# design 1

Figure 1. Clock wires, drivers and flops (design 1).
Scale bar: 10 um.
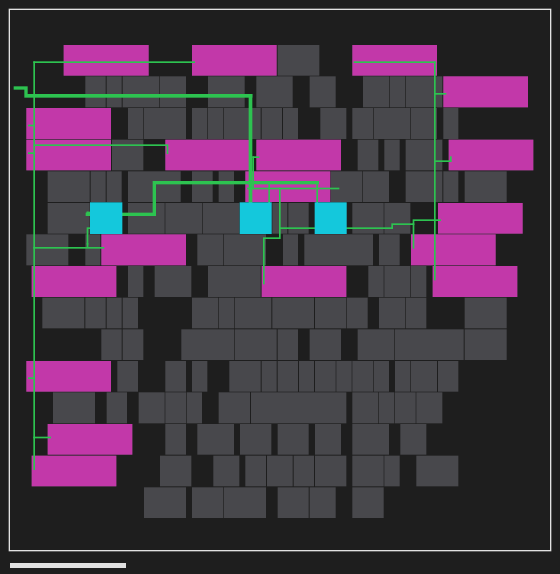
Figure 2. Wiring by layer (design 1).
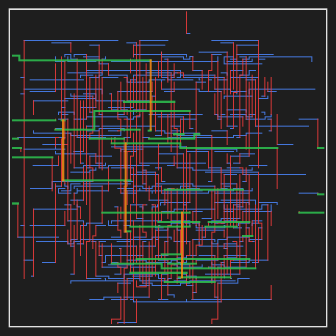
Figure 3. Congestion heat map (design 1).
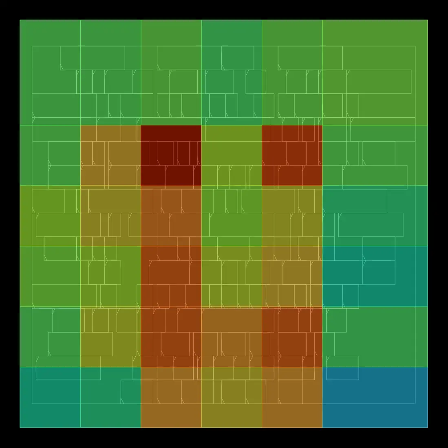
<file path="src/rtl/bus_arbiter.sv">
// Four-master round-robin bus arbiter with hold-time preemption.
// Grants are registered and one-hot; a master holding the bus for MAX_HOLD
// cycles is forced off when another master is waiting.
module bus_arbiter #(
  parameter int unsigned MAX_HOLD = 16
) (
  input  logic       clk,
  input  logic       reset_,
  input  logic [3:0] req,
  output logic [3:0] grant,
  output logic [1:0] owner,
  output logic       busy,
  output logic       preempt
);

  localparam logic [7:0] CntMax = 8'(MAX_HOLD - 1);

  typedef enum logic [0:0] {StIdle, StOwned} state_e;

  state_e     state_q, state_d;
  logic [3:0] grant_q, grant_d;
  logic [1:0] owner_q, owner_d;
  logic       busy_q, busy_d;
  logic       preempt_q, preempt_d;
  logic [1:0] ptr_q, ptr_d;
  logic [7:0] cnt_q, cnt_d;

  logic [3:0] others;
  logic [1:0] win_all, win_oth, new_win;
  logic       take_new;

  // First requester in search order p, p+1, p+2, p+3 (mod 4).
  function automatic logic [1:0] pick(input logic [3:0] r, input logic [1:0] p);
    logic [1:0] idx;
    pick = p;
    // Walk from the farthest offset down so the nearest requester wins.
    for (int i = 3; i >= 0; i--) begin
      idx = p + 2'(i);
      if (r[idx]) pick = idx;
    end
  endfunction

  // Next-state logic: arbitration, release, timeout and hold counting.
  always_comb begin
    state_d   = state_q;
    grant_d   = grant_q;
    owner_d   = owner_q;
    ptr_d     = ptr_q;
    cnt_d     = cnt_q;
    preempt_d = 1'b0;
    take_new  = 1'b0;
    others    = req & ~grant_q;
    win_all   = pick(req, ptr_q);
    win_oth   = pick(others, ptr_q);
    new_win   = win_all;

    unique case (state_q)
      StIdle: begin
        if (|req) begin
          take_new = 1'b1;
          new_win  = win_all;
        end
      end
      StOwned: begin
        if (!req[owner_q]) begin
          // Release wins over a coincident timeout, so no preempt here.
          if (|others) begin
            take_new = 1'b1;
            new_win  = win_oth;
          end else begin
            state_d = StIdle;
            grant_d = 4'b0000;
          end
        end else if (cnt_q == CntMax && |others) begin
          take_new  = 1'b1;
          new_win   = win_oth;
          preempt_d = 1'b1;
        end else if (cnt_q != CntMax) begin
          cnt_d = cnt_q + 8'd1;
        end
      end
      default: state_d = StIdle;
    endcase

    if (take_new) begin
      state_d = StOwned;
      grant_d = 4'b0001 << new_win;
      owner_d = new_win;
      ptr_d   = new_win + 2'd1;
      cnt_d   = 8'd0;
    end

    busy_d = |grant_d;
  end

  // State and output registers with synchronous active-low reset.
  always_ff @(posedge clk) begin
    if (!reset_) begin
      state_q   <= StIdle;
      grant_q   <= 4'b0000;
      owner_q   <= 2'd0;
      busy_q    <= 1'b0;
      preempt_q <= 1'b0;
      ptr_q     <= 2'd0;
      cnt_q     <= 8'd0;
    end else begin
      state_q   <= state_d;
      grant_q   <= grant_d;
      owner_q   <= owner_d;
      busy_q    <= busy_d;
      preempt_q <= preempt_d;
      ptr_q     <= ptr_d;
      cnt_q     <= cnt_d;
    end
  end

  assign grant   = grant_q;
  assign owner   = owner_q;
  assign busy    = busy_q;
  assign preempt = preempt_q;

endmodule

</file>
<file path="config.mk">
export PLATFORM = sky130hd
export DESIGN_NAME = bus_arbiter
export DESIGN_NICKNAME = d
export VERILOG_FILES = /design/src/rtl/bus_arbiter.sv
export SDC_FILE = /design/constraint.sdc
export NUM_CORES = 1
export LEC_CHECK = 0
export ABC_AREA = 0
export ABC_CLOCK_PERIOD_IN_PS = 2900
export CORE_UTILIZATION = 56
export CTS_BUF_LIST = sky130_fd_sc_hd__clkbuf_4 sky130_fd_sc_hd__clkbuf_8
export DETAILED_ROUTE_END_ITERATION = 16
export HOLD_SLACK_MARGIN = 0.15
export PLACE_DENSITY = 0.82
export SLEW_MARGIN = 20
export SYNTH_ARGS = -nofsm -noshare
export SYNTH_HDL_FRONTEND = slang
export SYNTH_SLANG_ARGS = --single-unit
</file>
<file path="constraint.sdc">
create_clock -name clk -period 2.9 [get_ports clk]
set_clock_uncertainty 0.1 [all_clocks]
set_input_delay 0.29 -clock clk [delete_from_list [all_inputs] [get_ports clk]]
set_output_delay 0.29 -clock clk [all_outputs]
set_load 0.05 [all_outputs]
</file>
==> job_summary.md <==
## Synthesis and layout report

| Metric | Value |
|---|---|
| H-tree depth | `1` |
| Top-count cell post-synth | `dfxtp_1` |
| Top cells excl fill/tap | `dfxtp_1, nor2_1, a21oi_1, clkdlybuf4s50_1, nand2_1` |
| Syn Nets | `140` |
| Combinational fraction of design power | `0.402` |
| Layout cells sized above 1 | `0.0933` |
| Main logic family | `simple AND/OR/NAND/NOR gates` |
| Status | `finished clean` |
| Reg2reg start | `owner[1]` |
| Grt ovf | `0` |
| Buffering overhead | `0.117` |
| CP Capture Type | `flop` |
| Area fraction in mux cells | `0.0293` |
| Relative slew slack | `0.589` |
| Setup Total Neg Slack | `0 ns` |
Notes on Figure 1 above:
[green] clock wires | length: 201 um
[cyan] cells driving clock nets | count: 3
[magenta] flip-flops | count: 19
flops lie: all over the die

Notes on Figure 2 above:
[red] met2 | wire length: 1180 um
[green] met3 | wire length: 243 um
[blue] met1 | wire length: 1080 um
[orange] met4 | wire length: 41.5 um

Notes on Figure 3 above:
GR Util met1: 0.351
Total GRT Usage: 0.257
Post-Route Utilization: 0.731
met3 Use GR: 0.0471


# design 2

Figure 4. Clock wires, drivers and flops (design 2).
Scale bar: 10 um.
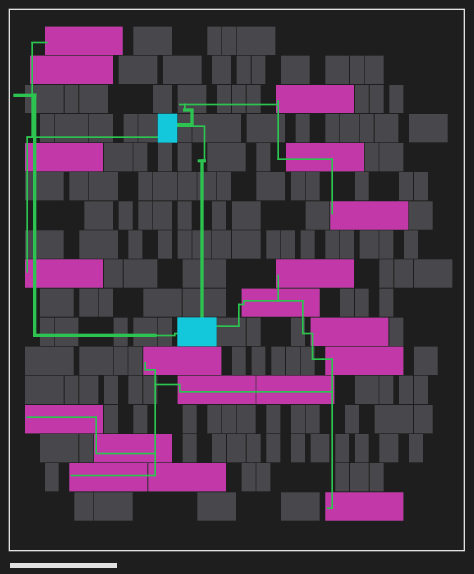
Figure 5. The metal 3 layer (design 2).
Scale bar: 10 um. Cells faint in the background.
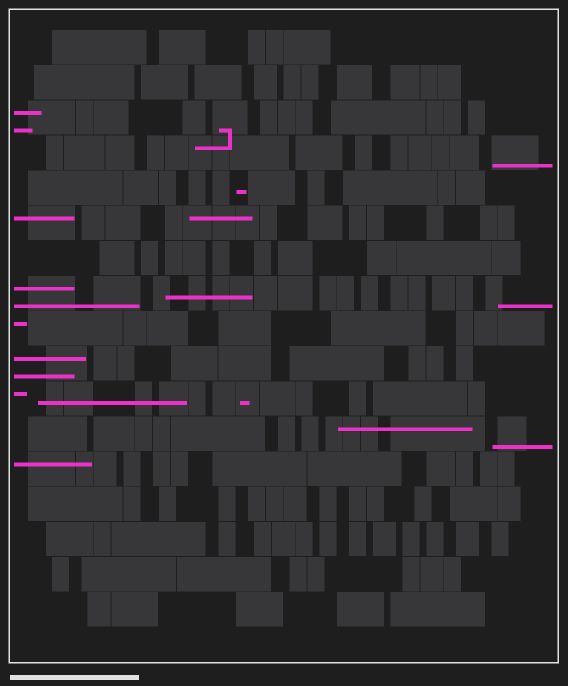
### config.mk
export PLATFORM = sky130hd
export DESIGN_NAME = logic_result_buffer_flat
export DESIGN_NICKNAME = d
export VERILOG_FILES = /design/src/rtl/logic_result_buffer_if.sv /design/src/rtl/logic_result_buffer.sv /design/src/flat_wrapper.sv
export SDC_FILE = /design/constraint.sdc
export NUM_CORES = 1
export LEC_CHECK = 0
export ABC_AREA = 1
export CORE_ASPECT_RATIO = 1.2
export CORE_UTILIZATION = 52
export CTS_BUF_LIST = sky130_fd_sc_hd__clkbuf_2
export DETAILED_ROUTE_END_ITERATION = 6
export HOLD_SLACK_MARGIN = 0.06
export PLACE_DENSITY_LB_ADDON = 0.2
export SYNTH_ARGS = -nofsm -noshare
export SYNTH_HDL_FRONTEND = slang
export SYNTH_SLANG_ARGS = --single-unit
### constraint.sdc
create_clock -name Clk -period 2.5 [get_ports Clk]
set_clock_uncertainty 0.2 [all_clocks]
set_input_delay 0.5 -clock Clk [delete_from_list [all_inputs] [get_ports Clk]]
set_output_delay 0.5 -clock Clk [all_outputs]
set_load 0.02 [all_outputs]
### src/rtl/logic_result_buffer_if.sv
// logic_result_buffer_if
//   Handshake bundle between the 4-bit AND/XOR logic unit, the result buffer
//   and the writeback stage.
//   slave  : buffer side. It receives In_* and Out_Ready/Flush and drives
//            In_Ready, Out_*, and Count.
//   master : environment side. It is the logic unit plus writeback seen as a
//            single driver.
//   Optional macro LOGIC_BUF_PARITY_EN adds the Out_P signal.
interface logic_result_buffer_if #(
  parameter int WIDTH = 4,
  parameter int DEPTH = 2
);
  logic                     In_Valid;
  logic                     In_Ready;
  logic [WIDTH-1:0]         In_R;
  logic                     In_Op;
  logic                     Out_Valid;
  logic                     Out_Ready;
  logic [WIDTH-1:0]         Out_R;
  logic                     Out_Op;
  logic                     Out_Z;
  logic                     Out_N;
  logic [$clog2(DEPTH):0]   Count;
  logic                     Flush;
`ifdef LOGIC_BUF_PARITY_EN
  logic                     Out_P;
`endif

  modport slave (
    input  In_Valid, In_R, In_Op, Out_Ready, Flush,
    output In_Ready, Out_Valid, Out_R, Out_Op, Out_Z, Out_N, Count
`ifdef LOGIC_BUF_PARITY_EN
    , output Out_P
`endif
  );

  modport master (
    output In_Valid, In_R, In_Op, Out_Ready, Flush,
    input  In_Ready, Out_Valid, Out_R, Out_Op, Out_Z, Out_N, Count
`ifdef LOGIC_BUF_PARITY_EN
    , input Out_P
`endif
  );
endinterface

### src/rtl/logic_result_buffer.sv
// logic_result_buffer
//   Elastic FIFO that sits after the 4-bit AND/XOR logic unit. It stores up to
//   DEPTH {Op, R} entries in order and presents the oldest entry, together with
//   Zero and Negative flags, to writeback.
// Ports
//   Clk   : rising-edge clock
//   Reset : synchronous, active-high
//   bus   : logic_result_buffer_if.slave, which carries the following signals.
//           In_Valid/In_Ready/In_R/In_Op form the push side.
//           Out_Valid/Out_Ready/Out_R/Out_Op/Out_Z/Out_N form the pop side.
//           Count gives the occupancy and Flush discards all entries.
// Optional macro
//   LOGIC_BUF_PARITY_EN stores ^In_R with each entry and drives bus.Out_P.
module logic_result_buffer #(
  parameter int WIDTH = 4,
  parameter int DEPTH = 2
) (
  input logic                   Clk,
  input logic                   Reset,
  logic_result_buffer_if.slave  bus
);

  localparam int PW = (DEPTH > 1) ? $clog2(DEPTH) : 1;
  localparam int CW = $clog2(DEPTH) + 1;
`ifdef LOGIC_BUF_PARITY_EN
  localparam int EW = WIDTH + 2;
`else
  localparam int EW = WIDTH + 1;
`endif

  // The entry layout is {[parity,] op, r}.
  function automatic logic [EW-1:0] pack_entry(input logic [WIDTH-1:0] r, input logic op);
`ifdef LOGIC_BUF_PARITY_EN
    pack_entry = {^r, op, r};
`else
    pack_entry = {op, r};
`endif
  endfunction

  logic [EW-1:0] mem_q [DEPTH];
  logic [EW-1:0] mem_d [DEPTH];
  logic [PW-1:0] wr_ptr_q, wr_ptr_d;
  logic [PW-1:0] rd_ptr_q, rd_ptr_d;
  logic [CW-1:0] count_q, count_d;
  logic [EW-1:0] head_q, head_d;
  logic          in_ready;
  logic          out_valid;
  logic          push;
  logic          pop;

  always_comb begin
    // In_Ready looks only at the occupancy. A full buffer refuses a push
    // even when it pops in the same cycle.
    in_ready  = (count_q < CW'(DEPTH)) & ~Reset;
    out_valid = (count_q != '0);
    push      = bus.In_Valid & in_ready & ~bus.Flush;
    pop       = out_valid & bus.Out_Ready & ~bus.Flush;

    mem_d    = mem_q;
    wr_ptr_d = wr_ptr_q;
    rd_ptr_d = rd_ptr_q;
    count_d  = count_q;

    if (bus.Flush) begin
      wr_ptr_d = '0;
      rd_ptr_d = '0;
      count_d  = '0;
    end else begin
      if (push) begin
        mem_d[wr_ptr_q] = pack_entry(bus.In_R, bus.In_Op);
        wr_ptr_d        = wr_ptr_q + PW'(1);  // DEPTH is a power of two, so the pointer wraps naturally
      end
      if (pop) begin
        rd_ptr_d = rd_ptr_q + PW'(1);
      end
      case ({push, pop})
        2'b10:   count_d = count_q + CW'(1);
        2'b01:   count_d = count_q - CW'(1);
        default: count_d = count_q;
      endcase
    end

    // The head register holds the next oldest entry. When the buffer drains,
    // the register keeps its last value so that Out_R stays stable while empty.
    head_d = (count_d != '0) ? mem_d[rd_ptr_d] : head_q;
  end

  always_ff @(posedge Clk) begin
    if (Reset) begin
      wr_ptr_q <= '0;
      rd_ptr_q <= '0;
      count_q  <= '0;
      head_q   <= '0;
    end else begin
      wr_ptr_q <= wr_ptr_d;
      rd_ptr_q <= rd_ptr_d;
      count_q  <= count_d;
      head_q   <= head_d;
    end
  end

  // The storage array holds data only. Occupancy decides which entries are live.
  always_ff @(posedge Clk) begin
    mem_q <= mem_d;
  end

  assign bus.In_Ready  = in_ready;
  assign bus.Out_Valid = out_valid;
  assign bus.Out_R     = head_q[WIDTH-1:0];
  assign bus.Out_Op    = head_q[WIDTH];
  assign bus.Out_Z     = out_valid & (head_q[WIDTH-1:0] == '0);
  assign bus.Out_N     = out_valid & head_q[WIDTH-1];
  assign bus.Count     = count_q;
`ifdef LOGIC_BUF_PARITY_EN
  assign bus.Out_P     = out_valid & head_q[WIDTH+1];
`endif

endmodule

### src/flat_wrapper.sv
// flat-port wrapper written by rule: the top's interface ports become plain ports
module logic_result_buffer_flat 
#(
  parameter int WIDTH = 4,
  parameter int DEPTH = 2
)
  (Clk, Reset, bus_In_Valid, bus_In_R, bus_In_Op, bus_Out_Ready, bus_Flush, bus_In_Ready, bus_Out_Valid, bus_Out_R, bus_Out_Op, bus_Out_Z, bus_Out_N, bus_Count);
  logic_result_buffer_if #(.WIDTH(WIDTH), .DEPTH(DEPTH)) bus_i ();
  input logic Clk;
  input logic Reset;
  input wire logic [$bits(bus_i.In_Valid)-1:0] bus_In_Valid;
  input wire logic [$bits(bus_i.In_R)-1:0] bus_In_R;
  input wire logic [$bits(bus_i.In_Op)-1:0] bus_In_Op;
  input wire logic [$bits(bus_i.Out_Ready)-1:0] bus_Out_Ready;
  input wire logic [$bits(bus_i.Flush)-1:0] bus_Flush;
  output wire logic [$bits(bus_i.In_Ready)-1:0] bus_In_Ready;
  output wire logic [$bits(bus_i.Out_Valid)-1:0] bus_Out_Valid;
  output wire logic [$bits(bus_i.Out_R)-1:0] bus_Out_R;
  output wire logic [$bits(bus_i.Out_Op)-1:0] bus_Out_Op;
  output wire logic [$bits(bus_i.Out_Z)-1:0] bus_Out_Z;
  output wire logic [$bits(bus_i.Out_N)-1:0] bus_Out_N;
  output wire logic [$bits(bus_i.Count)-1:0] bus_Count;
  assign bus_i.In_Valid = bus_In_Valid;
  assign bus_i.In_R = bus_In_R;
  assign bus_i.In_Op = bus_In_Op;
  assign bus_i.Out_Ready = bus_Out_Ready;
  assign bus_i.Flush = bus_Flush;
  assign bus_In_Ready = bus_i.In_Ready;
  assign bus_Out_Valid = bus_i.Out_Valid;
  assign bus_Out_R = bus_i.Out_R;
  assign bus_Out_Op = bus_i.Out_Op;
  assign bus_Out_Z = bus_i.Out_Z;
  assign bus_Out_N = bus_i.Out_N;
  assign bus_Count = bus_i.Count;
  logic_result_buffer #(.WIDTH(WIDTH), .DEPTH(DEPTH)) u_core (.Clk(Clk), .Reset(Reset), .bus(bus_i));
endmodule
==> job_summary.md <==
## Synthesis and layout report

| Metric | Value |
|---|---|
| Hold slack | `~0.27 ns` |
| MaxCap Viol Count | `0` |
| CTS Buf Count | `3` |
| Met1 Wirelength | `slightly above 900 um` |
| Combinational Power | `approximately 140 uW` |
| OpenROAD warnings | `26` |
| Power Density | `481 nW/um2` |
| Nets | `197` |
| Initial antenna violation count | `0` |
| Dominant synthesized flop cell | `dfxtp_1` |
| Max incr delay on CP | `between 0.6 and 0.7 ns` |
| Clk slew on worst S/H paths | `~0.19 ns` |
| Well Taps | `19` |
| Clk pwr share | `0.219` |
| Combinational fraction of design power | `0.219` |
| Worst setup endpoint | `bus_In_Ready` |
| Buffering overhead | `0.202` |
| I/O pins | `21` |
| Final setup vio count | `0` |
| Routed Wire Length | `roughly 2200 um` |
| DR pass1 iterations | `4` |
| Post-synth ARST share | `0` |
| Largest net degree at the start of global routing | `21` |
| Register share after synthesis | `0.373` |
| Status | `finished clean` |
| Fmax | `0.415 GHz` |
| Die width | `42.4 um` |
| FF-to-FF setup slack | `between 0.4 and 0.5 ns` |
| Max VDD drop | `about 330 uV` |
Notes on Figure 4 above:
[green] clock wires | length: 219 um
[magenta] flip-flops | count: 19
[cyan] cells driving clock nets | count: 3
routed clock nets: 4

Notes on Figure 5 above:
share of all routed wire: 4.1%
nets with wire on the layer: 18
longest straight run: 11.3 um
wire length on this layer: 88.1 um
main direction: horizontal


# design 3

Figure 6. Signal wires on met2 (design 3).
Cells faint in the background.
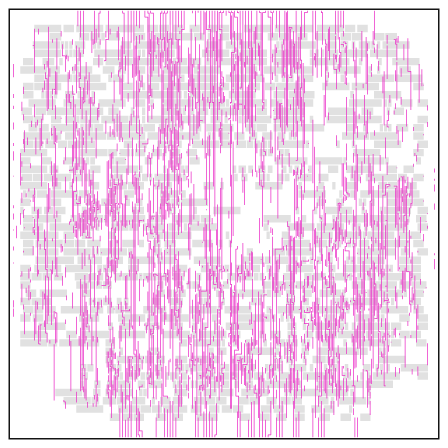
Figure 7. Wiring by layer (design 3).
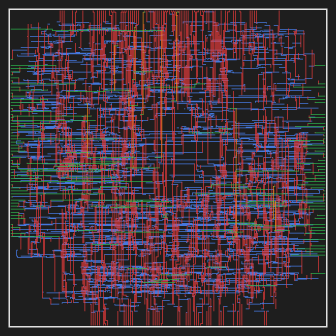
Figure 8. Clock wires, drivers and flops (design 3).
Scale bar: 50 um.
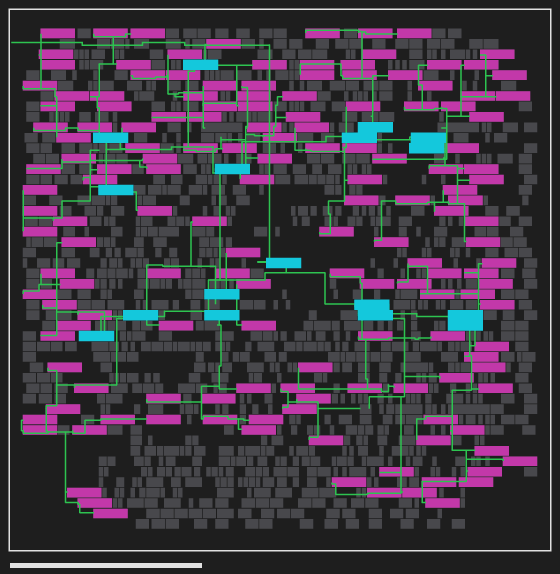
**config.mk**
```make
export PLATFORM = sky130hd
export DESIGN_NAME = lpm_walk_flat
export DESIGN_NICKNAME = d
export VERILOG_FILES = /design/src/rtl/lpm_walk_pkg.sv /design/src/rtl/lpm_walk_if.sv /design/src/rtl/lpm_walk.sv /design/src/flat_wrapper.sv
export SDC_FILE = /design/constraint.sdc
export NUM_CORES = 1
export LEC_CHECK = 0
export CAP_MARGIN = 20
export CORE_MARGIN = 3
export CORE_UTILIZATION = 45
export CTS_BUF_LIST = sky130_fd_sc_hd__clkbuf_16
export DETAILED_ROUTE_END_ITERATION = 7
export GPL_TIMING_DRIVEN = 0
export PLACE_DENSITY_LB_ADDON = 0.3
export RECOVER_POWER = 100
export SLEW_MARGIN = 20
export SYNTH_ARGS = -nofsm -noshare
export SYNTH_HDL_FRONTEND = slang
export SYNTH_SLANG_ARGS = --single-unit
```
**constraint.sdc**
```tcl
create_clock -name clk -period 14.3 [get_ports clk]
set_clock_uncertainty 0.2 [all_clocks]
set_input_delay 2.145 -clock clk [delete_from_list [all_inputs] [get_ports clk]]
set_output_delay 2.145 -clock clk [all_outputs]
set_load 0.1 [all_outputs]
```
**src/rtl/lpm_walk_pkg.sv**
```systemverilog
// Shared types, field positions and stride table for the LPM trie walker.
package lpm_walk_pkg;

   localparam int unsigned KEY_LO    = 0;
   localparam int unsigned ID_LO     = 32;
   localparam int unsigned BASE_LO   = 64;
   localparam int unsigned KEY_W     = 32;
   localparam int unsigned ID_W      = 32;
   localparam int unsigned LEAF_BIT  = 31;
   localparam int unsigned PAY_W     = 31;
   localparam int unsigned HOP_W     = 29;
   localparam int unsigned IDX_W     = 16;
   localparam int unsigned STRIDE_L0 = 16;
   localparam int unsigned STRIDE_L1 = 8;
   localparam int unsigned STRIDE_L2 = 8;

   typedef enum logic [1:0] {
      ST_IDLE,
      ST_ISSUE,
      ST_WAIT,
      ST_DONE
   } state_e;

   typedef struct packed {
      logic [ID_W-1:0]  id;
      logic             hit;
      logic [1:0]       lvl;
      logic [HOP_W-1:0] hop;
   } result_t;

   // Key slice indexing the table at a given trie level (16/8/8 strides).
   function automatic logic [IDX_W-1:0] stride_idx(input logic [1:0] lvl, input logic [KEY_W-1:0] key);
      case (lvl)
         2'd0:    stride_idx = key[KEY_W-1 -: STRIDE_L0];
         2'd1:    stride_idx = IDX_W'(key[KEY_W-STRIDE_L0-1 -: STRIDE_L1]);
         default: stride_idx = IDX_W'(key[STRIDE_L2-1:0]);
      endcase
   endfunction

endpackage

```
**src/rtl/lpm_walk_if.sv**
```systemverilog
// Request, table-memory and result handshakes of the LPM trie walker.
interface lpm_walk_if #(
   parameter int unsigned AW = 24
);
   logic [127:0]  req_first;
   logic          req_first_rdy;
   logic          req_deq_rdy;
   logic          req_deq_ena;
   logic          mem_req_ena;
   logic [AW-1:0] mem_req_addr;
   logic          mem_req_rdy;
   logic          mem_resp_ena;
   logic [31:0]   mem_resp_data;
   logic          out_enq_ena;
   logic [63:0]   out_enq_v;
   logic          out_enq_rdy;

   modport slave (
      input  req_first, req_first_rdy, req_deq_rdy, mem_req_rdy, mem_resp_ena, mem_resp_data, out_enq_rdy,
      output req_deq_ena, mem_req_ena, mem_req_addr, out_enq_ena, out_enq_v
   );

   modport master (
      output req_first, req_first_rdy, req_deq_rdy, mem_req_rdy, mem_resp_ena, mem_resp_data, out_enq_rdy,
      input  req_deq_ena, mem_req_ena, mem_req_addr, out_enq_ena, out_enq_v
   );
endinterface

```
**src/rtl/lpm_walk.sv**
```systemverilog
// LPM trie walker: dequeues one request, walks a 16/8/8 trie with one read in flight, enqueues the result.
// Define LPM_WALK_STATS_EN to add lookup/miss/read counters as extra outputs.
module lpm_walk
   import lpm_walk_pkg::*;
#(
   parameter int unsigned      AW       = 24,
   parameter logic [HOP_W-1:0] MISS_HOP = 29'h1FFFFFFF
) (
   input  logic        clk,
   input  logic        rst,
   lpm_walk_if.slave   bus
`ifdef LPM_WALK_STATS_EN
   ,
   output logic [31:0] stat_lookups,
   output logic [31:0] stat_misses,
   output logic [31:0] stat_reads
`endif
);

   state_e           state_q, state_d;
   logic [1:0]       level_q, level_d;
   logic [KEY_W-1:0] key_q, key_d;
   logic [ID_W-1:0]  id_q, id_d;
   logic [AW-1:0]    addr_q, addr_d;
   result_t          res_q, res_d;

   logic             deq_ena, rd_ena, enq_ena;
   logic             leaf;
   logic [PAY_W-1:0] payload;
   logic [KEY_W-1:0] req_key;
   logic             unused_ok;

   assign deq_ena = (state_q == ST_IDLE)  & bus.req_first_rdy & bus.req_deq_rdy;
   assign rd_ena  = (state_q == ST_ISSUE) & bus.mem_req_rdy;
   assign enq_ena = (state_q == ST_DONE)  & bus.out_enq_rdy;

   assign bus.req_deq_ena  = deq_ena;
   assign bus.mem_req_ena  = rd_ena;
   assign bus.out_enq_ena  = enq_ena;
   assign bus.mem_req_addr = addr_q;
   assign bus.out_enq_v    = res_q;

   assign req_key   = bus.req_first[KEY_LO +: KEY_W];
   assign leaf      = bus.mem_resp_data[LEAF_BIT];
   assign payload   = bus.mem_resp_data[PAY_W-1:0];
   assign unused_ok = ^{bus.req_first[127:BASE_LO+AW], payload};

   // Next-state and datapath; the read address is precomputed on entry to ISSUE.
   always_comb begin
      state_d = state_q;
      level_d = level_q;
      key_d   = key_q;
      id_d    = id_q;
      addr_d  = addr_q;
      res_d   = res_q;
      case (state_q)
         ST_IDLE: begin
            if (deq_ena) begin
               key_d   = req_key;
               id_d    = bus.req_first[ID_LO +: ID_W];
               level_d = 2'd0;
               addr_d  = bus.req_first[BASE_LO +: AW] + AW'(stride_idx(2'd0, req_key));
               state_d = ST_ISSUE;
            end
         end
         ST_ISSUE: begin
            if (rd_ena) state_d = ST_WAIT;
         end
         ST_WAIT: begin
            if (bus.mem_resp_ena) begin
               if (leaf) begin
                  res_d.id  = id_q;
                  res_d.hit = 1'b1;
                  res_d.lvl = level_q;
                  res_d.hop = payload[HOP_W-1:0];
                  state_d   = ST_DONE;
               end else if (level_q < 2'd2) begin
                  level_d = 2'(level_q + 2'd1);
                  addr_d  = AW'(payload) + AW'(stride_idx(2'(level_q + 2'd1), key_q));
                  state_d = ST_ISSUE;
               end else begin
                  res_d.id  = id_q;
                  res_d.hit = 1'b0;
                  res_d.lvl = 2'd2;
                  res_d.hop = MISS_HOP;
                  state_d   = ST_DONE;
               end
            end
         end
         ST_DONE: begin
            if (enq_ena) state_d = ST_IDLE;
         end
         default: state_d = ST_IDLE;
      endcase
   end

   always_ff @(posedge clk or posedge rst) begin
      if (rst) begin
         state_q <= ST_IDLE;
         level_q <= '0;
         key_q   <= '0;
         id_q    <= '0;
         addr_q  <= '0;
         res_q   <= '0;
      end else begin
         state_q <= state_d;
         level_q <= level_d;
         key_q   <= key_d;
         id_q    <= id_d;
         addr_q  <= addr_d;
         res_q   <= res_d;
      end
   end

`ifdef LPM_WALK_STATS_EN
   logic [31:0] lookups_q, lookups_d, misses_q, misses_d, reads_q, reads_d;

   // Free-running wrapping event counters.
   always_comb begin
      lookups_d = lookups_q + 32'(enq_ena);
      misses_d  = misses_q + 32'(enq_ena & ~res_q.hit);
      reads_d   = reads_q + 32'(rd_ena);
   end

   always_ff @(posedge clk or posedge rst) begin
      if (rst) begin
         lookups_q <= '0;
         misses_q  <= '0;
         reads_q   <= '0;
      end else begin
         lookups_q <= lookups_d;
         misses_q  <= misses_d;
         reads_q   <= reads_d;
      end
   end

   assign stat_lookups = lookups_q;
   assign stat_misses  = misses_q;
   assign stat_reads   = reads_q;
`endif

endmodule
```
**src/flat_wrapper.sv**
```systemverilog
// flat-port wrapper written by rule: the top's interface ports become plain ports
module lpm_walk_flat import lpm_walk_pkg::*;
#(
   parameter int unsigned      AW       = 24,
   parameter logic [HOP_W-1:0] MISS_HOP = 29'h1FFFFFFF
)
  (clk, rst, bus_req_first, bus_req_first_rdy, bus_req_deq_rdy, bus_mem_req_rdy, bus_mem_resp_ena, bus_mem_resp_data, bus_out_enq_rdy, bus_req_deq_ena, bus_mem_req_ena, bus_mem_req_addr, bus_out_enq_ena, bus_out_enq_v);
  lpm_walk_if #(.AW(AW)) bus_i ();
  input  logic clk;
  input  logic rst;
  input wire logic [$bits(bus_i.req_first)-1:0] bus_req_first;
  input wire logic [$bits(bus_i.req_first_rdy)-1:0] bus_req_first_rdy;
  input wire logic [$bits(bus_i.req_deq_rdy)-1:0] bus_req_deq_rdy;
  input wire logic [$bits(bus_i.mem_req_rdy)-1:0] bus_mem_req_rdy;
  input wire logic [$bits(bus_i.mem_resp_ena)-1:0] bus_mem_resp_ena;
  input wire logic [$bits(bus_i.mem_resp_data)-1:0] bus_mem_resp_data;
  input wire logic [$bits(bus_i.out_enq_rdy)-1:0] bus_out_enq_rdy;
  output wire logic [$bits(bus_i.req_deq_ena)-1:0] bus_req_deq_ena;
  output wire logic [$bits(bus_i.mem_req_ena)-1:0] bus_mem_req_ena;
  output wire logic [$bits(bus_i.mem_req_addr)-1:0] bus_mem_req_addr;
  output wire logic [$bits(bus_i.out_enq_ena)-1:0] bus_out_enq_ena;
  output wire logic [$bits(bus_i.out_enq_v)-1:0] bus_out_enq_v;
  assign bus_i.req_first = bus_req_first;
  assign bus_i.req_first_rdy = bus_req_first_rdy;
  assign bus_i.req_deq_rdy = bus_req_deq_rdy;
  assign bus_i.mem_req_rdy = bus_mem_req_rdy;
  assign bus_i.mem_resp_ena = bus_mem_resp_ena;
  assign bus_i.mem_resp_data = bus_mem_resp_data;
  assign bus_i.out_enq_rdy = bus_out_enq_rdy;
  assign bus_req_deq_ena = bus_i.req_deq_ena;
  assign bus_mem_req_ena = bus_i.mem_req_ena;
  assign bus_mem_req_addr = bus_i.mem_req_addr;
  assign bus_out_enq_ena = bus_i.out_enq_ena;
  assign bus_out_enq_v = bus_i.out_enq_v;
  lpm_walk #(.AW(AW), .MISS_HOP(MISS_HOP)) u_core (.clk(clk), .rst(rst), .bus(bus_i));
endmodule
```
==> job_summary.md <==
## Synthesis and layout report

| Metric | Value |
|---|---|
| Post-place setup slack | `approximately 6.6 ns` |
| Most numerous logic cell after layout | `nand2_1` |
| Seq group | `~750 uW` |
| OpenROAD warnings | `69` |
| Largest Pwr Group | `combinational logic` |
| Met2 usage | `0.394` |
| Chip Area, Yosys | `8170 um2` |
| Die width | `~140 um` |
| Hold Path Origin | `u_core.id_q[6]` |
| Fp_density | `0.466` |
| Critical Path Stages | `3` |
| Final period util | `0.593` |
| Wire per inst | `18.0 um` |
| Status | `complete, but fails checks` |
| Number of cell rows | `approximately 48` |
| Cell count after synthesis | `873` |
| Die area | `between 15000 and 20000 um2` |
| Hold depth | `2` |
| MaxCap Viol Count | `2` |
| WP data required | `13.60 ns` |
| Critical path fanouts, max | `83` |
| Met3 Use GR | `0.0661` |
| CP Capture Type | `asynchronous set/reset pin` |
| Worst setup startpoint | `rst` |
| Final Max Slew Viols | `159` |
| Failing checks | `max-capacitance violations, max-slew violations` |
| CTS sink cnt | `156` |
| Register area | `about 4000 um2` |
| Buffering overhead | `0.205` |
About Figure 6:
main direction: vertical
longest straight run: 67.5 um
share of all routed wire: 48%
nets with wire on the layer: 1081
wire length on this layer: 11500 um

About Figure 7:
[blue] met1 | wire length: 10600 um
[green] met3 | wire length: 1790 um
[orange] met4 | wire length: 327 um
[red] met2 | wire length: 11500 um

About Figure 8:
[green] clock wires | length: 1950 um
[magenta] flip-flops | count: 156
[cyan] cells driving clock nets | count: 17
flops lie: all over the die


# design 4

## config.mk

```make
export PLATFORM = sky130hd
export DESIGN_NAME = pe_cfg_apb_master
export DESIGN_NICKNAME = d
export VERILOG_FILES = /design/src/rtl/pe_cfg_apb_master.sv
export SDC_FILE = /design/constraint.sdc
export NUM_CORES = 1
export LEC_CHECK = 0
export CAP_MARGIN = 40
export CORE_AREA = 2 2 142 116
export CTS_CLUSTER_SIZE = 30
export DETAILED_ROUTE_END_ITERATION = 8
export DIE_AREA = 0 0 144 118
export GPL_TIMING_DRIVEN = 0
export PLACE_DENSITY = 0.49
export SLEW_MARGIN = 20
export SYNTH_ARGS = -nofsm -noshare
export SYNTH_HDL_FRONTEND = slang
export SYNTH_SLANG_ARGS = --single-unit
```

## constraint.sdc

```tcl
create_clock -name clk -period 3.65 [get_ports clk]
set_input_delay 0.5475 -clock clk [delete_from_list [all_inputs] [get_ports clk]]
set_output_delay 0.5475 -clock clk [all_outputs]
set_load 0.1 [all_outputs]
```

## src/rtl/pe_cfg_apb_master.sv

```systemverilog
// pe_cfg_apb_master
//
// Host-side APB initiator for the pe_cell configuration/status port. It takes
// one register access at a time from a valid/ready command port and runs a
// single APB SETUP/ACCESS transfer for it. The read data, or the write
// completion, comes back on a valid/ready response port. A programmable wait
// limit aborts transfers whose pready never arrives and flags them with rsp_err.
//
// Ports
//   clk, rst                 clock, asynchronous active-high reset
//   cmd_valid/cmd_ready      command handshake
//   cmd_write/addr/wdata     command fields, captured on handshake
//   rsp_valid/rsp_ready      response handshake
//   rsp_rdata, rsp_err       read data (0 for writes/errors), timeout flag
//   busy                     transfer in SETUP or ACCESS
//   psel, penable, pwrite,
//   paddr, pwdata            APB request (all registered)
//   prdata, pready           APB completion from pe_cell
module pe_cfg_apb_master #(
  parameter int WID_PADDR = 8,
  parameter int WID_BUS   = 32,
  parameter int TIMEOUT   = 255
) (
  input  logic                 clk,
  input  logic                 rst,
  input  logic                 cmd_valid,
  output logic                 cmd_ready,
  input  logic                 cmd_write,
  input  logic [WID_PADDR-1:0] cmd_addr,
  input  logic [WID_BUS-1:0]   cmd_wdata,
  output logic                 rsp_valid,
  input  logic                 rsp_ready,
  output logic [WID_BUS-1:0]   rsp_rdata,
  output logic                 rsp_err,
  output logic                 busy,
  output logic                 psel,
  output logic                 penable,
  output logic                 pwrite,
  output logic [WID_PADDR-1:0] paddr,
  output logic [WID_BUS-1:0]   pwdata,
  input  logic [WID_BUS-1:0]   prdata,
  input  logic                 pready
);

  localparam int CNT_W = (TIMEOUT > 0) ? $clog2(TIMEOUT + 1) : 1;
  // Count value in the ACCESS cycle whose increment would reach TIMEOUT.
  localparam logic [CNT_W-1:0] CNT_LAST = CNT_W'((TIMEOUT > 0) ? TIMEOUT - 1 : 0);
  localparam logic [CNT_W-1:0] CNT_MAX  = '1;

  typedef enum logic [1:0] {IDLE, SETUP, ACCESS} state_t;

  state_t               state_reg, state_next;
  logic [CNT_W-1:0]     wait_reg, wait_next;
  logic                 psel_next, penable_next, pwrite_next;
  logic [WID_PADDR-1:0] paddr_next;
  logic [WID_BUS-1:0]   pwdata_next;
  logic                 rsp_valid_next, rsp_err_next;
  logic [WID_BUS-1:0]   rsp_rdata_next;

  // Only one transfer may be outstanding, so a pending response blocks new commands.
  assign cmd_ready = (state_reg == IDLE) && !rsp_valid;
  assign busy      = (state_reg != IDLE);

  always_comb begin
    state_next     = state_reg;
    wait_next      = wait_reg;
    psel_next      = psel;
    penable_next   = penable;
    pwrite_next    = pwrite;
    paddr_next     = paddr;
    pwdata_next    = pwdata;
    rsp_valid_next = rsp_valid;
    rsp_err_next   = rsp_err;
    rsp_rdata_next = rsp_rdata;

    // Response fields stay put after the handshake; only valid drops.
    if (rsp_valid && rsp_ready) begin
      rsp_valid_next = 1'b0;
    end

    case (state_reg)
      IDLE: begin
        if (cmd_valid && cmd_ready) begin
          state_next  = SETUP;
          psel_next   = 1'b1;
          pwrite_next = cmd_write;
          paddr_next  = cmd_addr;
          pwdata_next = cmd_wdata;
        end
      end
      SETUP: begin
        state_next   = ACCESS;
        penable_next = 1'b1;
        wait_next    = '0;
      end
      ACCESS: begin
        if (pready) begin
          // pready wins over a timeout landing in the same cycle.
          state_next     = IDLE;
          psel_next      = 1'b0;
          penable_next   = 1'b0;
          rsp_valid_next = 1'b1;
          rsp_err_next   = 1'b0;
          rsp_rdata_next = pwrite ? '0 : prdata;
        end else if ((TIMEOUT > 0) && (wait_reg == CNT_LAST)) begin
          state_next     = IDLE;
          psel_next      = 1'b0;
          penable_next   = 1'b0;
          rsp_valid_next = 1'b1;
          rsp_err_next   = 1'b1;
          rsp_rdata_next = '0;
        end else if (wait_reg != CNT_MAX) begin
          wait_next = wait_reg + 1'b1;
        end
      end
      default: begin
        state_next   = IDLE;
        psel_next    = 1'b0;
        penable_next = 1'b0;
      end
    endcase
  end

  always_ff @(posedge clk or posedge rst) begin
    if (rst) begin
      state_reg <= IDLE;
      wait_reg  <= '0;
      psel      <= 1'b0;
      penable   <= 1'b0;
      pwrite    <= 1'b0;
      paddr     <= '0;
      pwdata    <= '0;
      rsp_valid <= 1'b0;
      rsp_err   <= 1'b0;
      rsp_rdata <= '0;
    end else begin
      state_reg <= state_next;
      wait_reg  <= wait_next;
      psel      <= psel_next;
      penable   <= penable_next;
      pwrite    <= pwrite_next;
      paddr     <= paddr_next;
      pwdata    <= pwdata_next;
      rsp_valid <= rsp_valid_next;
      rsp_err   <= rsp_err_next;
      rsp_rdata <= rsp_rdata_next;
    end
  end

endmodule

```

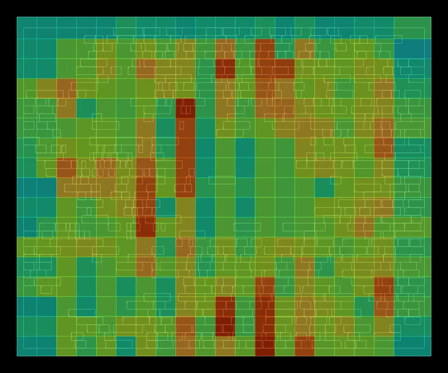
Figure 9: design 4, congestion heat map.
gr busiest metal: met2
met3 Use GR: 0.0391
met2 usage: 0.238
Total GRT Usage: 0.143

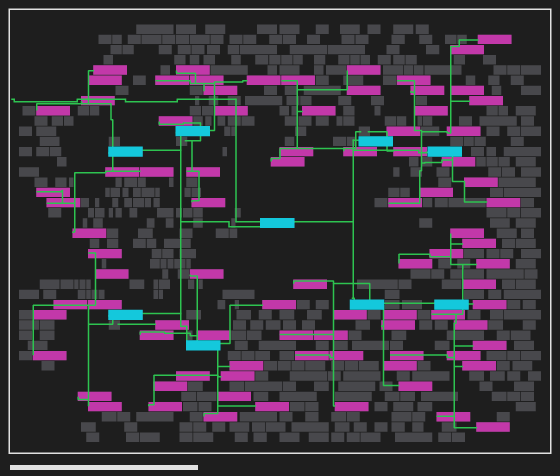
Figure 10: design 4, clock wires, drivers and flops.
Scale bar: 50 um.
[green] clock wires | length: 1210 um
[cyan] cells driving clock nets | count: 9
[magenta] flip-flops | count: 87
flops lie: all over the die

==> job_summary.md <==
## Synthesis and layout report

| Metric | Value |
|---|---|
| Worst-case reg-to-reg path depth | `4` |
| CP Buf/Inv Count | `4` |
| Crit path max-delay cell type | `clkdlybuf4s50_1` |
| Fa+ha+maj area frac | `0.00654` |
| Chip Area, Yosys | `about 3800 um2` |
| Mean number of vias per cell | `4.35` |
| Initial antenna violation count | `0` |
| Leading cell kind | `buffers` |
| Status | `finished clean` |
| Clock root cell | `clkbuf_16` |
| Final Hold Viols | `0` |
| CP Cell Sequence | `buf_6 -> clkbuf_1 -> or2_2 -> nor2_1 -> clkdlybuf4s50_1 -> buf_16` |
| Core Region | `about 16000 um2` |
| Drt drc | `0` |
| Hold depth | `1` |

# design 5

Figure 11. Clock wires, drivers and flops (design 5).
Scale bar: 100 um.
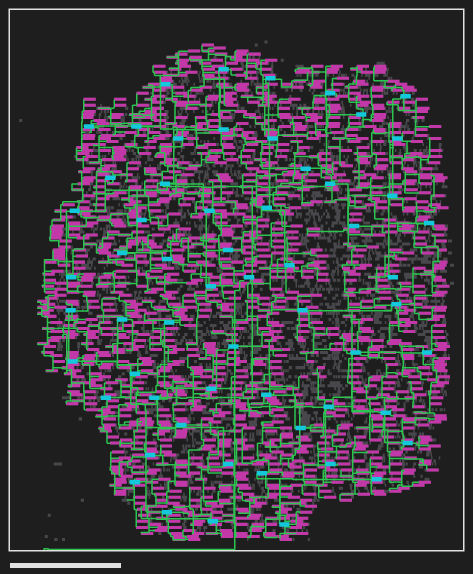
Figure 12. The metal 3 layer (design 5).
Scale bar: 100 um. Cells faint in the background.
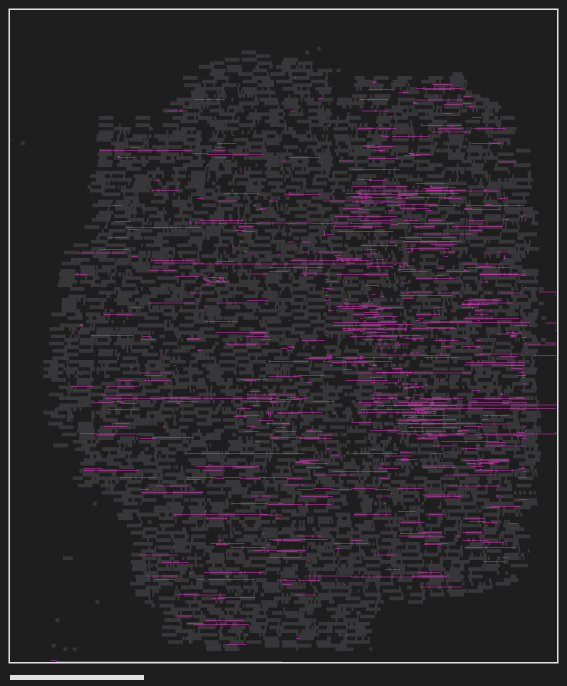
<file path="src/rtl/cached_ram_pkg.sv">
// Shared geometry helpers and the cache line record for cached_ram.
package cached_ram_pkg;

  localparam int DEF_DATA_WIDTH = 8;
  localparam int DEF_ADDR_BITS  = 7;
  localparam int DEF_CACHE_SIZE = 16;
  localparam int DEF_LINE_SIZE  = 4;

  function automatic int offset_w(input int line_size);
    return $clog2(line_size);
  endfunction

  function automatic int index_w(input int cache_size);
    return $clog2(cache_size);
  endfunction

  function automatic int tag_w(input int addr_bits, input int cache_size, input int line_size);
    return addr_bits - index_w(cache_size) - offset_w(line_size);
  endfunction

  // Line record for the default geometry; the top derives the same shape from its parameters.
  typedef struct packed {
    logic                                                 valid;
    logic [DEF_ADDR_BITS-$clog2(DEF_CACHE_SIZE)-$clog2(DEF_LINE_SIZE)-1:0] tag;
    logic [DEF_LINE_SIZE-1:0][DEF_DATA_WIDTH-1:0]         data;
  } cache_line_t;

endpackage

</file>
<file path="src/rtl/cached_ram_store.sv">
// Backing word memory: one synchronous write port and a combinational whole-line read.
module cached_ram_store
  import cached_ram_pkg::*;
#(
  parameter int DATA_WIDTH = 8,
  parameter int ADDR_BITS  = 7,
  parameter int LINE_SIZE  = 4,
  localparam int OFFSET_W  = offset_w(LINE_SIZE)
) (
  input  logic                                 clk,
  input  logic                                 wr_en,
  input  logic [ADDR_BITS-1:0]                 wr_addr,
  input  logic [DATA_WIDTH-1:0]                wr_data,
  input  logic [ADDR_BITS-OFFSET_W-1:0]        line_addr,
  output logic [LINE_SIZE-1:0][DATA_WIDTH-1:0] line_data
);

  localparam int DEPTH = 2 ** ADDR_BITS;

  // Contents start at zero from configuration; reset deliberately leaves them alone.
  logic [DATA_WIDTH-1:0] mem_q [DEPTH] = '{default: '0};

  always_ff @(posedge clk) begin
    if (wr_en) begin
      mem_q[wr_addr] <= wr_data;
    end
  end

  generate
    for (genvar gi = 0; gi < LINE_SIZE; gi++) begin : g_line_rd
      assign line_data[gi] = mem_q[{line_addr, OFFSET_W'(gi)}];
    end
  endgenerate

endmodule

</file>
<file path="src/rtl/cached_ram.sv">
// Word RAM with a direct-mapped, write-through, write-allocate cache; 1-cycle read latency.
module cached_ram
  import cached_ram_pkg::*;
#(
  parameter int DATA_WIDTH      = 8,
  parameter int ADDR_WIDTH      = 8,
  parameter int CACHE_SIZE      = 16,
  parameter int CACHE_LINE_SIZE = 4
) (
  input  logic                  clk,
  input  logic                  reset,
  input  logic [ADDR_WIDTH-2:0] addr,
  input  logic [DATA_WIDTH-1:0] dataIn,
  input  logic                  writeEnable,
  output logic [DATA_WIDTH-1:0] dataOut
);

  localparam int AW       = ADDR_WIDTH - 1;
  localparam int OFFSET_W = offset_w(CACHE_LINE_SIZE);
  localparam int INDEX_W  = index_w(CACHE_SIZE);
  localparam int TAG_W    = tag_w(AW, CACHE_SIZE, CACHE_LINE_SIZE);

  generate
    if (TAG_W < 1) begin : g_bad_geometry
      $error("cached_ram: address too narrow for cache index and offset fields");
    end
  endgenerate

  typedef struct packed {
    logic                                       valid;
    logic [TAG_W-1:0]                           tag;
    logic [CACHE_LINE_SIZE-1:0][DATA_WIDTH-1:0] data;
  } line_t;

  logic [OFFSET_W-1:0] offset;
  logic [INDEX_W-1:0]  index;
  logic [TAG_W-1:0]    tag;

  assign offset = addr[OFFSET_W-1:0];
  assign index  = addr[OFFSET_W +: INDEX_W];
  assign tag    = addr[AW-1 -: TAG_W];

  line_t                                      cache_q [CACHE_SIZE];
  line_t                                      cache_d [CACHE_SIZE];
  logic [DATA_WIDTH-1:0]                      data_out_q;
  logic [DATA_WIDTH-1:0]                      data_out_d;
  logic [CACHE_LINE_SIZE-1:0][DATA_WIDTH-1:0] mem_line;
  logic [CACHE_LINE_SIZE-1:0][DATA_WIDTH-1:0] fill_line;
  line_t                                      cur_line;
  logic                                       hit;

  cached_ram_store #(
    .DATA_WIDTH (DATA_WIDTH),
    .ADDR_BITS  (AW),
    .LINE_SIZE  (CACHE_LINE_SIZE)
  ) u_store (
    .clk       (clk),
    .wr_en     (writeEnable && !reset),
    .wr_addr   (addr),
    .wr_data   (dataIn),
    .line_addr ({tag, index}),
    .line_data (mem_line)
  );

  // Every access (re)installs the addressed line, so hits and misses share one path:
  // the line source is the cache on a hit and the backing memory on a miss.
  always_comb begin
    cache_d    = cache_q;
    data_out_d = data_out_q;
    cur_line   = cache_q[index];
    hit        = cur_line.valid && (cur_line.tag == tag);
    fill_line  = hit ? cur_line.data : mem_line;

    if (writeEnable) begin
      fill_line[offset] = dataIn;
      data_out_d        = dataIn;
    end else begin
      data_out_d = fill_line[offset];
    end

    cache_d[index].valid = 1'b1;
    cache_d[index].tag   = tag;
    cache_d[index].data  = fill_line;
  end

  always_ff @(posedge clk) begin
    if (reset) begin
      for (int i = 0; i < CACHE_SIZE; i++) begin
        cache_q[i].valid <= 1'b0;
      end
      data_out_q <= '0;
    end else begin
      cache_q    <= cache_d;
      data_out_q <= data_out_d;
    end
  end

  assign dataOut = data_out_q;

endmodule

</file>
<file path="config.mk">
export PLATFORM = sky130hd
export DESIGN_NAME = cached_ram
export DESIGN_NICKNAME = d
export VERILOG_FILES = /design/src/rtl/cached_ram_pkg.sv /design/src/rtl/cached_ram_store.sv /design/src/rtl/cached_ram.sv
export SDC_FILE = /design/constraint.sdc
export NUM_CORES = 2
export LEC_CHECK = 0
export ABC_AREA = 1
export CAP_MARGIN = 20
export CORE_ASPECT_RATIO = 1.2
export CORE_MARGIN = 8
export CORE_UTILIZATION = 35
export CTS_CLUSTER_DIAMETER = 100
export CTS_CLUSTER_SIZE = 30
export DETAILED_ROUTE_END_ITERATION = 8
export PLACE_DENSITY = 0.5
export SLEW_MARGIN = 20
export SYNTH_ARGS = -nofsm -noshare
export SYNTH_HDL_FRONTEND = slang
export SYNTH_SLANG_ARGS = --single-unit
export TNS_END_PERCENT = 20
</file>
<file path="constraint.sdc">
create_clock -name clk -period 3.8 [get_ports clk]
set_clock_uncertainty 0.1 [all_clocks]
set_input_delay 0.76 -clock clk [delete_from_list [all_inputs] [get_ports clk]]
set_output_delay 0.76 -clock clk [all_outputs]
set_load 0.005 [all_outputs]
</file>
==> job_summary.md <==
## Synthesis and layout report

| Metric | Value |
|---|---|
| Setup Total Neg Slack | `0 ns` |
| Drt first-iter violations | `about 4000` |
| Seq area share | `0.647` |
| Setup Crit Path Kind | `in2reg` |
| Initial antenna violation count | `6` |
| Status | `finished clean` |
| Area of the mapped netlist | `64800 um2` |
| Synthesis-to-finish area growth | `12.3%` |
| Sw Share | `0.250` |
| Final min period | `slightly above 3 ns` |
| Relative slew slack | `0.438` |
| Met1 Wirelength | `89000 um` |
| Buffer count from post-CTS setup fixing | `0` |
| Fmax | `about 0.32 GHz` |
| Met3 Use GR | `0.0206` |
| P_clk | `between 8000 and 9000 uW` |
## Picture notes: Figure 11
[magenta] flip-flops | count: 1576
[cyan] cells driving clock nets | count: 59
[green] clock wires | length: 17400 um
flops lie: all over the die
routed clock nets: 60

## Picture notes: Figure 12
longest straight run: 168 um
main direction: horizontal
share of all routed wire: 5.3%
nets with wire on the layer: 396
wire length on this layer: 11300 um


# design 6

Figure 13. Congestion heat map (design 6).
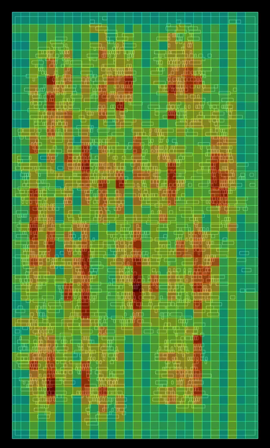
Figure 14. Clock wires, drivers and flops (design 6).
Scale bar: 50 um.
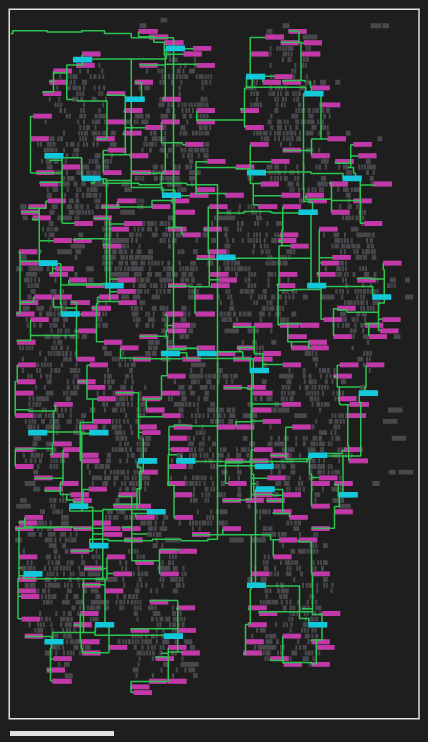
### src/rtl/condicionador_entradas_if.sv
// Raw board inputs and conditioned levels feeding the access-control block.
// master drives the raw switches/buttons; slave is the conditioner.
interface condicionador_entradas_if;
  logic [3:0] HH0_IN;
  logic [3:0] HH1_IN;
  logic [1:0] B0_IN;
  logic [1:0] B1_IN;
  logic [3:0] HH0;
  logic [3:0] HH1;
  logic [1:0] B0;
  logic [1:0] B1;
  logic       VALID;

  modport master (
    output HH0_IN, HH1_IN, B0_IN, B1_IN,
    input  HH0, HH1, B0, B1, VALID
  );

  modport slave (
    input  HH0_IN, HH1_IN, B0_IN, B1_IN,
    output HH0, HH1, B0, B1, VALID
  );
endinterface

### src/rtl/condicionador_entradas.sv
// Synchronize and debounce board switches/buttons; turn button presses
// into toggled function-select bits, cleared whenever the user ID changes.
module condicionador_entradas #(
  parameter int DEBOUNCE_CYCLES = 500000,
  parameter int CNT_W           = 20
) (
  input logic CLK,
  input logic RST_N,
  condicionador_entradas_if.slave io
);

  // Bit map: [3:0] HH0, [7:4] HH1, [9:8] B0, [11:10] B1 (buttons idle high)
  localparam logic [11:0] RST_VAL = 12'hF00;
  localparam logic [CNT_W-1:0] CNT_MAX = CNT_W'(DEBOUNCE_CYCLES - 1);
  localparam logic [CNT_W-1:0] ST_END  = CNT_W'(DEBOUNCE_CYCLES + 2);

  logic [11:0]      raw;
  logic [11:0]      sync1;
  logic [11:0]      sync2;
  logic [11:0]      s;
  logic [11:0]      nxt_s;
  logic [CNT_W-1:0] cnt [12];
  logic [CNT_W-1:0] st;
  logic             valid;
  logic [1:0]       p0;
  logic [1:0]       p1;
  logic             clr0;
  logic             clr1;
  logic [1:0]       b0;
  logic [1:0]       b1;

  assign raw = {io.B1_IN, io.B0_IN, io.HH1_IN, io.HH0_IN};

  always_comb begin
    nxt_s = s;
    for (int i = 0; i < 12; i++) begin
      if (sync2[i] != s[i] && cnt[i] == CNT_MAX)
        nxt_s[i] = sync2[i];
    end
  end

  always_ff @(posedge CLK or negedge RST_N) begin
    if (!RST_N) begin
      sync1 <= RST_VAL;
      sync2 <= RST_VAL;
      s     <= RST_VAL;
      for (int i = 0; i < 12; i++)
        cnt[i] <= '0;
    end else begin
      sync1 <= raw;
      sync2 <= sync1;
      s     <= nxt_s;
      for (int i = 0; i < 12; i++) begin
        if (sync2[i] == s[i] || cnt[i] == CNT_MAX)
          cnt[i] <= '0;
        else
          cnt[i] <= cnt[i] + CNT_W'(1);
      end
    end
  end

  always_ff @(posedge CLK or negedge RST_N) begin
    if (!RST_N)
      st <= '0;
    else if (st != ST_END)
      st <= st + CNT_W'(1);
  end

  assign valid = (st == ST_END);

  // Events are captured on the edge the debounced level moves,
  // so press and ID-clear land together one edge later.
  always_ff @(posedge CLK or negedge RST_N) begin
    if (!RST_N) begin
      p0   <= 2'b00;
      p1   <= 2'b00;
      clr0 <= 1'b0;
      clr1 <= 1'b0;
    end else begin
      p0   <= s[9:8] & ~nxt_s[9:8] & {2{valid}};
      p1   <= s[11:10] & ~nxt_s[11:10] & {2{valid}};
      clr0 <= nxt_s[3:1] != s[3:1];
      clr1 <= nxt_s[7:5] != s[7:5];
    end
  end

  always_ff @(posedge CLK or negedge RST_N) begin
    if (!RST_N) begin
      b0 <= 2'b00;
      b1 <= 2'b00;
    end else begin
      if (!valid || clr0)
        b0 <= 2'b00;
      else
        b0 <= b0 ^ p0;
      if (!valid || clr1)
        b1 <= 2'b00;
      else
        b1 <= b1 ^ p1;
    end
  end

  assign io.HH0   = s[3:0];
  assign io.HH1   = s[7:4];
  assign io.B0    = b0;
  assign io.B1    = b1;
  assign io.VALID = valid;

endmodule

### src/flat_wrapper.sv
// flat-port wrapper written by rule: the top's interface ports become plain ports
module condicionador_entradas_flat 
#(
  parameter int DEBOUNCE_CYCLES = 500000,
  parameter int CNT_W           = 20
)
  (CLK, RST_N, io_HH0_IN, io_HH1_IN, io_B0_IN, io_B1_IN, io_HH0, io_HH1, io_B0, io_B1, io_VALID);
  condicionador_entradas_if io_i ();
  input logic CLK;
  input logic RST_N;
  input wire logic [$bits(io_i.HH0_IN)-1:0] io_HH0_IN;
  input wire logic [$bits(io_i.HH1_IN)-1:0] io_HH1_IN;
  input wire logic [$bits(io_i.B0_IN)-1:0] io_B0_IN;
  input wire logic [$bits(io_i.B1_IN)-1:0] io_B1_IN;
  output wire logic [$bits(io_i.HH0)-1:0] io_HH0;
  output wire logic [$bits(io_i.HH1)-1:0] io_HH1;
  output wire logic [$bits(io_i.B0)-1:0] io_B0;
  output wire logic [$bits(io_i.B1)-1:0] io_B1;
  output wire logic [$bits(io_i.VALID)-1:0] io_VALID;
  assign io_i.HH0_IN = io_HH0_IN;
  assign io_i.HH1_IN = io_HH1_IN;
  assign io_i.B0_IN = io_B0_IN;
  assign io_i.B1_IN = io_B1_IN;
  assign io_HH0 = io_i.HH0;
  assign io_HH1 = io_i.HH1;
  assign io_B0 = io_i.B0;
  assign io_B1 = io_i.B1;
  assign io_VALID = io_i.VALID;
  condicionador_entradas #(.DEBOUNCE_CYCLES(DEBOUNCE_CYCLES), .CNT_W(CNT_W)) u_core (.CLK(CLK), .RST_N(RST_N), .io(io_i));
endmodule
### config.mk
export PLATFORM = sky130hd
export DESIGN_NAME = condicionador_entradas_flat
export DESIGN_NICKNAME = d
export VERILOG_FILES = /design/src/rtl/condicionador_entradas_if.sv /design/src/rtl/condicionador_entradas.sv /design/src/flat_wrapper.sv
export SDC_FILE = /design/constraint.sdc
export NUM_CORES = 1
export LEC_CHECK = 0
export ABC_AREA = 1
export CORE_ASPECT_RATIO = 1.75
export CORE_MARGIN = 2
export CORE_UTILIZATION = 25
export CTS_CLUSTER_DIAMETER = 50
export CTS_CLUSTER_SIZE = 28
export DETAILED_ROUTE_END_ITERATION = 10
export PLACE_DENSITY = 0.4
export SLEW_MARGIN = 5
export SYNTH_ARGS = -nofsm -noshare
export SYNTH_HDL_FRONTEND = slang
export SYNTH_SLANG_ARGS = --single-unit
### constraint.sdc
create_clock -name CLK -period 1.65 [get_ports CLK]
set_clock_uncertainty 0.15 [all_clocks]
set_input_delay 0.33 -clock CLK [delete_from_list [all_inputs] [get_ports CLK]]
set_output_delay 0.33 -clock CLK [all_outputs]
set_load 0.03 [all_outputs]
==> job_summary.md <==
## Synthesis and layout report

| Metric | Value |
|---|---|
| CTS Buf Count | `38` |
| Distinct cells, synth | `30` |
| Chip Area, Yosys | `approximately 16000 um2` |
| Well Taps | `812` |
| Synth area leaders | `dfrtp_1, nand2_1, nor2_1` |
| Post-placement cell count | `3163` |
| Main logic family | `simple AND/OR/NAND/NOR gates` |
| Mean number of vias per cell | `~4.3` |
| Clock root cell | `clkbuf_16` |
| Logic area | `between 8000 and 9000 um2` |
| Grt ovf | `0` |
| Critical path fanouts, max | `2` |
| Final WS setup | `-0.548 ns` |
| WL met3 | `approximately 1200 um` |
| Vias | `between 10000 and 15000` |
| Drt drc | `0` |
| Register area | `roughly 7700 um2` |
| Cell Int Power | `roughly 13000 uW` |
| Failing checks | `negative setup slack` |
| Status | `complete, but fails checks` |
| Final setup vio count | `4` |
| Post-place setup slack | `-0.0707 ns` |
About Figure 13:
met2 usage: 0.251
GR Util met1: 0.135
gr busiest metal: met2
met3 Use GR: 0.0223
wire per inst: 12.9 um

About Figure 14:
[cyan] cells driving clock nets | count: 38
[magenta] flip-flops | count: 306
[green] clock wires | length: 5410 um
routed clock nets: 39
flops lie: all over the die


# design 7

### src/rtl/fp_pkg.sv
// fp_pkg: shared float32 constants and the accumulator state type.
//   FP32_W        - float32 word width
//   FP32_POS_ZERO - +0.0 bit pattern, the accumulator's cleared value
//   FP32_ONE      - 1.0 bit pattern
//   accum_state_e - IDLE (no partial sum), ACCUM (summing), DONE (result held)
package fp_pkg;

  localparam int FP32_W = 32;

  localparam logic [FP32_W-1:0] FP32_POS_ZERO = 32'h0000_0000;
  localparam logic [FP32_W-1:0] FP32_ONE      = 32'h3F80_0000;

  typedef enum logic [1:0] {
    IDLE,
    ACCUM,
    DONE
  } accum_state_e;

endpackage

### src/rtl/FAdd.sv
// FAdd: combinational IEEE-754 single-precision adder, round-to-nearest-even.
//   a      - float32 operand
//   b      - float32 operand
//   answer - float32 a+b; any NaN input or +inf + -inf gives quiet NaN 7FC00000,
//            overflow gives a signed infinity, denormals are fully supported.
module FAdd (
  input  logic [31:0] a,
  input  logic [31:0] b,
  output logic [31:0] answer
);

  logic        sa, sb, sl;
  logic [7:0]  ea, eb;
  logic [22:0] ma, mb;
  logic        a_nan, b_nan, a_inf, b_inf, swap;
  logic [9:0]  exa, exb, el, es, dexp;
  logic [23:0] siga, sigb, sigl, sigs;
  logic [50:0] wide;
  logic [26:0] lg, sm, norm;
  logic [27:0] raw;
  logic [9:0]  e_norm, e_fin;
  logic [4:0]  lz, sh;
  logic        round_up;
  logic [24:0] rounded;
  logic [23:0] mant_fin;

  // Number of leading zeros in a 27-bit value (27 when the value is zero).
  function automatic logic [4:0] lzc27(input logic [26:0] v);
    logic [4:0] n;
    logic       found;
    n     = 5'd27;
    found = 1'b0;
    for (int i = 26; i >= 0; i--) begin
      if (!found && v[i]) begin
        n     = 5'(26 - i);
        found = 1'b1;
      end
    end
    return n;
  endfunction

  // Align the smaller-magnitude operand to the larger one, add or subtract
  // with guard/round/sticky bits, renormalise (stopping at the denormal
  // boundary), then round to nearest even.
  always_comb begin
    sa = a[31];
    ea = a[30:23];
    ma = a[22:0];
    sb = b[31];
    eb = b[30:23];
    mb = b[22:0];

    a_nan = (ea == 8'hFF) && (ma != 23'd0);
    b_nan = (eb == 8'hFF) && (mb != 23'd0);
    a_inf = (ea == 8'hFF) && (ma == 23'd0);
    b_inf = (eb == 8'hFF) && (mb == 23'd0);

    // Denormals behave as exponent 1 without the hidden bit.
    exa  = (ea == 8'd0) ? 10'd1 : {2'b00, ea};
    exb  = (eb == 8'd0) ? 10'd1 : {2'b00, eb};
    siga = {ea != 8'd0, ma};
    sigb = {eb != 8'd0, mb};

    swap = {ea, ma} < {eb, mb};
    sl   = swap ? sb : sa;
    el   = swap ? exb : exa;
    es   = swap ? exa : exb;
    sigl = swap ? sigb : siga;
    sigs = swap ? siga : sigb;
    dexp = el - es;

    lg   = {sigl, 3'b000};
    wide = {sigs, 27'd0} >> dexp;
    if (dexp > 10'd26) begin
      sm = {26'd0, |sigs};
    end else begin
      sm = {wide[50:25], |wide[24:0]};
    end

    if (sa == sb) begin
      raw = {1'b0, lg} + {1'b0, sm};
    end else begin
      raw = {1'b0, lg} - {1'b0, sm};
    end

    lz     = lzc27(raw[26:0]);
    sh     = 5'd0;
    norm   = raw[26:0];
    e_norm = el;
    if (raw[27]) begin
      norm   = {raw[27:2], raw[1] | raw[0]};
      e_norm = el + 10'd1;
    end else begin
      // Never shift below exponent 1: what is left over is a denormal.
      sh     = ({5'd0, lz} < el) ? lz : 5'(el - 10'd1);
      norm   = raw[26:0] << sh;
      e_norm = el - {5'd0, sh};
    end

    round_up = norm[2] & (norm[1] | norm[0] | norm[3]);
    rounded  = {1'b0, norm[26:3]} + {24'd0, round_up};
    mant_fin = rounded[23:0];
    e_fin    = e_norm;
    if (rounded[24]) begin
      mant_fin = rounded[24:1];
      e_fin    = e_norm + 10'd1;
    end

    if (a_nan || b_nan || (a_inf && b_inf && (sa != sb))) begin
      answer = 32'h7FC0_0000;
    end else if (a_inf) begin
      answer = a;
    end else if (b_inf) begin
      answer = b;
    end else if (raw == 28'd0) begin
      // Exact zero is -0 only when both inputs were -0.
      answer = {sa & sb, 31'd0};
    end else if (e_fin >= 10'd255) begin
      answer = {sl, 8'hFF, 23'd0};
    end else begin
      answer = {sl, mant_fin[23] ? e_fin[7:0] : 8'd0, mant_fin[22:0]};
    end
  end

endmodule

### src/rtl/fadd_accum.sv
// fadd_accum: streaming float32 accumulator in front of FAdd.
//   clk, rst_n            - clock, synchronous active-low reset
//   in_valid/in_ready     - operand handshake; in_data operand, in_last ends stream
//   out_valid/out_ready   - result handshake
//   out_sum               - float32 sum of the stream in arrival order
//   out_count             - accepted operand count, saturating at 2^CNT_W-1
//   count_sat             - stream was longer than 2^CNT_W-1
module fadd_accum
  import fp_pkg::*;
#(
  parameter int CNT_W = 8
) (
  input  logic              clk,
  input  logic              rst_n,
  input  logic              in_valid,
  output logic              in_ready,
  input  logic [FP32_W-1:0] in_data,
  input  logic              in_last,
  output logic              out_valid,
  input  logic              out_ready,
  output logic [FP32_W-1:0] out_sum,
  output logic [CNT_W-1:0]  out_count,
  output logic              count_sat
);

  localparam logic [CNT_W-1:0] CNT_MAX = '1;

  accum_state_e      state, state_next;
  logic [FP32_W-1:0] acc, acc_next, fadd_sum;
  logic [CNT_W-1:0]  count, count_next;
  logic              sat, sat_next;
  logic              in_fire, out_fire;

  FAdd u_fadd (acc, in_data, fadd_sum);

  // The handshakes are forced low while reset is held so nothing is accepted
  // or presented during the reset cycle itself.
  assign in_ready  = rst_n && (state != DONE);
  assign out_valid = rst_n && (state == DONE);
  assign in_fire   = in_valid && in_ready;
  assign out_fire  = out_valid && out_ready;

  assign out_sum   = out_valid ? acc : FP32_POS_ZERO;
  assign out_count = out_valid ? count : '0;
  assign count_sat = rst_n && sat;

  always_ff @(posedge clk) begin
    if (!rst_n) begin
      state <= IDLE;
      acc   <= FP32_POS_ZERO;
      count <= '0;
      sat   <= 1'b0;
    end else begin
      state <= state_next;
      acc   <= acc_next;
      count <= count_next;
      sat   <= sat_next;
    end
  end

  // The first operand of a stream is loaded raw rather than added to zero,
  // so -0, NaN payloads and denormals survive bit-exact.
  always_comb begin
    state_next = state;
    acc_next   = acc;
    count_next = count;
    sat_next   = sat;
    case (state)
      IDLE: begin
        if (in_fire) begin
          acc_next   = in_data;
          count_next = CNT_W'(1);
          state_next = in_last ? DONE : ACCUM;
        end
      end
      ACCUM: begin
        if (in_fire) begin
          acc_next = fadd_sum;
          if (count == CNT_MAX) begin
            sat_next = 1'b1;
          end else begin
            count_next = count + CNT_W'(1);
          end
          state_next = in_last ? DONE : ACCUM;
        end
      end
      DONE: begin
        if (out_fire) begin
          acc_next   = FP32_POS_ZERO;
          count_next = '0;
          sat_next   = 1'b0;
          state_next = IDLE;
        end
      end
      default: begin
        state_next = IDLE;
      end
    endcase
  end

endmodule

### config.mk
export PLATFORM = sky130hd
export DESIGN_NAME = fadd_accum
export DESIGN_NICKNAME = d
export VERILOG_FILES = /design/src/rtl/fp_pkg.sv /design/src/rtl/FAdd.sv /design/src/rtl/fadd_accum.sv
export SDC_FILE = /design/constraint.sdc
export NUM_CORES = 1
export LEC_CHECK = 0
export CAP_MARGIN = 20
export CORE_ASPECT_RATIO = 1.25
export CORE_MARGIN = 4
export CORE_UTILIZATION = 31
export DETAILED_ROUTE_END_ITERATION = 10
export REMOVE_ABC_BUFFERS = 1
export SKIP_LAST_GASP = 1
export SYNTH_ARGS = -nofsm -noshare
export SYNTH_HDL_FRONTEND = slang
export SYNTH_HIERARCHICAL = 1
export SYNTH_SLANG_ARGS = --single-unit
### constraint.sdc
create_clock -name clk -period 51.8 [get_ports clk]
set_clock_uncertainty 0.2 [all_clocks]
set_input_delay 5.18 -clock clk [delete_from_list [all_inputs] [get_ports clk]]
set_output_delay 5.18 -clock clk [all_outputs]
set_load 0.005 [all_outputs]
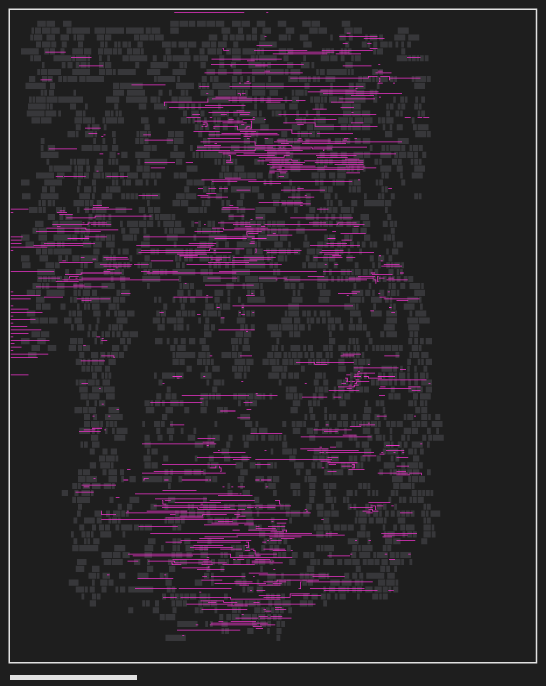
Figure 15: design 7, the metal 3 layer.
Scale bar: 50 um. Cells faint in the background.
main direction: horizontal
nets with wire on the layer: 419
longest straight run: 73.1 um

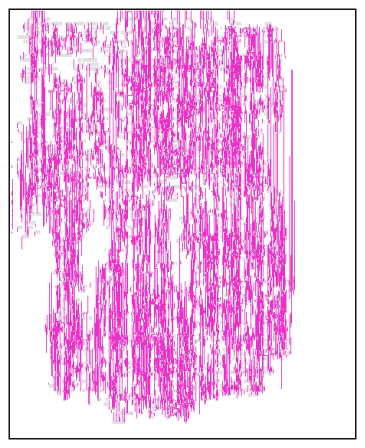
Figure 16: design 7, signal wires on met2.
Cells faint in the background.
longest straight run: 152 um
nets with wire on the layer: 2054
wire length on this layer: 34.0 mm
main direction: vertical

==> job_summary.md <==
## Synthesis and layout report

| Metric | Value |
|---|---|
| Vias | `~19000` |
| Mean number of vias per cell | `6.52` |
| Flip-flops with a built-in enable | `0` |
| Final period util | `0.500` |
| Post-place setup slack | `26.25 ns` |
| Seq group | `between 50 and 60 uW` |
| Top cells excl fill/tap | `nand2_1, nor2_1, a21oi_1, o21ai_0, inv_1` |
| Fmax | `slightly below 0.04 GHz` |
| DR pass1 iterations | `6` |
| TritonCTS clock tree | `done` |
| Sw Share | `0.657` |
| Reg2reg start | `acc[16]` |
| Cell count after synthesis | `around 2300` |
| Max clock buf depth | `2` |
| Status | `finished clean` |
| Post-CTS sizing | `0` |
| Net Sw Power | `between 700 and 800 uW` |
| Total GRT Usage | `0.264` |
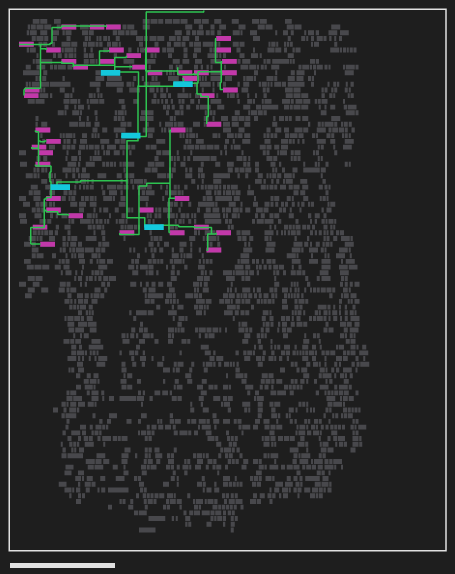
Figure 17: design 7, clock wires, drivers and flops.
Scale bar: 50 um.
[cyan] cells driving clock nets | count: 5
[magenta] flip-flops | count: 43
[green] clock wires | length: 790 um
routed clock nets: 6


# design 8

**src/rtl/vga_scan.sv**
```systemverilog
// VGA display scan controller: raster counters, downscaled frame-buffer read
// coordinates, and sync/DE/colour pins aligned to the buffer read latency.
package vga_scan_pkg;
  typedef struct packed {
    logic [7:0] r;
    logic [7:0] g;
    logic [7:0] b;
  } vga_color_t;
endpackage

module vga_scan
  import vga_scan_pkg::*;
#(
  parameter int unsigned H_ACTIVE    = 640,
  parameter int unsigned H_FP        = 16,
  parameter int unsigned H_SYNC      = 96,
  parameter int unsigned H_BP        = 48,
  parameter int unsigned V_ACTIVE    = 480,
  parameter int unsigned V_FP        = 10,
  parameter int unsigned V_SYNC      = 2,
  parameter int unsigned V_BP        = 33,
  parameter int unsigned SCALE_SHIFT = 2,
  parameter int unsigned READ_LAT    = 1
) (
  input  logic       i_clk,
  input  logic       i_rst,
  output logic [7:0] o_pxlX,
  output logic [7:0] o_pxlY,
  input  vga_color_t i_color,
  output vga_color_t o_color,
  output logic       o_hsync,
  output logic       o_vsync,
  output logic       o_de,
  output logic       o_frameStart,
  output logic       o_vblank
);

  localparam int unsigned H_TOTAL = H_ACTIVE + H_FP + H_SYNC + H_BP;
  localparam int unsigned V_TOTAL = V_ACTIVE + V_FP + V_SYNC + V_BP;
  localparam int unsigned H_W     = $clog2(H_TOTAL);
  localparam int unsigned V_W     = $clog2(V_TOTAL);

  localparam logic [H_W-1:0] H_LAST     = H_W'(H_TOTAL - 1);
  localparam logic [H_W-1:0] H_VIS      = H_W'(H_ACTIVE);
  localparam logic [H_W-1:0] H_SYNC_ON  = H_W'(H_ACTIVE + H_FP);
  localparam logic [H_W-1:0] H_SYNC_OFF = H_W'(H_ACTIVE + H_FP + H_SYNC);
  localparam logic [V_W-1:0] V_LAST     = V_W'(V_TOTAL - 1);
  localparam logic [V_W-1:0] V_VIS      = V_W'(V_ACTIVE);
  localparam logic [V_W-1:0] V_SYNC_ON  = V_W'(V_ACTIVE + V_FP);
  localparam logic [V_W-1:0] V_SYNC_OFF = V_W'(V_ACTIVE + V_FP + V_SYNC);

  logic [H_W-1:0]      h_cnt_q, h_cnt_d;
  logic [V_W-1:0]      v_cnt_q, v_cnt_d;
  logic [READ_LAT-1:0] de_pipe_q, de_pipe_d;
  logic [READ_LAT-1:0] hs_pipe_q, hs_pipe_d;
  logic [READ_LAT-1:0] vs_pipe_q, vs_pipe_d;
  logic                de_q, de_d;
  logic                hsync_q, hsync_d;
  logic                vsync_q, vsync_d;
  vga_color_t          color_q, color_d;
  logic                vblank_q, vblank_d;
  logic                wrap_q, wrap_d;
  logic                frame_start_q, frame_start_d;

  logic active_c;
  logic hs_c;
  logic vs_c;

  // Raster counters: h wraps every line, v steps on each h wrap.
  always_comb begin
    h_cnt_d = h_cnt_q + H_W'(1);
    v_cnt_d = v_cnt_q;
    if (h_cnt_q == H_LAST) begin
      h_cnt_d = '0;
      v_cnt_d = (v_cnt_q == V_LAST) ? '0 : v_cnt_q + V_W'(1);
    end
  end

  // Counter-stage decode of visibility and sync windows.
  always_comb begin
    active_c = (h_cnt_q < H_VIS) && (v_cnt_q < V_VIS);
    hs_c     = !((h_cnt_q >= H_SYNC_ON) && (h_cnt_q < H_SYNC_OFF));
    vs_c     = !((v_cnt_q >= V_SYNC_ON) && (v_cnt_q < V_SYNC_OFF));
  end

  assign o_pxlX = active_c ? 8'(h_cnt_q >> SCALE_SHIFT) : 8'd0;
  assign o_pxlY = active_c ? 8'(v_cnt_q >> SCALE_SHIFT) : 8'd0;

  // Delay line matching the frame-buffer read latency.
  always_comb begin
    de_pipe_d    = de_pipe_q;
    hs_pipe_d    = hs_pipe_q;
    vs_pipe_d    = vs_pipe_q;
    de_pipe_d[0] = active_c;
    hs_pipe_d[0] = hs_c;
    vs_pipe_d[0] = vs_c;
    for (int i = 1; i < int'(READ_LAT); i++) begin
      de_pipe_d[i] = de_pipe_q[i-1];
      hs_pipe_d[i] = hs_pipe_q[i-1];
      vs_pipe_d[i] = vs_pipe_q[i-1];
    end
  end

  // Pin stage: colour only passes when the aligned pixel is visible.
  always_comb begin
    de_d          = de_pipe_q[READ_LAT-1];
    hsync_d       = hs_pipe_q[READ_LAT-1];
    vsync_d       = vs_pipe_q[READ_LAT-1];
    color_d       = de_pipe_q[READ_LAT-1] ? i_color : '0;
    vblank_d      = (v_cnt_q >= V_VIS);
    wrap_d        = (h_cnt_q == H_LAST) && (v_cnt_q == V_LAST);
    frame_start_d = wrap_q;
  end

  always_ff @(posedge i_clk) begin
    if (i_rst) begin
      h_cnt_q       <= '0;
      v_cnt_q       <= '0;
      de_pipe_q     <= '0;
      hs_pipe_q     <= '1;
      vs_pipe_q     <= '1;
      de_q          <= 1'b0;
      hsync_q       <= 1'b1;
      vsync_q       <= 1'b1;
      color_q       <= '0;
      vblank_q      <= 1'b0;
      wrap_q        <= 1'b0;
      frame_start_q <= 1'b0;
    end else begin
      h_cnt_q       <= h_cnt_d;
      v_cnt_q       <= v_cnt_d;
      de_pipe_q     <= de_pipe_d;
      hs_pipe_q     <= hs_pipe_d;
      vs_pipe_q     <= vs_pipe_d;
      de_q          <= de_d;
      hsync_q       <= hsync_d;
      vsync_q       <= vsync_d;
      color_q       <= color_d;
      vblank_q      <= vblank_d;
      wrap_q        <= wrap_d;
      frame_start_q <= frame_start_d;
    end
  end

  assign o_de         = de_q;
  assign o_hsync      = hsync_q;
  assign o_vsync      = vsync_q;
  assign o_color      = color_q;
  assign o_vblank     = vblank_q;
  assign o_frameStart = frame_start_q;

endmodule

```
**config.mk**
```make
export PLATFORM = sky130hd
export DESIGN_NAME = vga_scan
export DESIGN_NICKNAME = d
export VERILOG_FILES = /design/src/rtl/vga_scan.sv
export SDC_FILE = /design/constraint.sdc
export NUM_CORES = 1
export LEC_CHECK = 0
export CORE_ASPECT_RATIO = 2
export CORE_MARGIN = 4
export CORE_UTILIZATION = 30
export DETAILED_ROUTE_END_ITERATION = 8
export GPL_TIMING_DRIVEN = 0
export SYNTH_ARGS = -nofsm -noshare
export SYNTH_HDL_FRONTEND = slang
export SYNTH_SLANG_ARGS = --single-unit
export TNS_END_PERCENT = 100
```
**constraint.sdc**
```tcl
create_clock -name i_clk -period 1.81 [get_ports i_clk]
set_clock_uncertainty 0.1 [all_clocks]
set_input_delay 0.2715 -clock i_clk [delete_from_list [all_inputs] [get_ports i_clk]]
set_output_delay 0.2715 -clock i_clk [all_outputs]
set_load 0.05 [all_outputs]
```
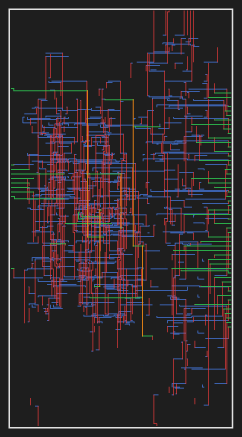
Figure 18: design 8, wiring by layer.
[blue] met1 | wire length: 2160 um
[green] met3 | wire length: 434 um
[orange] met4 | wire length: 155 um
[red] met2 | wire length: 2750 um

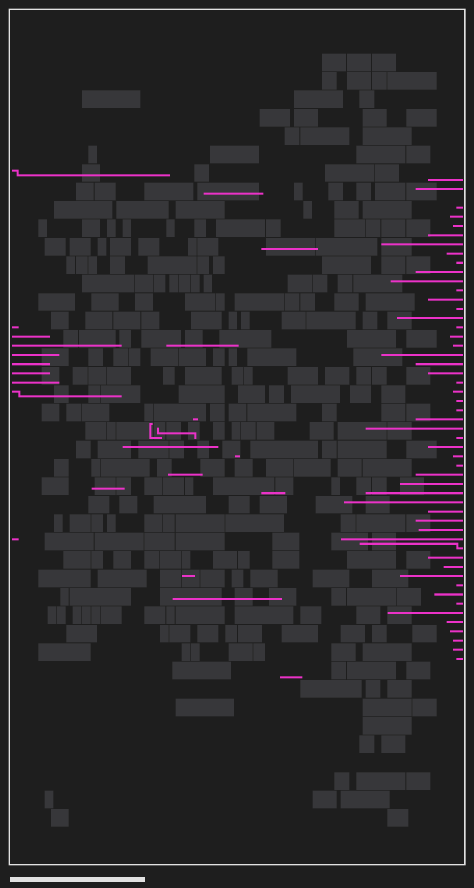
Figure 19: design 8, the metal 3 layer.
Scale bar: 20 um. Cells faint in the background.
share of all routed wire: 7.9%
wire length on this layer: 434 um
main direction: horizontal
nets with wire on the layer: 69

==> job_summary.md <==
## Synthesis and layout report

| Metric | Value |
|---|---|
| Final period util | `1.03` |
| Post-DP Area | `just under 3000 um2` |
| Max Used Layer | `met4` |
| Failing checks | `negative setup slack` |
| Dominant synthesized flop cell | `dfxtp_1` |
| Cell count after synthesis | `approximately 220` |
| Die area | `about 8400 um2` |
| Final setup vio count | `10` |
| Buffer count from post-CTS setup fixing | `11` |
| Post-synth ARST share | `0` |
| Worst setup endpoint | `o_pxlY[0]` |
| Final WS setup | `-0.0607 ns` |
| Clk pwr share | `0.398` |
| Status | `complete, but fails checks` |
| Combinational share of cell area | `0.309` |
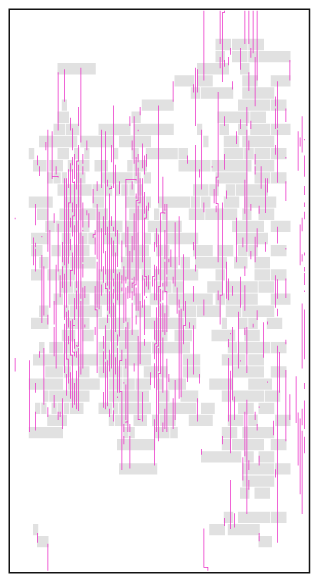
Figure 20: design 8, signal wires on met2.
Cells faint in the background.
longest straight run: 44.0 um
main direction: vertical
nets with wire on the layer: 275
wire length on this layer: 2750 um
share of all routed wire: 50%


# design 9

--- src/rtl/axi4lite_reg_slave.sv ---
// AXI4-Lite register bank: NREGS byte-strobed R/W registers mapped at BASE.
// AW and W are captured independently; a write commits on the edge where both are present.
module axi4lite_reg_slave #(
    parameter int          N     = 4,
    parameter int          A     = 32,
    parameter int          NREGS = 16,
    parameter logic [31:0] BASE  = 32'h100
) (
    input  logic                    Clk,
    input  logic                    Rst,
    input  logic [A-1:0]            AWADDR,
    input  logic [2:0]              AWPROT,
    input  logic                    AWVALID,
    output logic                    AWREADY,
    input  logic [8*N-1:0]          WDATA,
    input  logic [N-1:0]            WSTRB,
    input  logic                    WVALID,
    output logic                    WREADY,
    output logic [1:0]              BRESP,
    output logic                    BVALID,
    input  logic                    BREADY,
    input  logic [A-1:0]            ARADDR,
    input  logic [2:0]              ARPROT,
    input  logic                    ARVALID,
    output logic                    ARREADY,
    output logic [8*N-1:0]          RDATA,
    output logic [1:0]              RRESP,
    output logic                    RVALID,
    input  logic                    RREADY,
    output logic [NREGS*8*N-1:0]    RegOut,
    output logic [NREGS-1:0]        WrStb
);

    localparam int            DW     = 8 * N;
    localparam int            LN     = (N > 1) ? $clog2(N) : 0;
    localparam int            IW     = (NREGS > 1) ? $clog2(NREGS) : 1;
    localparam logic [A-1:0]  BASE_A = A'(BASE);
    localparam logic [A-1:0]  SPAN   = A'(NREGS * N);
    localparam logic [1:0]    OKAY   = 2'b00;
    localparam logic [1:0]    DECERR = 2'b11;

    // Offset compare also rejects addresses below BASE because the subtraction wraps high.
    function automatic logic addr_hit(input logic [A-1:0] addr);
        return (addr >= BASE_A) && ((addr - BASE_A) < SPAN);
    endfunction

    function automatic logic [IW-1:0] addr_idx(input logic [A-1:0] addr);
        return IW'((addr - BASE_A) >> LN);
    endfunction

    logic [DW-1:0] regs [NREGS];
    logic          out_en;
    logic          aw_full;
    logic          w_full;
    logic [A-1:0]  aw_addr;
    logic [DW-1:0] w_data;
    logic [N-1:0]  w_strb;

    logic          aw_hs;
    logic          w_hs;
    logic          ar_hs;
    logic          commit;
    logic [A-1:0]  c_addr;
    logic [DW-1:0] c_data;
    logic [N-1:0]  c_strb;
    logic          c_hit;
    logic [IW-1:0] c_idx;
    logic          r_hit;
    logic [IW-1:0] r_idx;
    logic          unused_prot;

    assign unused_prot = ^{AWPROT, ARPROT};

    // out_en keeps every READY low through reset and for the edge that leaves it.
    assign AWREADY = out_en & ~aw_full & ~BVALID;
    assign WREADY  = out_en & ~w_full & ~BVALID;
    assign ARREADY = out_en & ~RVALID;

    assign aw_hs  = AWVALID & AWREADY;
    assign w_hs   = WVALID & WREADY;
    assign ar_hs  = ARVALID & ARREADY;
    assign commit = (aw_full | aw_hs) & (w_full | w_hs);

    assign c_addr = aw_full ? aw_addr : AWADDR;
    assign c_data = w_full ? w_data : WDATA;
    assign c_strb = w_full ? w_strb : WSTRB;
    assign c_hit  = addr_hit(c_addr);
    assign c_idx  = addr_idx(c_addr);
    assign r_hit  = addr_hit(ARADDR);
    assign r_idx  = addr_idx(ARADDR);

    always_ff @(posedge Clk) begin
        if (Rst) begin
            out_en  <= 1'b0;
            aw_full <= 1'b0;
            w_full  <= 1'b0;
            aw_addr <= '0;
            w_data  <= '0;
            w_strb  <= '0;
            BVALID  <= 1'b0;
            BRESP   <= OKAY;
            WrStb   <= '0;
            RVALID  <= 1'b0;
            RDATA   <= '0;
            RRESP   <= OKAY;
            for (int i = 0; i < NREGS; i++) begin
                regs[i] <= '0;
            end
        end else begin
            out_en <= 1'b1;
            WrStb  <= '0;

            if (BVALID && BREADY) begin
                BVALID <= 1'b0;
            end

            if (commit) begin
                aw_full <= 1'b0;
                w_full  <= 1'b0;
                BVALID  <= 1'b1;
                if (c_hit) begin
                    BRESP        <= OKAY;
                    WrStb[c_idx] <= 1'b1;
                    for (int b = 0; b < N; b++) begin
                        if (c_strb[b]) begin
                            regs[c_idx][8*b +: 8] <= c_data[8*b +: 8];
                        end
                    end
                end else begin
                    BRESP <= DECERR;
                end
            end else begin
                if (aw_hs) begin
                    aw_full <= 1'b1;
                    aw_addr <= AWADDR;
                end
                if (w_hs) begin
                    w_full <= 1'b1;
                    w_data <= WDATA;
                    w_strb <= WSTRB;
                end
            end

            // Reads sample regs before this edge's write lands, so a colliding read sees old data.
            if (ar_hs) begin
                RVALID <= 1'b1;
                RDATA  <= r_hit ? regs[r_idx] : '0;
                RRESP  <= r_hit ? OKAY : DECERR;
            end else if (RVALID && RREADY) begin
                RVALID <= 1'b0;
            end
        end
    end

    always_comb begin
        RegOut = '0;
        for (int i = 0; i < NREGS; i++) begin
            RegOut[i*DW +: DW] = regs[i];
        end
    end

endmodule

--- config.mk ---
export PLATFORM = sky130hd
export DESIGN_NAME = axi4lite_reg_slave
export DESIGN_NICKNAME = d
export VERILOG_FILES = /design/src/rtl/axi4lite_reg_slave.sv
export SDC_FILE = /design/constraint.sdc
export NUM_CORES = 1
export LEC_CHECK = 0
export CORE_MARGIN = 8
export CORE_UTILIZATION = 35
export DETAILED_ROUTE_END_ITERATION = 8
export PLACE_DENSITY = 0.59
export SLEW_MARGIN = 20
export SYNTH_ARGS = -nofsm -noshare
export SYNTH_HDL_FRONTEND = slang
export SYNTH_SLANG_ARGS = --single-unit
--- constraint.sdc ---
create_clock -name Clk -period 5.9 [get_ports Clk]
set_clock_uncertainty 0.1 [all_clocks]
set_input_delay 0.59 -clock Clk [delete_from_list [all_inputs] [get_ports Clk]]
set_output_delay 0.59 -clock Clk [all_outputs]
set_load 0.05 [all_outputs]
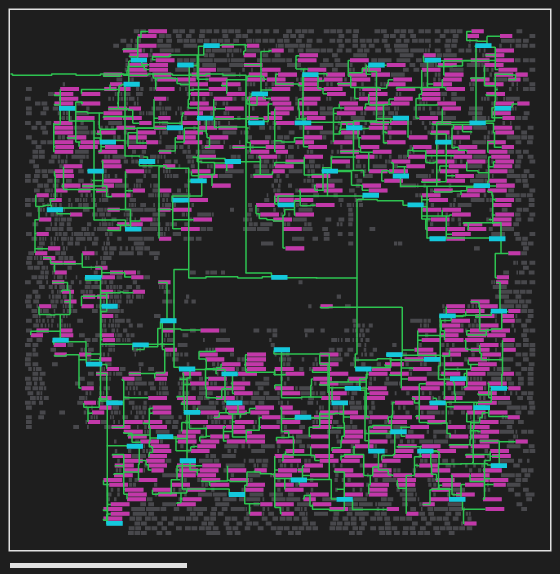
Figure 21: design 9, clock wires, drivers and flops.
Scale bar: 100 um.
[magenta] flip-flops | count: 633
[green] clock wires | length: 8300 um
[cyan] cells driving clock nets | count: 72
routed clock nets: 73

==> job_summary.md <==
## Synthesis and layout report

| Metric | Value |
|---|---|
| Post-DP Area | `about 37000 um2` |
| Combinational share of cell area | `0.261` |
| Clock-cell share | `0.0586` |
| Clk slew on worst S/H paths | `0.06 ns` |
| I/O pins | `around 680` |
| Worst-case reg-to-reg path depth | `9` |
| Non-Filler Cell Area, Final | `between 30000 and 40000 um2` |
| Biggest regs | `regs (512), RDATA (32), w_data (32)` |
| Status | `finished clean` |
| Count of nets left with antenna violations after detail routing | `0` |
| Grt ovf | `0` |
| Synth Area in XOR/XNOR | `0.00120` |
| Met2 usage | `0.440` |
| Top cells excl fill/tap | `clkdlybuf4s50_1, edfxtp_1, nor3_1, nand2_1, mux4_2` |
| Critical Path Stages | `9` |
| Worst Hold End | `w_data[20]` |
| Critical path fanouts, max | `34` |
| Mean number of vias per cell | `5.96` |
| Critical Path Source Type | `flop` |
| HP Class | `in2reg` |
| Die Ht | `~300 um` |
| Layout cells sized above 1 | `0.156` |
| Met3 Use GR | `0.0931` |
| H-tree depth | `3` |
| Ant. Diodes | `5` |
| MaxCap Viol Count | `0` |
| Combinational Power | `around 1700 uW` |
| Commonest cells post-synth | `edfxtp_1, nor3_1, nand2_1, mux4_2, clkbuf_1` |

# design 10

Figure 22. Wiring by layer (design 10).
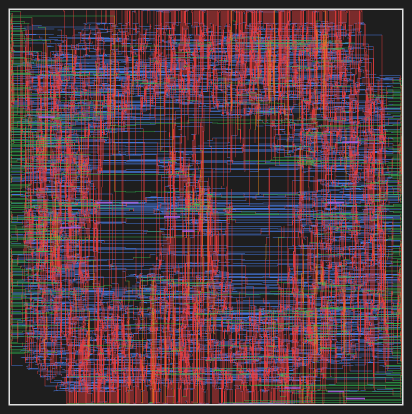
Figure 23. Clock wires, drivers and flops (design 10).
Scale bar: 100 um.
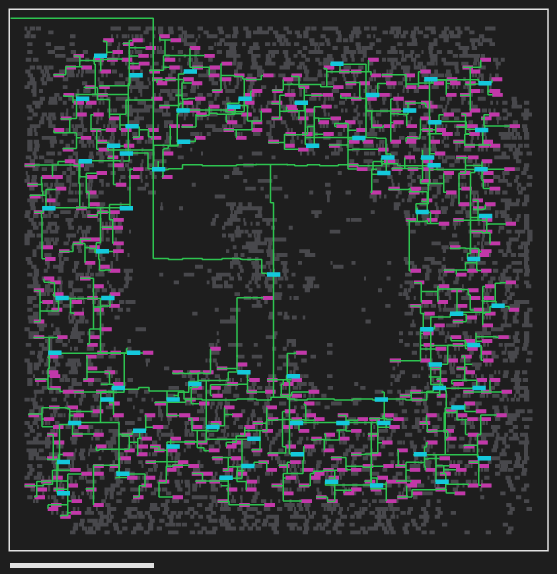
Figure 24. Congestion heat map (design 10).
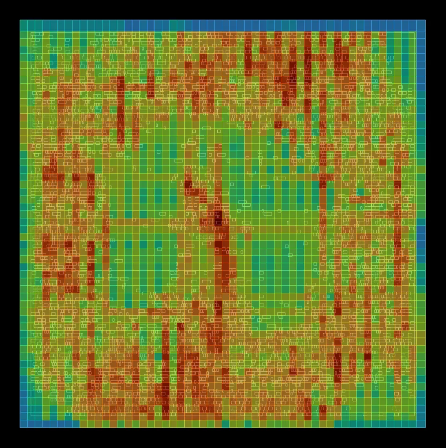
## config.mk

```make
export PLATFORM = sky130hd
export DESIGN_NAME = dafx_axi_slave
export DESIGN_NICKNAME = d
export VERILOG_FILES = /design/src/rtl/dafx_axi_slave.sv
export SDC_FILE = /design/constraint.sdc
export NUM_CORES = 1
export LEC_CHECK = 0
export CAP_MARGIN = 10
export CORE_AREA = 10 10 364 366
export CTS_CLUSTER_DIAMETER = 120
export DETAILED_ROUTE_END_ITERATION = 10
export DIE_AREA = 0 0 374 376
export PLACE_DENSITY = 0.41
export SETUP_SLACK_MARGIN = 0.02
export SLEW_MARGIN = 30
export SYNTH_ARGS = -nofsm -noshare
export SYNTH_HDL_FRONTEND = slang
export SYNTH_SLANG_ARGS = --single-unit
```

## constraint.sdc

```tcl
create_clock -name clk -period 3.1 [get_ports clk]
set_input_delay 0.62 -clock clk [delete_from_list [all_inputs] [get_ports clk]]
set_output_delay 0.62 -clock clk [all_outputs]
set_load 0.01 [all_outputs]
```

## src/rtl/dafx_axi_slave.sv

```systemverilog
// dafx_axi_slave: AXI4-Lite slave for the DAFX control/status register map
module dafx_axi_slave #(
  parameter int AXI_DATA_WIDTH_P = 64,
  parameter int AXI_ADDR_WIDTH_P = 16,
  parameter logic [AXI_DATA_WIDTH_P-1:0] HW_VERSION_P = 64'h0000_0000_0001_0000
) (
  input  logic clk,
  input  logic rst,
  input  logic [AXI_ADDR_WIDTH_P-1:0] awaddr,
  input  logic awvalid,
  output logic awready,
  input  logic [AXI_DATA_WIDTH_P-1:0] wdata,
  input  logic [AXI_DATA_WIDTH_P/8-1:0] wstrb,
  input  logic wvalid,
  output logic wready,
  output logic [1:0] bresp,
  output logic bvalid,
  input  logic bready,
  input  logic [AXI_ADDR_WIDTH_P-1:0] araddr,
  input  logic arvalid,
  output logic arready,
  output logic [AXI_DATA_WIDTH_P-1:0] rdata,
  output logic [1:0] rresp,
  output logic rvalid,
  input  logic rready,
  output logic [AXI_DATA_WIDTH_P-1:0] cr_mix_output_gain,
  output logic [AXI_DATA_WIDTH_P-1:0] cr_mix_channel_gain_0,
  output logic [AXI_DATA_WIDTH_P-1:0] cr_mix_channel_gain_1,
  output logic [AXI_DATA_WIDTH_P-1:0] cr_mix_channel_gain_2,
  output logic [1:0] cr_osc0_waveform_select,
  output logic [AXI_DATA_WIDTH_P-1:0] cr_osc0_frequency,
  output logic [AXI_DATA_WIDTH_P-1:0] cr_osc0_duty_cycle,
  input  logic [AXI_DATA_WIDTH_P-1:0] sr_cir_min_adc_amplitude,
  input  logic [AXI_DATA_WIDTH_P-1:0] sr_cir_max_adc_amplitude,
  input  logic [AXI_DATA_WIDTH_P-1:0] sr_cir_min_dac_amplitude,
  input  logic [AXI_DATA_WIDTH_P-1:0] sr_cir_max_dac_amplitude,
  input  logic [AXI_DATA_WIDTH_P-1:0] sr_mix_out_left,
  input  logic [AXI_DATA_WIDTH_P-1:0] sr_mix_out_right,
  output logic cmd_clear_adc_amplitude,
  output logic cmd_clear_irq_0,
  output logic cmd_clear_irq_1
);
  localparam int DW = AXI_DATA_WIDTH_P;
  localparam int SW = DW / 8;
  localparam int AW = AXI_ADDR_WIDTH_P;
  localparam logic [1:0] OKAY = 2'b00;
  localparam logic [1:0] SLVERR = 2'b10;

  typedef enum logic [1:0] {W_IDLE, W_COMMIT, W_RESP} w_state_t;
  typedef enum logic {R_IDLE, R_DATA} r_state_t;

  w_state_t w_state, w_next;
  r_state_t r_state, r_next;
  logic aw_hs, w_hs, ar_hs, aw_got, w_got, aw_got_n, w_got_n, aw_got_d, w_got_d;
  logic commit, wr_ok, rd_ok, awready_d, wready_d, arready_d, bvalid_d, rvalid_d;
  logic [1:0] bresp_d;
  logic [AW-4:0] w_idx;
  logic [DW-1:0] w_data, w_mask, rd_val;
  logic [SW-1:0] w_strb;
  int wi, ri;
  logic unused_addr_lsbs;

  assign unused_addr_lsbs = ^{awaddr[2:0], araddr[2:0]};
  assign aw_hs = awvalid & awready;
  assign w_hs = wvalid & wready;
  assign ar_hs = arvalid & arready;
  assign aw_got_n = aw_got | aw_hs;
  assign w_got_n = w_got | w_hs;
  assign wi = int'(w_idx);
  assign ri = int'(araddr[AW-1:3]);

  function automatic logic [DW-1:0] merge(input logic [DW-1:0] old, input logic [DW-1:0] d,
                                          input logic [DW-1:0] m);
    return (old & ~m) | (d & m);
  endfunction

  always_ff @(posedge clk) begin
    if (rst) begin
      w_state <= W_IDLE;
      r_state <= R_IDLE;
    end else begin
      w_state <= w_next;
      r_state <= r_next;
    end
  end

  always_comb begin
    w_next = (w_state == W_COMMIT) ? W_RESP :
             (w_state == W_RESP) ? (bready ? W_IDLE : W_RESP) :
             (aw_got_n && w_got_n) ? W_COMMIT : W_IDLE;
    r_next = (r_state == R_IDLE) ? (ar_hs ? R_DATA : R_IDLE) : (rready ? R_IDLE : R_DATA);
  end

  always_comb begin
    commit = (w_state == W_COMMIT);
    wr_ok = (wi >= 1 && wi <= 7) || (wi >= 12 && wi <= 14);
    rd_ok = (ri <= 16);
    aw_got_d = (w_state == W_RESP && bready) ? 1'b0 : aw_got_n;
    w_got_d = (w_state == W_RESP && bready) ? 1'b0 : w_got_n;
    awready_d = (w_next == W_IDLE) && !aw_got_d;
    wready_d = (w_next == W_IDLE) && !w_got_d;
    bvalid_d = (w_next == W_RESP);
    bresp_d = commit ? (wr_ok ? OKAY : SLVERR) : bresp;
    arready_d = (r_next == R_IDLE);
    rvalid_d = (r_next == R_DATA);
    w_mask = '0;
    for (int i = 0; i < SW; i++) w_mask[8*i +: 8] = {8{w_strb[i]}};
  end

  // Command and unused slots read as zero; out-of-range reads also zero with SLVERR
  always_comb begin
    rd_val = '0;
    case (ri)
      0: rd_val = HW_VERSION_P;
      1: rd_val = cr_mix_output_gain;
      2: rd_val = cr_mix_channel_gain_0;
      3: rd_val = cr_mix_channel_gain_1;
      4: rd_val = cr_mix_channel_gain_2;
      5: rd_val = {{(DW-2){1'b0}}, cr_osc0_waveform_select};
      6: rd_val = cr_osc0_frequency;
      7: rd_val = cr_osc0_duty_cycle;
      8: rd_val = sr_cir_min_adc_amplitude;
      9: rd_val = sr_cir_max_adc_amplitude;
      10: rd_val = sr_cir_min_dac_amplitude;
      11: rd_val = sr_cir_max_dac_amplitude;
      15: rd_val = sr_mix_out_left;
      16: rd_val = sr_mix_out_right;
      default: rd_val = '0;
    endcase
  end

  always_ff @(posedge clk) begin
    if (rst) begin
      aw_got <= 1'b0;
      w_got <= 1'b0;
      awready <= 1'b0;
      wready <= 1'b0;
      arready <= 1'b0;
      bvalid <= 1'b0;
      rvalid <= 1'b0;
      bresp <= OKAY;
      rresp <= OKAY;
      rdata <= '0;
      w_idx <= '0;
      w_data <= '0;
      w_strb <= '0;
      cr_mix_output_gain <= '0;
      cr_mix_channel_gain_0 <= '0;
      cr_mix_channel_gain_1 <= '0;
      cr_mix_channel_gain_2 <= '0;
      cr_osc0_waveform_select <= '0;
      cr_osc0_frequency <= '0;
      cr_osc0_duty_cycle <= '0;
      cmd_clear_adc_amplitude <= 1'b0;
      cmd_clear_irq_0 <= 1'b0;
      cmd_clear_irq_1 <= 1'b0;
    end else begin
      aw_got <= aw_got_d;
      w_got <= w_got_d;
      awready <= awready_d;
      wready <= wready_d;
      arready <= arready_d;
      bvalid <= bvalid_d;
      rvalid <= rvalid_d;
      bresp <= bresp_d;
      if (aw_hs) w_idx <= awaddr[AW-1:3];
      if (w_hs) begin
        w_data <= wdata;
        w_strb <= wstrb;
      end
      if (ar_hs) begin
        rdata <= rd_val;
        rresp <= rd_ok ? OKAY : SLVERR;
      end
      if (commit && wi == 1) cr_mix_output_gain <= merge(cr_mix_output_gain, w_data, w_mask);
      if (commit && wi == 2) cr_mix_channel_gain_0 <= merge(cr_mix_channel_gain_0, w_data, w_mask);
      if (commit && wi == 3) cr_mix_channel_gain_1 <= merge(cr_mix_channel_gain_1, w_data, w_mask);
      if (commit && wi == 4) cr_mix_channel_gain_2 <= merge(cr_mix_channel_gain_2, w_data, w_mask);
      if (commit && wi == 5 && w_strb[0]) cr_osc0_waveform_select <= w_data[1:0];
      if (commit && wi == 6) cr_osc0_frequency <= merge(cr_osc0_frequency, w_data, w_mask);
      if (commit && wi == 7) cr_osc0_duty_cycle <= merge(cr_osc0_duty_cycle, w_data, w_mask);
      cmd_clear_adc_amplitude <= commit && wi == 12 && |w_strb;
      cmd_clear_irq_0 <= commit && wi == 13 && |w_strb;
      cmd_clear_irq_1 <= commit && wi == 14 && |w_strb;
    end
  end
endmodule

```

==> job_summary.md <==
## Synthesis and layout report

| Metric | Value |
|---|---|
| Register share after synthesis | `0.425` |
| Core Region | `between 100000 and 150000 um2` |
| Largest Pwr Group | `the clock network` |
| Buffering overhead | `0.298` |
| Cell count after synthesis | `between 3000 and 4000` |
| Fmax | `0.345 GHz` |
| Final setup vio count | `0` |
| Fill cell count | `about 13000` |
| Bufs w/o clock | `around 1200` |
| Max incr delay on CP | `between 0.7 and 0.8 ns` |
| Top-count cell post-synth | `nand2_1` |
| Final period util | `0.935` |
| Gr busiest metal | `met2` |
| Area fraction in mux cells | `0.0482` |
| Setup Crit Path Kind | `in2reg` |
| Clk pwr share | `0.492` |
| Status | `finished clean` |
| Seq group | `around 7300 uW` |
| Met2 usage | `0.440` |
| Clock buffer count | `between 100 and 150` |
| Arrival time worst endpoint | `~3.5 ns` |
| Hold Buf Count CTS | `0` |
## Picture notes: Figure 22
[purple] met5 | wire length: 156 um
[red] met2 | wire length: 92.6 mm
[orange] met4 | wire length: 4630 um
[blue] met1 | wire length: 79.0 mm
[green] met3 | wire length: 14800 um

## Picture notes: Figure 23
[green] clock wires | length: 9270 um
[cyan] cells driving clock nets | count: 73
[magenta] flip-flops | count: 549
routed clock nets: 74

## Picture notes: Figure 24
Total GRT Usage: 0.257
GR Util met1: 0.317
Post-Route Utilization: 0.335
met3 Use GR: 0.0692


# design 11

==> src/rtl/mem_write_arbiter_pkg.sv <==
// Shared types and MCB command constants for the two-port memory write arbiter.
package mem_write_arbiter_pkg;

  typedef enum logic [1:0] {
    ST_IDLE,
    ST_DATA,
    ST_CMD
  } state_e;

  localparam logic [2:0] MCB_INSTR_WRITE = 3'b000;
  localparam logic [5:0] MCB_BL_SINGLE   = 6'd0;

endpackage

==> src/rtl/mem_write_arbiter_rr_arbiter2.sv <==
// Two-way combinational arbiter: last_ptr names the requester served most recently,
// so on a tie the other one wins.
module rr_arbiter2 (
  input  logic [1:0] req,
  input  logic       last_ptr,
  output logic [1:0] grant
);

  assign grant[0] = req[0] & (~req[1] | last_ptr);
  assign grant[1] = req[1] & (~req[0] | ~last_ptr);

endmodule

==> src/rtl/mem_write_arbiter.sv <==
// Arbitrates two single-word write requesters onto an MCB write/command port pair.
// Define MEM_ARB_FIXED_PRIO_EN to give requester 0 fixed priority instead of round-robin.
module mem_write_arbiter
  import mem_write_arbiter_pkg::*;
#(
  parameter int ADDR_WIDTH = 30,
  parameter int DATA_WIDTH = 32
) (
  input  logic                    clk,
  input  logic                    rst,

  input  logic                    req_0,
  input  logic [ADDR_WIDTH-1:0]   addr_0,
  input  logic [DATA_WIDTH-1:0]   data_0,
  input  logic [DATA_WIDTH/8-1:0] mask_0,
  output logic                    done_0,

  input  logic                    req_1,
  input  logic [ADDR_WIDTH-1:0]   addr_1,
  input  logic [DATA_WIDTH-1:0]   data_1,
  input  logic [DATA_WIDTH/8-1:0] mask_1,
  output logic                    done_1,

  output logic                    mem_wr_en,
  output logic [DATA_WIDTH-1:0]   mem_wr_data,
  output logic [DATA_WIDTH/8-1:0] mem_wr_mask,
  input  logic                    mem_wr_full,

  output logic                    mem_cmd_en,
  output logic [2:0]              mem_cmd_instr,
  output logic [5:0]              mem_cmd_bl,
  output logic [ADDR_WIDTH-1:0]   mem_cmd_byte_addr,
  input  logic                    mem_cmd_full
);

  localparam int MASK_WIDTH = DATA_WIDTH / 8;
  localparam logic [ADDR_WIDTH-1:0] ADDR_ALIGN_MASK = ~ADDR_WIDTH'(3);

  state_e                  state_q, state_d;
  logic                    gnt_q, gnt_d;
  logic [ADDR_WIDTH-1:0]   addr_q, addr_d;
  logic [DATA_WIDTH-1:0]   data_q, data_d;
  logic [MASK_WIDTH-1:0]   mask_q, mask_d;
  logic [1:0]              grant;
  logic                    arb_ptr;

`ifdef MEM_ARB_FIXED_PRIO_EN
  assign arb_ptr = 1'b1;
`else
  logic ptr_q, ptr_d;
  assign arb_ptr = ptr_q;
`endif

  rr_arbiter2 u_arb (
    .req      ({req_1, req_0}),
    .last_ptr (arb_ptr),
    .grant    (grant)
  );

  always_comb begin
    state_d    = state_q;
    gnt_d      = gnt_q;
    addr_d     = addr_q;
    data_d     = data_q;
    mask_d     = mask_q;
    mem_wr_en  = 1'b0;
    mem_cmd_en = 1'b0;
    done_0     = 1'b0;
    done_1     = 1'b0;
`ifndef MEM_ARB_FIXED_PRIO_EN
    ptr_d      = ptr_q;
`endif
    case (state_q)
      ST_IDLE: begin
        if (|grant) begin
          gnt_d   = grant[1];
          addr_d  = grant[1] ? addr_1 : addr_0;
          data_d  = grant[1] ? data_1 : data_0;
          mask_d  = grant[1] ? mask_1 : mask_0;
          state_d = ST_DATA;
        end
      end
      ST_DATA: begin
        if (!mem_wr_full) begin
          mem_wr_en = 1'b1;
          state_d   = ST_CMD;
        end
      end
      ST_CMD: begin
        if (!mem_cmd_full) begin
          mem_cmd_en = 1'b1;
          done_0     = ~gnt_q;
          done_1     = gnt_q;
`ifndef MEM_ARB_FIXED_PRIO_EN
          ptr_d      = gnt_q;
`endif
          state_d    = ST_IDLE;
        end
      end
      default: state_d = ST_IDLE;
    endcase
  end

  // Pointer resets to 1 so that requester 0 wins the first tie.
  always_ff @(posedge clk) begin
    if (rst) begin
      state_q <= ST_IDLE;
      gnt_q   <= 1'b0;
      addr_q  <= '0;
      data_q  <= '0;
      mask_q  <= '0;
`ifndef MEM_ARB_FIXED_PRIO_EN
      ptr_q   <= 1'b1;
`endif
    end else begin
      state_q <= state_d;
      gnt_q   <= gnt_d;
      addr_q  <= addr_d;
      data_q  <= data_d;
      mask_q  <= mask_d;
`ifndef MEM_ARB_FIXED_PRIO_EN
      ptr_q   <= ptr_d;
`endif
    end
  end

  assign mem_wr_data       = data_q;
  assign mem_wr_mask       = mask_q;
  assign mem_cmd_instr     = MCB_INSTR_WRITE;
  assign mem_cmd_bl        = MCB_BL_SINGLE;
  assign mem_cmd_byte_addr = addr_q & ADDR_ALIGN_MASK;

endmodule

==> config.mk <==
export PLATFORM = sky130hd
export DESIGN_NAME = mem_write_arbiter
export DESIGN_NICKNAME = d
export VERILOG_FILES = /design/src/rtl/mem_write_arbiter_pkg.sv /design/src/rtl/mem_write_arbiter_rr_arbiter2.sv /design/src/rtl/mem_write_arbiter.sv
export SDC_FILE = /design/constraint.sdc
export NUM_CORES = 1
export LEC_CHECK = 0
export CAP_MARGIN = 30
export CORE_MARGIN = 2
export CORE_UTILIZATION = 40
export CTS_CLUSTER_SIZE = 12
export DETAILED_ROUTE_END_ITERATION = 10
export PLACE_DENSITY = 0.94
export SYNTH_ARGS = -nofsm -noshare
export SYNTH_HDL_FRONTEND = slang
export SYNTH_SLANG_ARGS = --single-unit
==> constraint.sdc <==
create_clock -name clk -period 2.2 [get_ports clk]
set_input_delay 0.44 -clock clk [delete_from_list [all_inputs] [get_ports clk]]
set_output_delay 0.44 -clock clk [all_outputs]
set_load 0.02 [all_outputs]
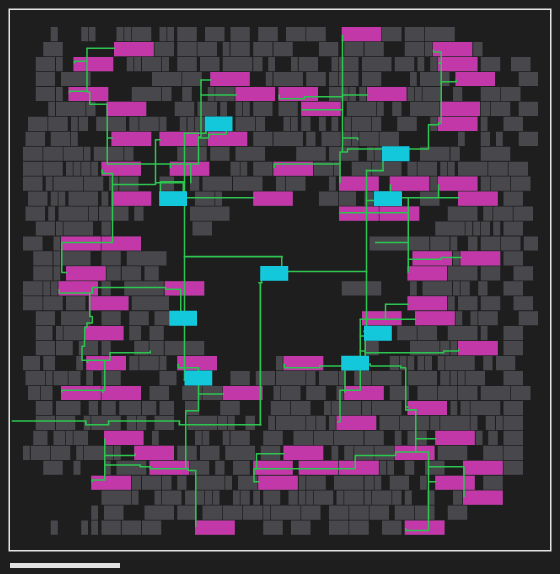
Figure 25: design 11, clock wires, drivers and flops.
Scale bar: 20 um.
[magenta] flip-flops | count: 68
[green] clock wires | length: 885 um
[cyan] cells driving clock nets | count: 9
routed clock nets: 10

==> job_summary.md <==
## Synthesis and layout report

| Metric | Value |
|---|---|
| DR pass1 iterations | `4` |
| Seq_cells | `between 60 and 70` |
| Total GRT Usage | `0.234` |
| Initial antenna violation count | `0` |
| Mean number of vias per cell | `approximately 5.4` |
| Fp_density | `0.409` |
| Nets | `roughly 720` |
| Commonest cells post-synth | `nand2_1, dfxtp_1, a21oi_1, a311oi_2, clkbuf_1` |
| Clock-cell share | `0.0333` |
| HP Class | `reg2reg` |
| Post-place setup slack | `-0.243 ns` |
| CP Capture Type | `primary output` |
| Ant. Diodes | `0` |
| Area of the mapped netlist | `approximately 3600 um2` |
| Met3 Use GR | `0.0508` |
| Max Clock Skew | `roughly 0.0086 ns` |
| Crit path max-delay cell type | `clkdlybuf4s50_1` |
| Clock root cell | `clkbuf_8` |
| Relative slew slack | `0.614` |
| H-tree depth | `3` |
| Status | `finished clean` |
| Compound Share, Synth | `0.365` |

# design 12

Figure 26. Congestion heat map (design 12).
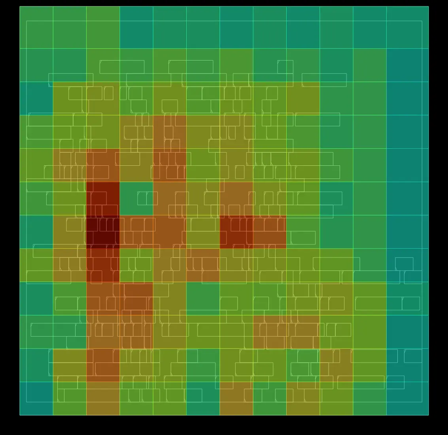
==> config.mk <==
export PLATFORM = sky130hd
export DESIGN_NAME = seg_display_arbiter
export DESIGN_NICKNAME = d
export VERILOG_FILES = /design/src/rtl/seg_display_arbiter.sv
export SDC_FILE = /design/constraint.sdc
export NUM_CORES = 1
export LEC_CHECK = 0
export CORE_UTILIZATION = 35
export CTS_CLUSTER_DIAMETER = 200
export DETAILED_ROUTE_END_ITERATION = 7
export PLACE_DENSITY_LB_ADDON = 0.25
export RECOVER_POWER = 100
export SLEW_MARGIN = 20
export SYNTH_ARGS = -nofsm -noshare
export SYNTH_HDL_FRONTEND = slang
export SYNTH_SLANG_ARGS = --single-unit
==> constraint.sdc <==
create_clock -name i_Clk -period 7.5 [get_ports i_Clk]
set_input_delay 1.5 -clock i_Clk [delete_from_list [all_inputs] [get_ports i_Clk]]
set_output_delay 1.5 -clock i_Clk [all_outputs]
set_load 0.005 [all_outputs]
==> src/rtl/seg_display_arbiter.sv <==
`default_nettype none
// ============================================================================
//  Module      : seg_display_arbiter
//  Description : Round-robin arbiter sharing one 7-segment digit between two
//                requesters, with minimum hold time, blanking gap between
//                owners and active-low hex-to-segment decode.
//  Revision    : 1.0 - initial release
// ============================================================================
module seg_display_arbiter #(
    parameter int HOLD_CYCLES = 12_500_000,
    parameter int GAP_CYCLES  = 250_000
) (
    input  logic       i_Clk,
    input  logic       i_Rst_L,
    input  logic       i_Req_0,
    input  logic [3:0] i_Data_0,
    input  logic       i_Req_1,
    input  logic [3:0] i_Data_1,
    output logic       o_Grant_0,
    output logic       o_Grant_1,
    output logic [6:0] o_Segments
);

    localparam int MAX_CYCLES = (HOLD_CYCLES > GAP_CYCLES) ? HOLD_CYCLES : GAP_CYCLES;
    localparam int CNT_W      = (MAX_CYCLES < 1) ? 1 : $clog2(MAX_CYCLES + 1);

    localparam logic [CNT_W-1:0] c_HOLD_LAST = CNT_W'(HOLD_CYCLES - 1);
    localparam logic [CNT_W-1:0] c_GAP_LAST  = (GAP_CYCLES > 0) ? CNT_W'(GAP_CYCLES - 1) : '0;
    localparam logic [CNT_W-1:0] c_CNT_ONE   = CNT_W'(1);
    localparam logic [6:0]       c_BLANK     = 7'h7F;

    typedef enum logic [1:0] {
        ST_IDLE  = 2'd0,
        ST_GRANT = 2'd1,
        ST_GAP   = 2'd2
    } state_t;

    state_t           r_state,    w_state;
    logic             r_owner,    w_owner;
    logic             r_rr,       w_rr;
    logic [CNT_W-1:0] r_count,    w_count;
    logic             r_grant_0,  w_grant_0;
    logic             r_grant_1,  w_grant_1;
    logic [6:0]       r_segments, w_segments;

    logic             w_pick;
    logic             w_owner_req;
    logic             w_other_req;
    logic [3:0]       w_owner_data;

    // Active-low {G,F,E,D,C,B,A}
    function automatic logic [6:0] hex_to_seg(input logic [3:0] value);
        logic [6:0] seg;
        case (value)
            4'h0:    seg = 7'h40;
            4'h1:    seg = 7'h79;
            4'h2:    seg = 7'h24;
            4'h3:    seg = 7'h30;
            4'h4:    seg = 7'h19;
            4'h5:    seg = 7'h12;
            4'h6:    seg = 7'h02;
            4'h7:    seg = 7'h78;
            4'h8:    seg = 7'h00;
            4'h9:    seg = 7'h10;
            4'hA:    seg = 7'h08;
            4'hB:    seg = 7'h03;
            4'hC:    seg = 7'h46;
            4'hD:    seg = 7'h21;
            4'hE:    seg = 7'h06;
            default: seg = 7'h0E;
        endcase
        return seg;
    endfunction

    // Contention goes to the round-robin favourite, otherwise to whoever asks
    assign w_pick       = (i_Req_0 & i_Req_1) ? r_rr : i_Req_1;
    assign w_owner_req  = r_owner ? i_Req_1  : i_Req_0;
    assign w_other_req  = r_owner ? i_Req_0  : i_Req_1;
    assign w_owner_data = r_owner ? i_Data_1 : i_Data_0;

    always_comb begin
        w_state    = r_state;
        w_owner    = r_owner;
        w_rr       = r_rr;
        w_count    = r_count;
        w_grant_0  = r_grant_0;
        w_grant_1  = r_grant_1;
        w_segments = r_segments;

        case (r_state)
            ST_IDLE: begin
                w_segments = c_BLANK;
                w_grant_0  = 1'b0;
                w_grant_1  = 1'b0;
                if (i_Req_0 | i_Req_1) begin
                    w_owner   = w_pick;
                    w_grant_0 = ~w_pick;
                    w_grant_1 = w_pick;
                    w_count   = '0;
                    w_state   = ST_GRANT;
                end
            end

            ST_GRANT: begin
                if (!w_owner_req || ((r_count == c_HOLD_LAST) && w_other_req)) begin
                    w_grant_0  = 1'b0;
                    w_grant_1  = 1'b0;
                    w_segments = c_BLANK;
                    w_count    = '0;
                    w_rr       = ~r_owner;
                    w_state    = (GAP_CYCLES > 0) ? ST_GAP : ST_IDLE;
                end else begin
                    w_segments = hex_to_seg(w_owner_data);
                    if (r_count != c_HOLD_LAST) begin
                        w_count = r_count + c_CNT_ONE;
                    end
                end
            end

            ST_GAP: begin
                w_grant_0  = 1'b0;
                w_grant_1  = 1'b0;
                w_segments = c_BLANK;
                if (r_count >= c_GAP_LAST) begin
                    w_count = '0;
                    w_state = ST_IDLE;
                end else begin
                    w_count = r_count + c_CNT_ONE;
                end
            end

            default: begin
                w_state    = ST_IDLE;
                w_grant_0  = 1'b0;
                w_grant_1  = 1'b0;
                w_segments = c_BLANK;
                w_count    = '0;
            end
        endcase
    end

    always_ff @(posedge i_Clk or negedge i_Rst_L) begin
        if (!i_Rst_L) begin
            r_state    <= ST_IDLE;
            r_owner    <= 1'b0;
            r_rr       <= 1'b0;
            r_count    <= '0;
            r_grant_0  <= 1'b0;
            r_grant_1  <= 1'b0;
            r_segments <= c_BLANK;
        end else begin
            r_state    <= w_state;
            r_owner    <= w_owner;
            r_rr       <= w_rr;
            r_count    <= w_count;
            r_grant_0  <= w_grant_0;
            r_grant_1  <= w_grant_1;
            r_segments <= w_segments;
        end
    end

    assign o_Grant_0  = r_grant_0;
    assign o_Grant_1  = r_grant_1;
    assign o_Segments = r_segments;

endmodule
`default_nettype wire
==> job_summary.md <==
## Synthesis and layout report

| Metric | Value |
|---|---|
| Status | `complete, but fails checks` |
| Failing checks | `max-capacitance violations, max-slew violations` |
| Syn Nets | `278` |
| H-tree depth | `2` |
| CTS sink cnt | `37` |
| Post-synth top area share | `0.314` |
| Power Density | `about 270 nW/um2` |
| MaxCap Viol Count | `2` |
| Pleak | `around 0.0011 uW` |
| WP data required | `around 7.7 ns` |
| Critical Path Stages | `7` |
| Distinct cells, synth | `around 51` |
| Die area | `roughly 7200 um2` |
| DR pass1 iterations | `4` |
| Clk pwr share | `0.244` |
| Max clock buf depth | `2` |
| Die Ht | `84.6 um` |
| Reg2reg start | `r_count[7]` |
| Die width | `about 85 um` |
| Final Wtd Congestion | `slightly below 0.8` |
| Dominant synthesized flop cell | `dfrtp_1` |
| Post-CTS sizing | `0` |
| Final Max Slew Viols | `60` |
| Worst-case reg-to-reg path depth | `6` |
| Flip-flops with a built-in enable | `0` |
| RSZ-0062 raised after global routing | `false` |
| Logic area | `about 1300 um2` |
Notes on Figure 26 above:
GR Util met1: 0.211
met3 Use GR: 0.0324



==> layout pictures side by side <==
Wiring by layer.
panel A
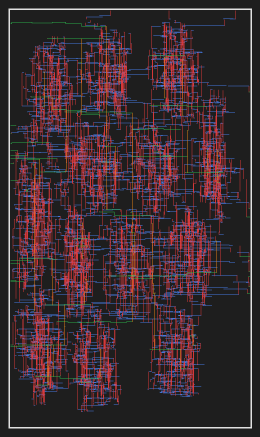
panel B
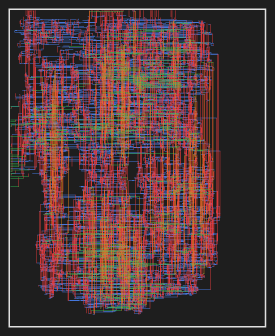
panel C
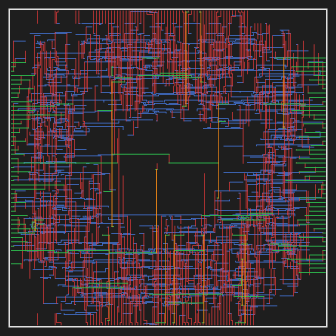
panel D
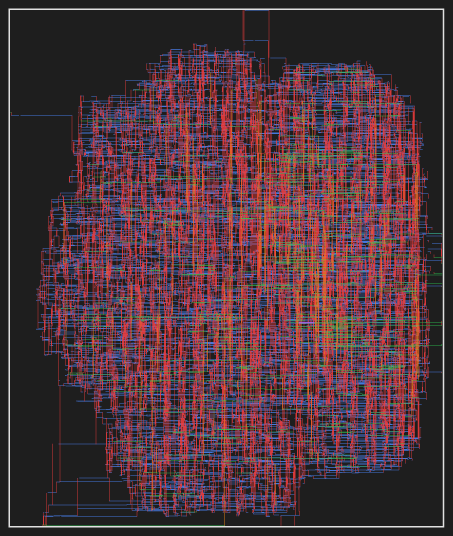
panel E
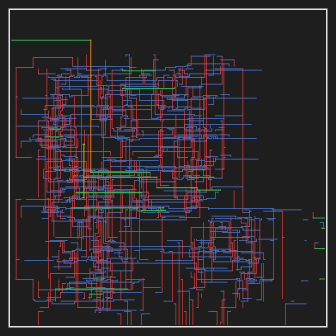
panel F
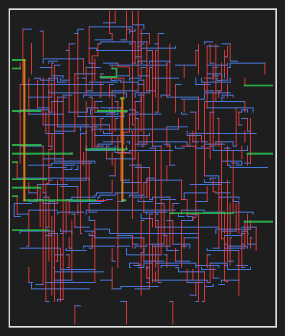
- least wire: panel F
- most wire: panel D
Panel C comes from design 11.
Panel B comes from design 7.
Panel D comes from design 5.
Panel E comes from design 12.
Panel F comes from design 2.
Panel A comes from design 6.


## Gallery

The metal 3 layer.
shot_01.png
Scale bar: 100 um. Cells faint in the background.
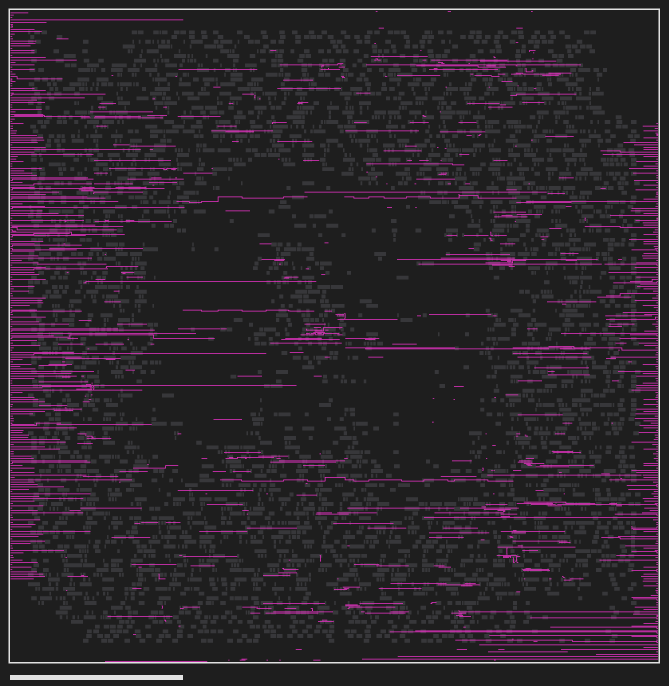
shot_02.png
Scale bar: 20 um. Cells faint in the background.
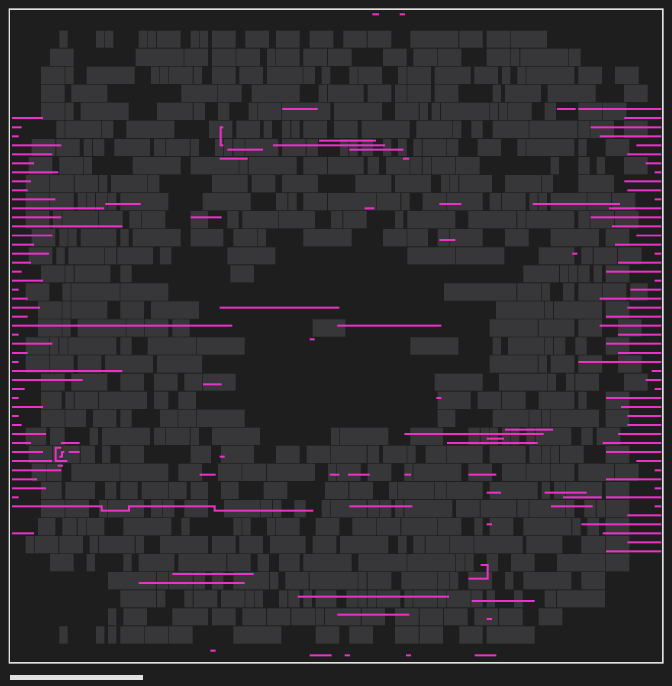
shot_03.png
Scale bar: 100 um. Cells faint in the background.
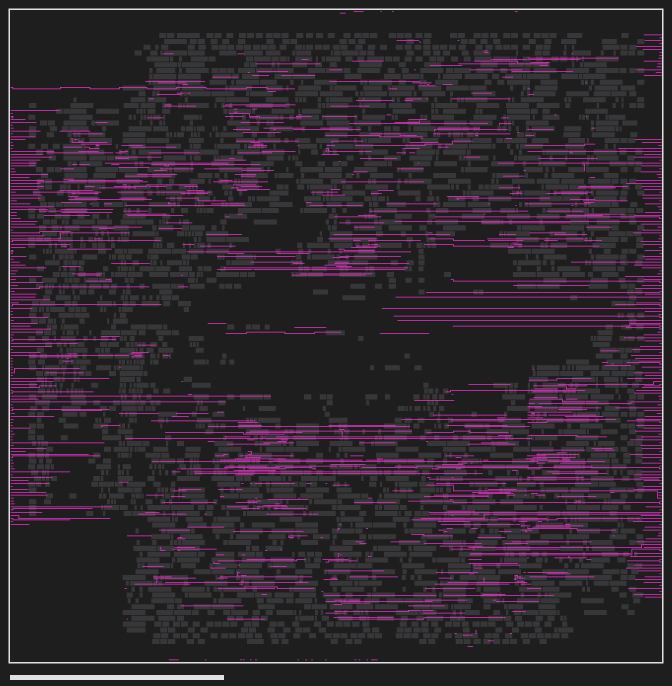
shot_04.png
Scale bar: 10 um. Cells faint in the background.
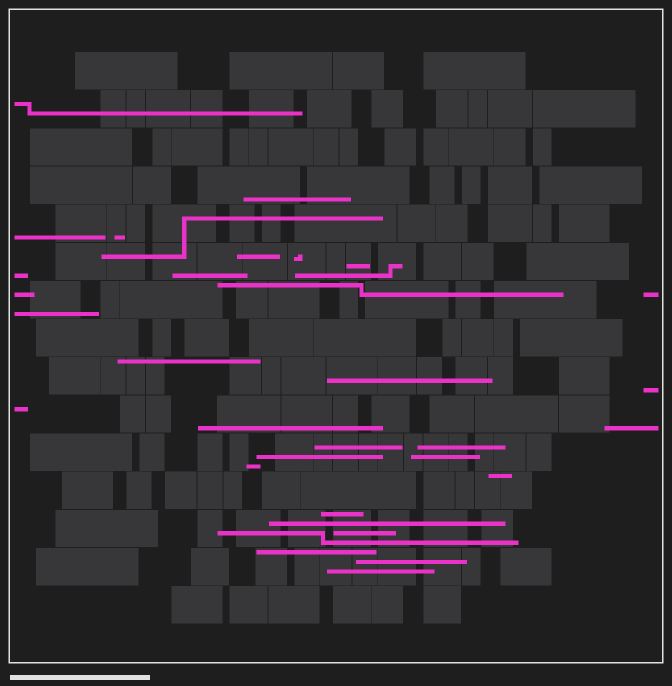
shot_05.png
Scale bar: 50 um. Cells faint in the background.
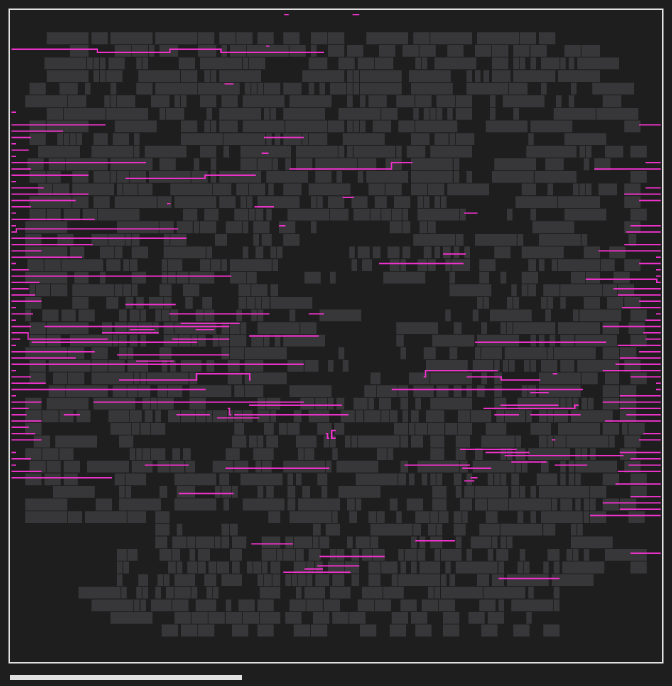
shot_06.png
Scale bar: 50 um. Cells faint in the background.
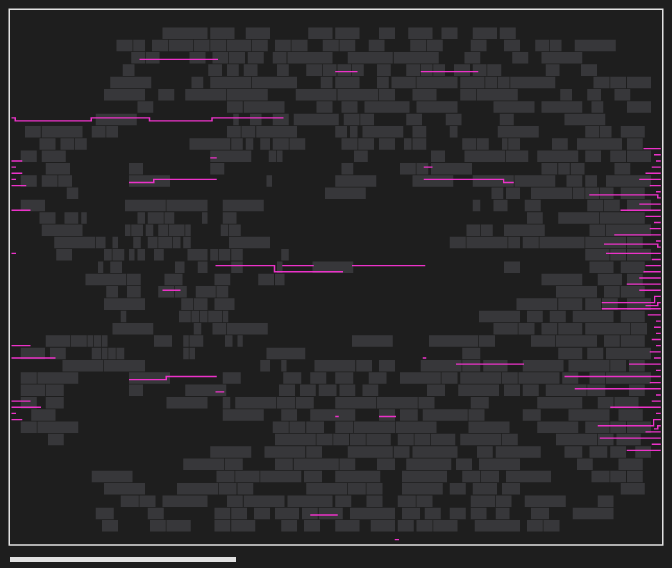
shot_01.png comes from design 10.
shot_03.png comes from design 9.
shot_02.png comes from design 11.
shot_05.png comes from design 3.
shot_06.png comes from design 4.
shot_04.png comes from design 1.
- largest die: shot_01.png

Key to shot_03.png:
nets with wire on the layer: 628
main direction: horizontal
share of all routed wire: 12%

Power is estimated from default activity; no workload was simulated.
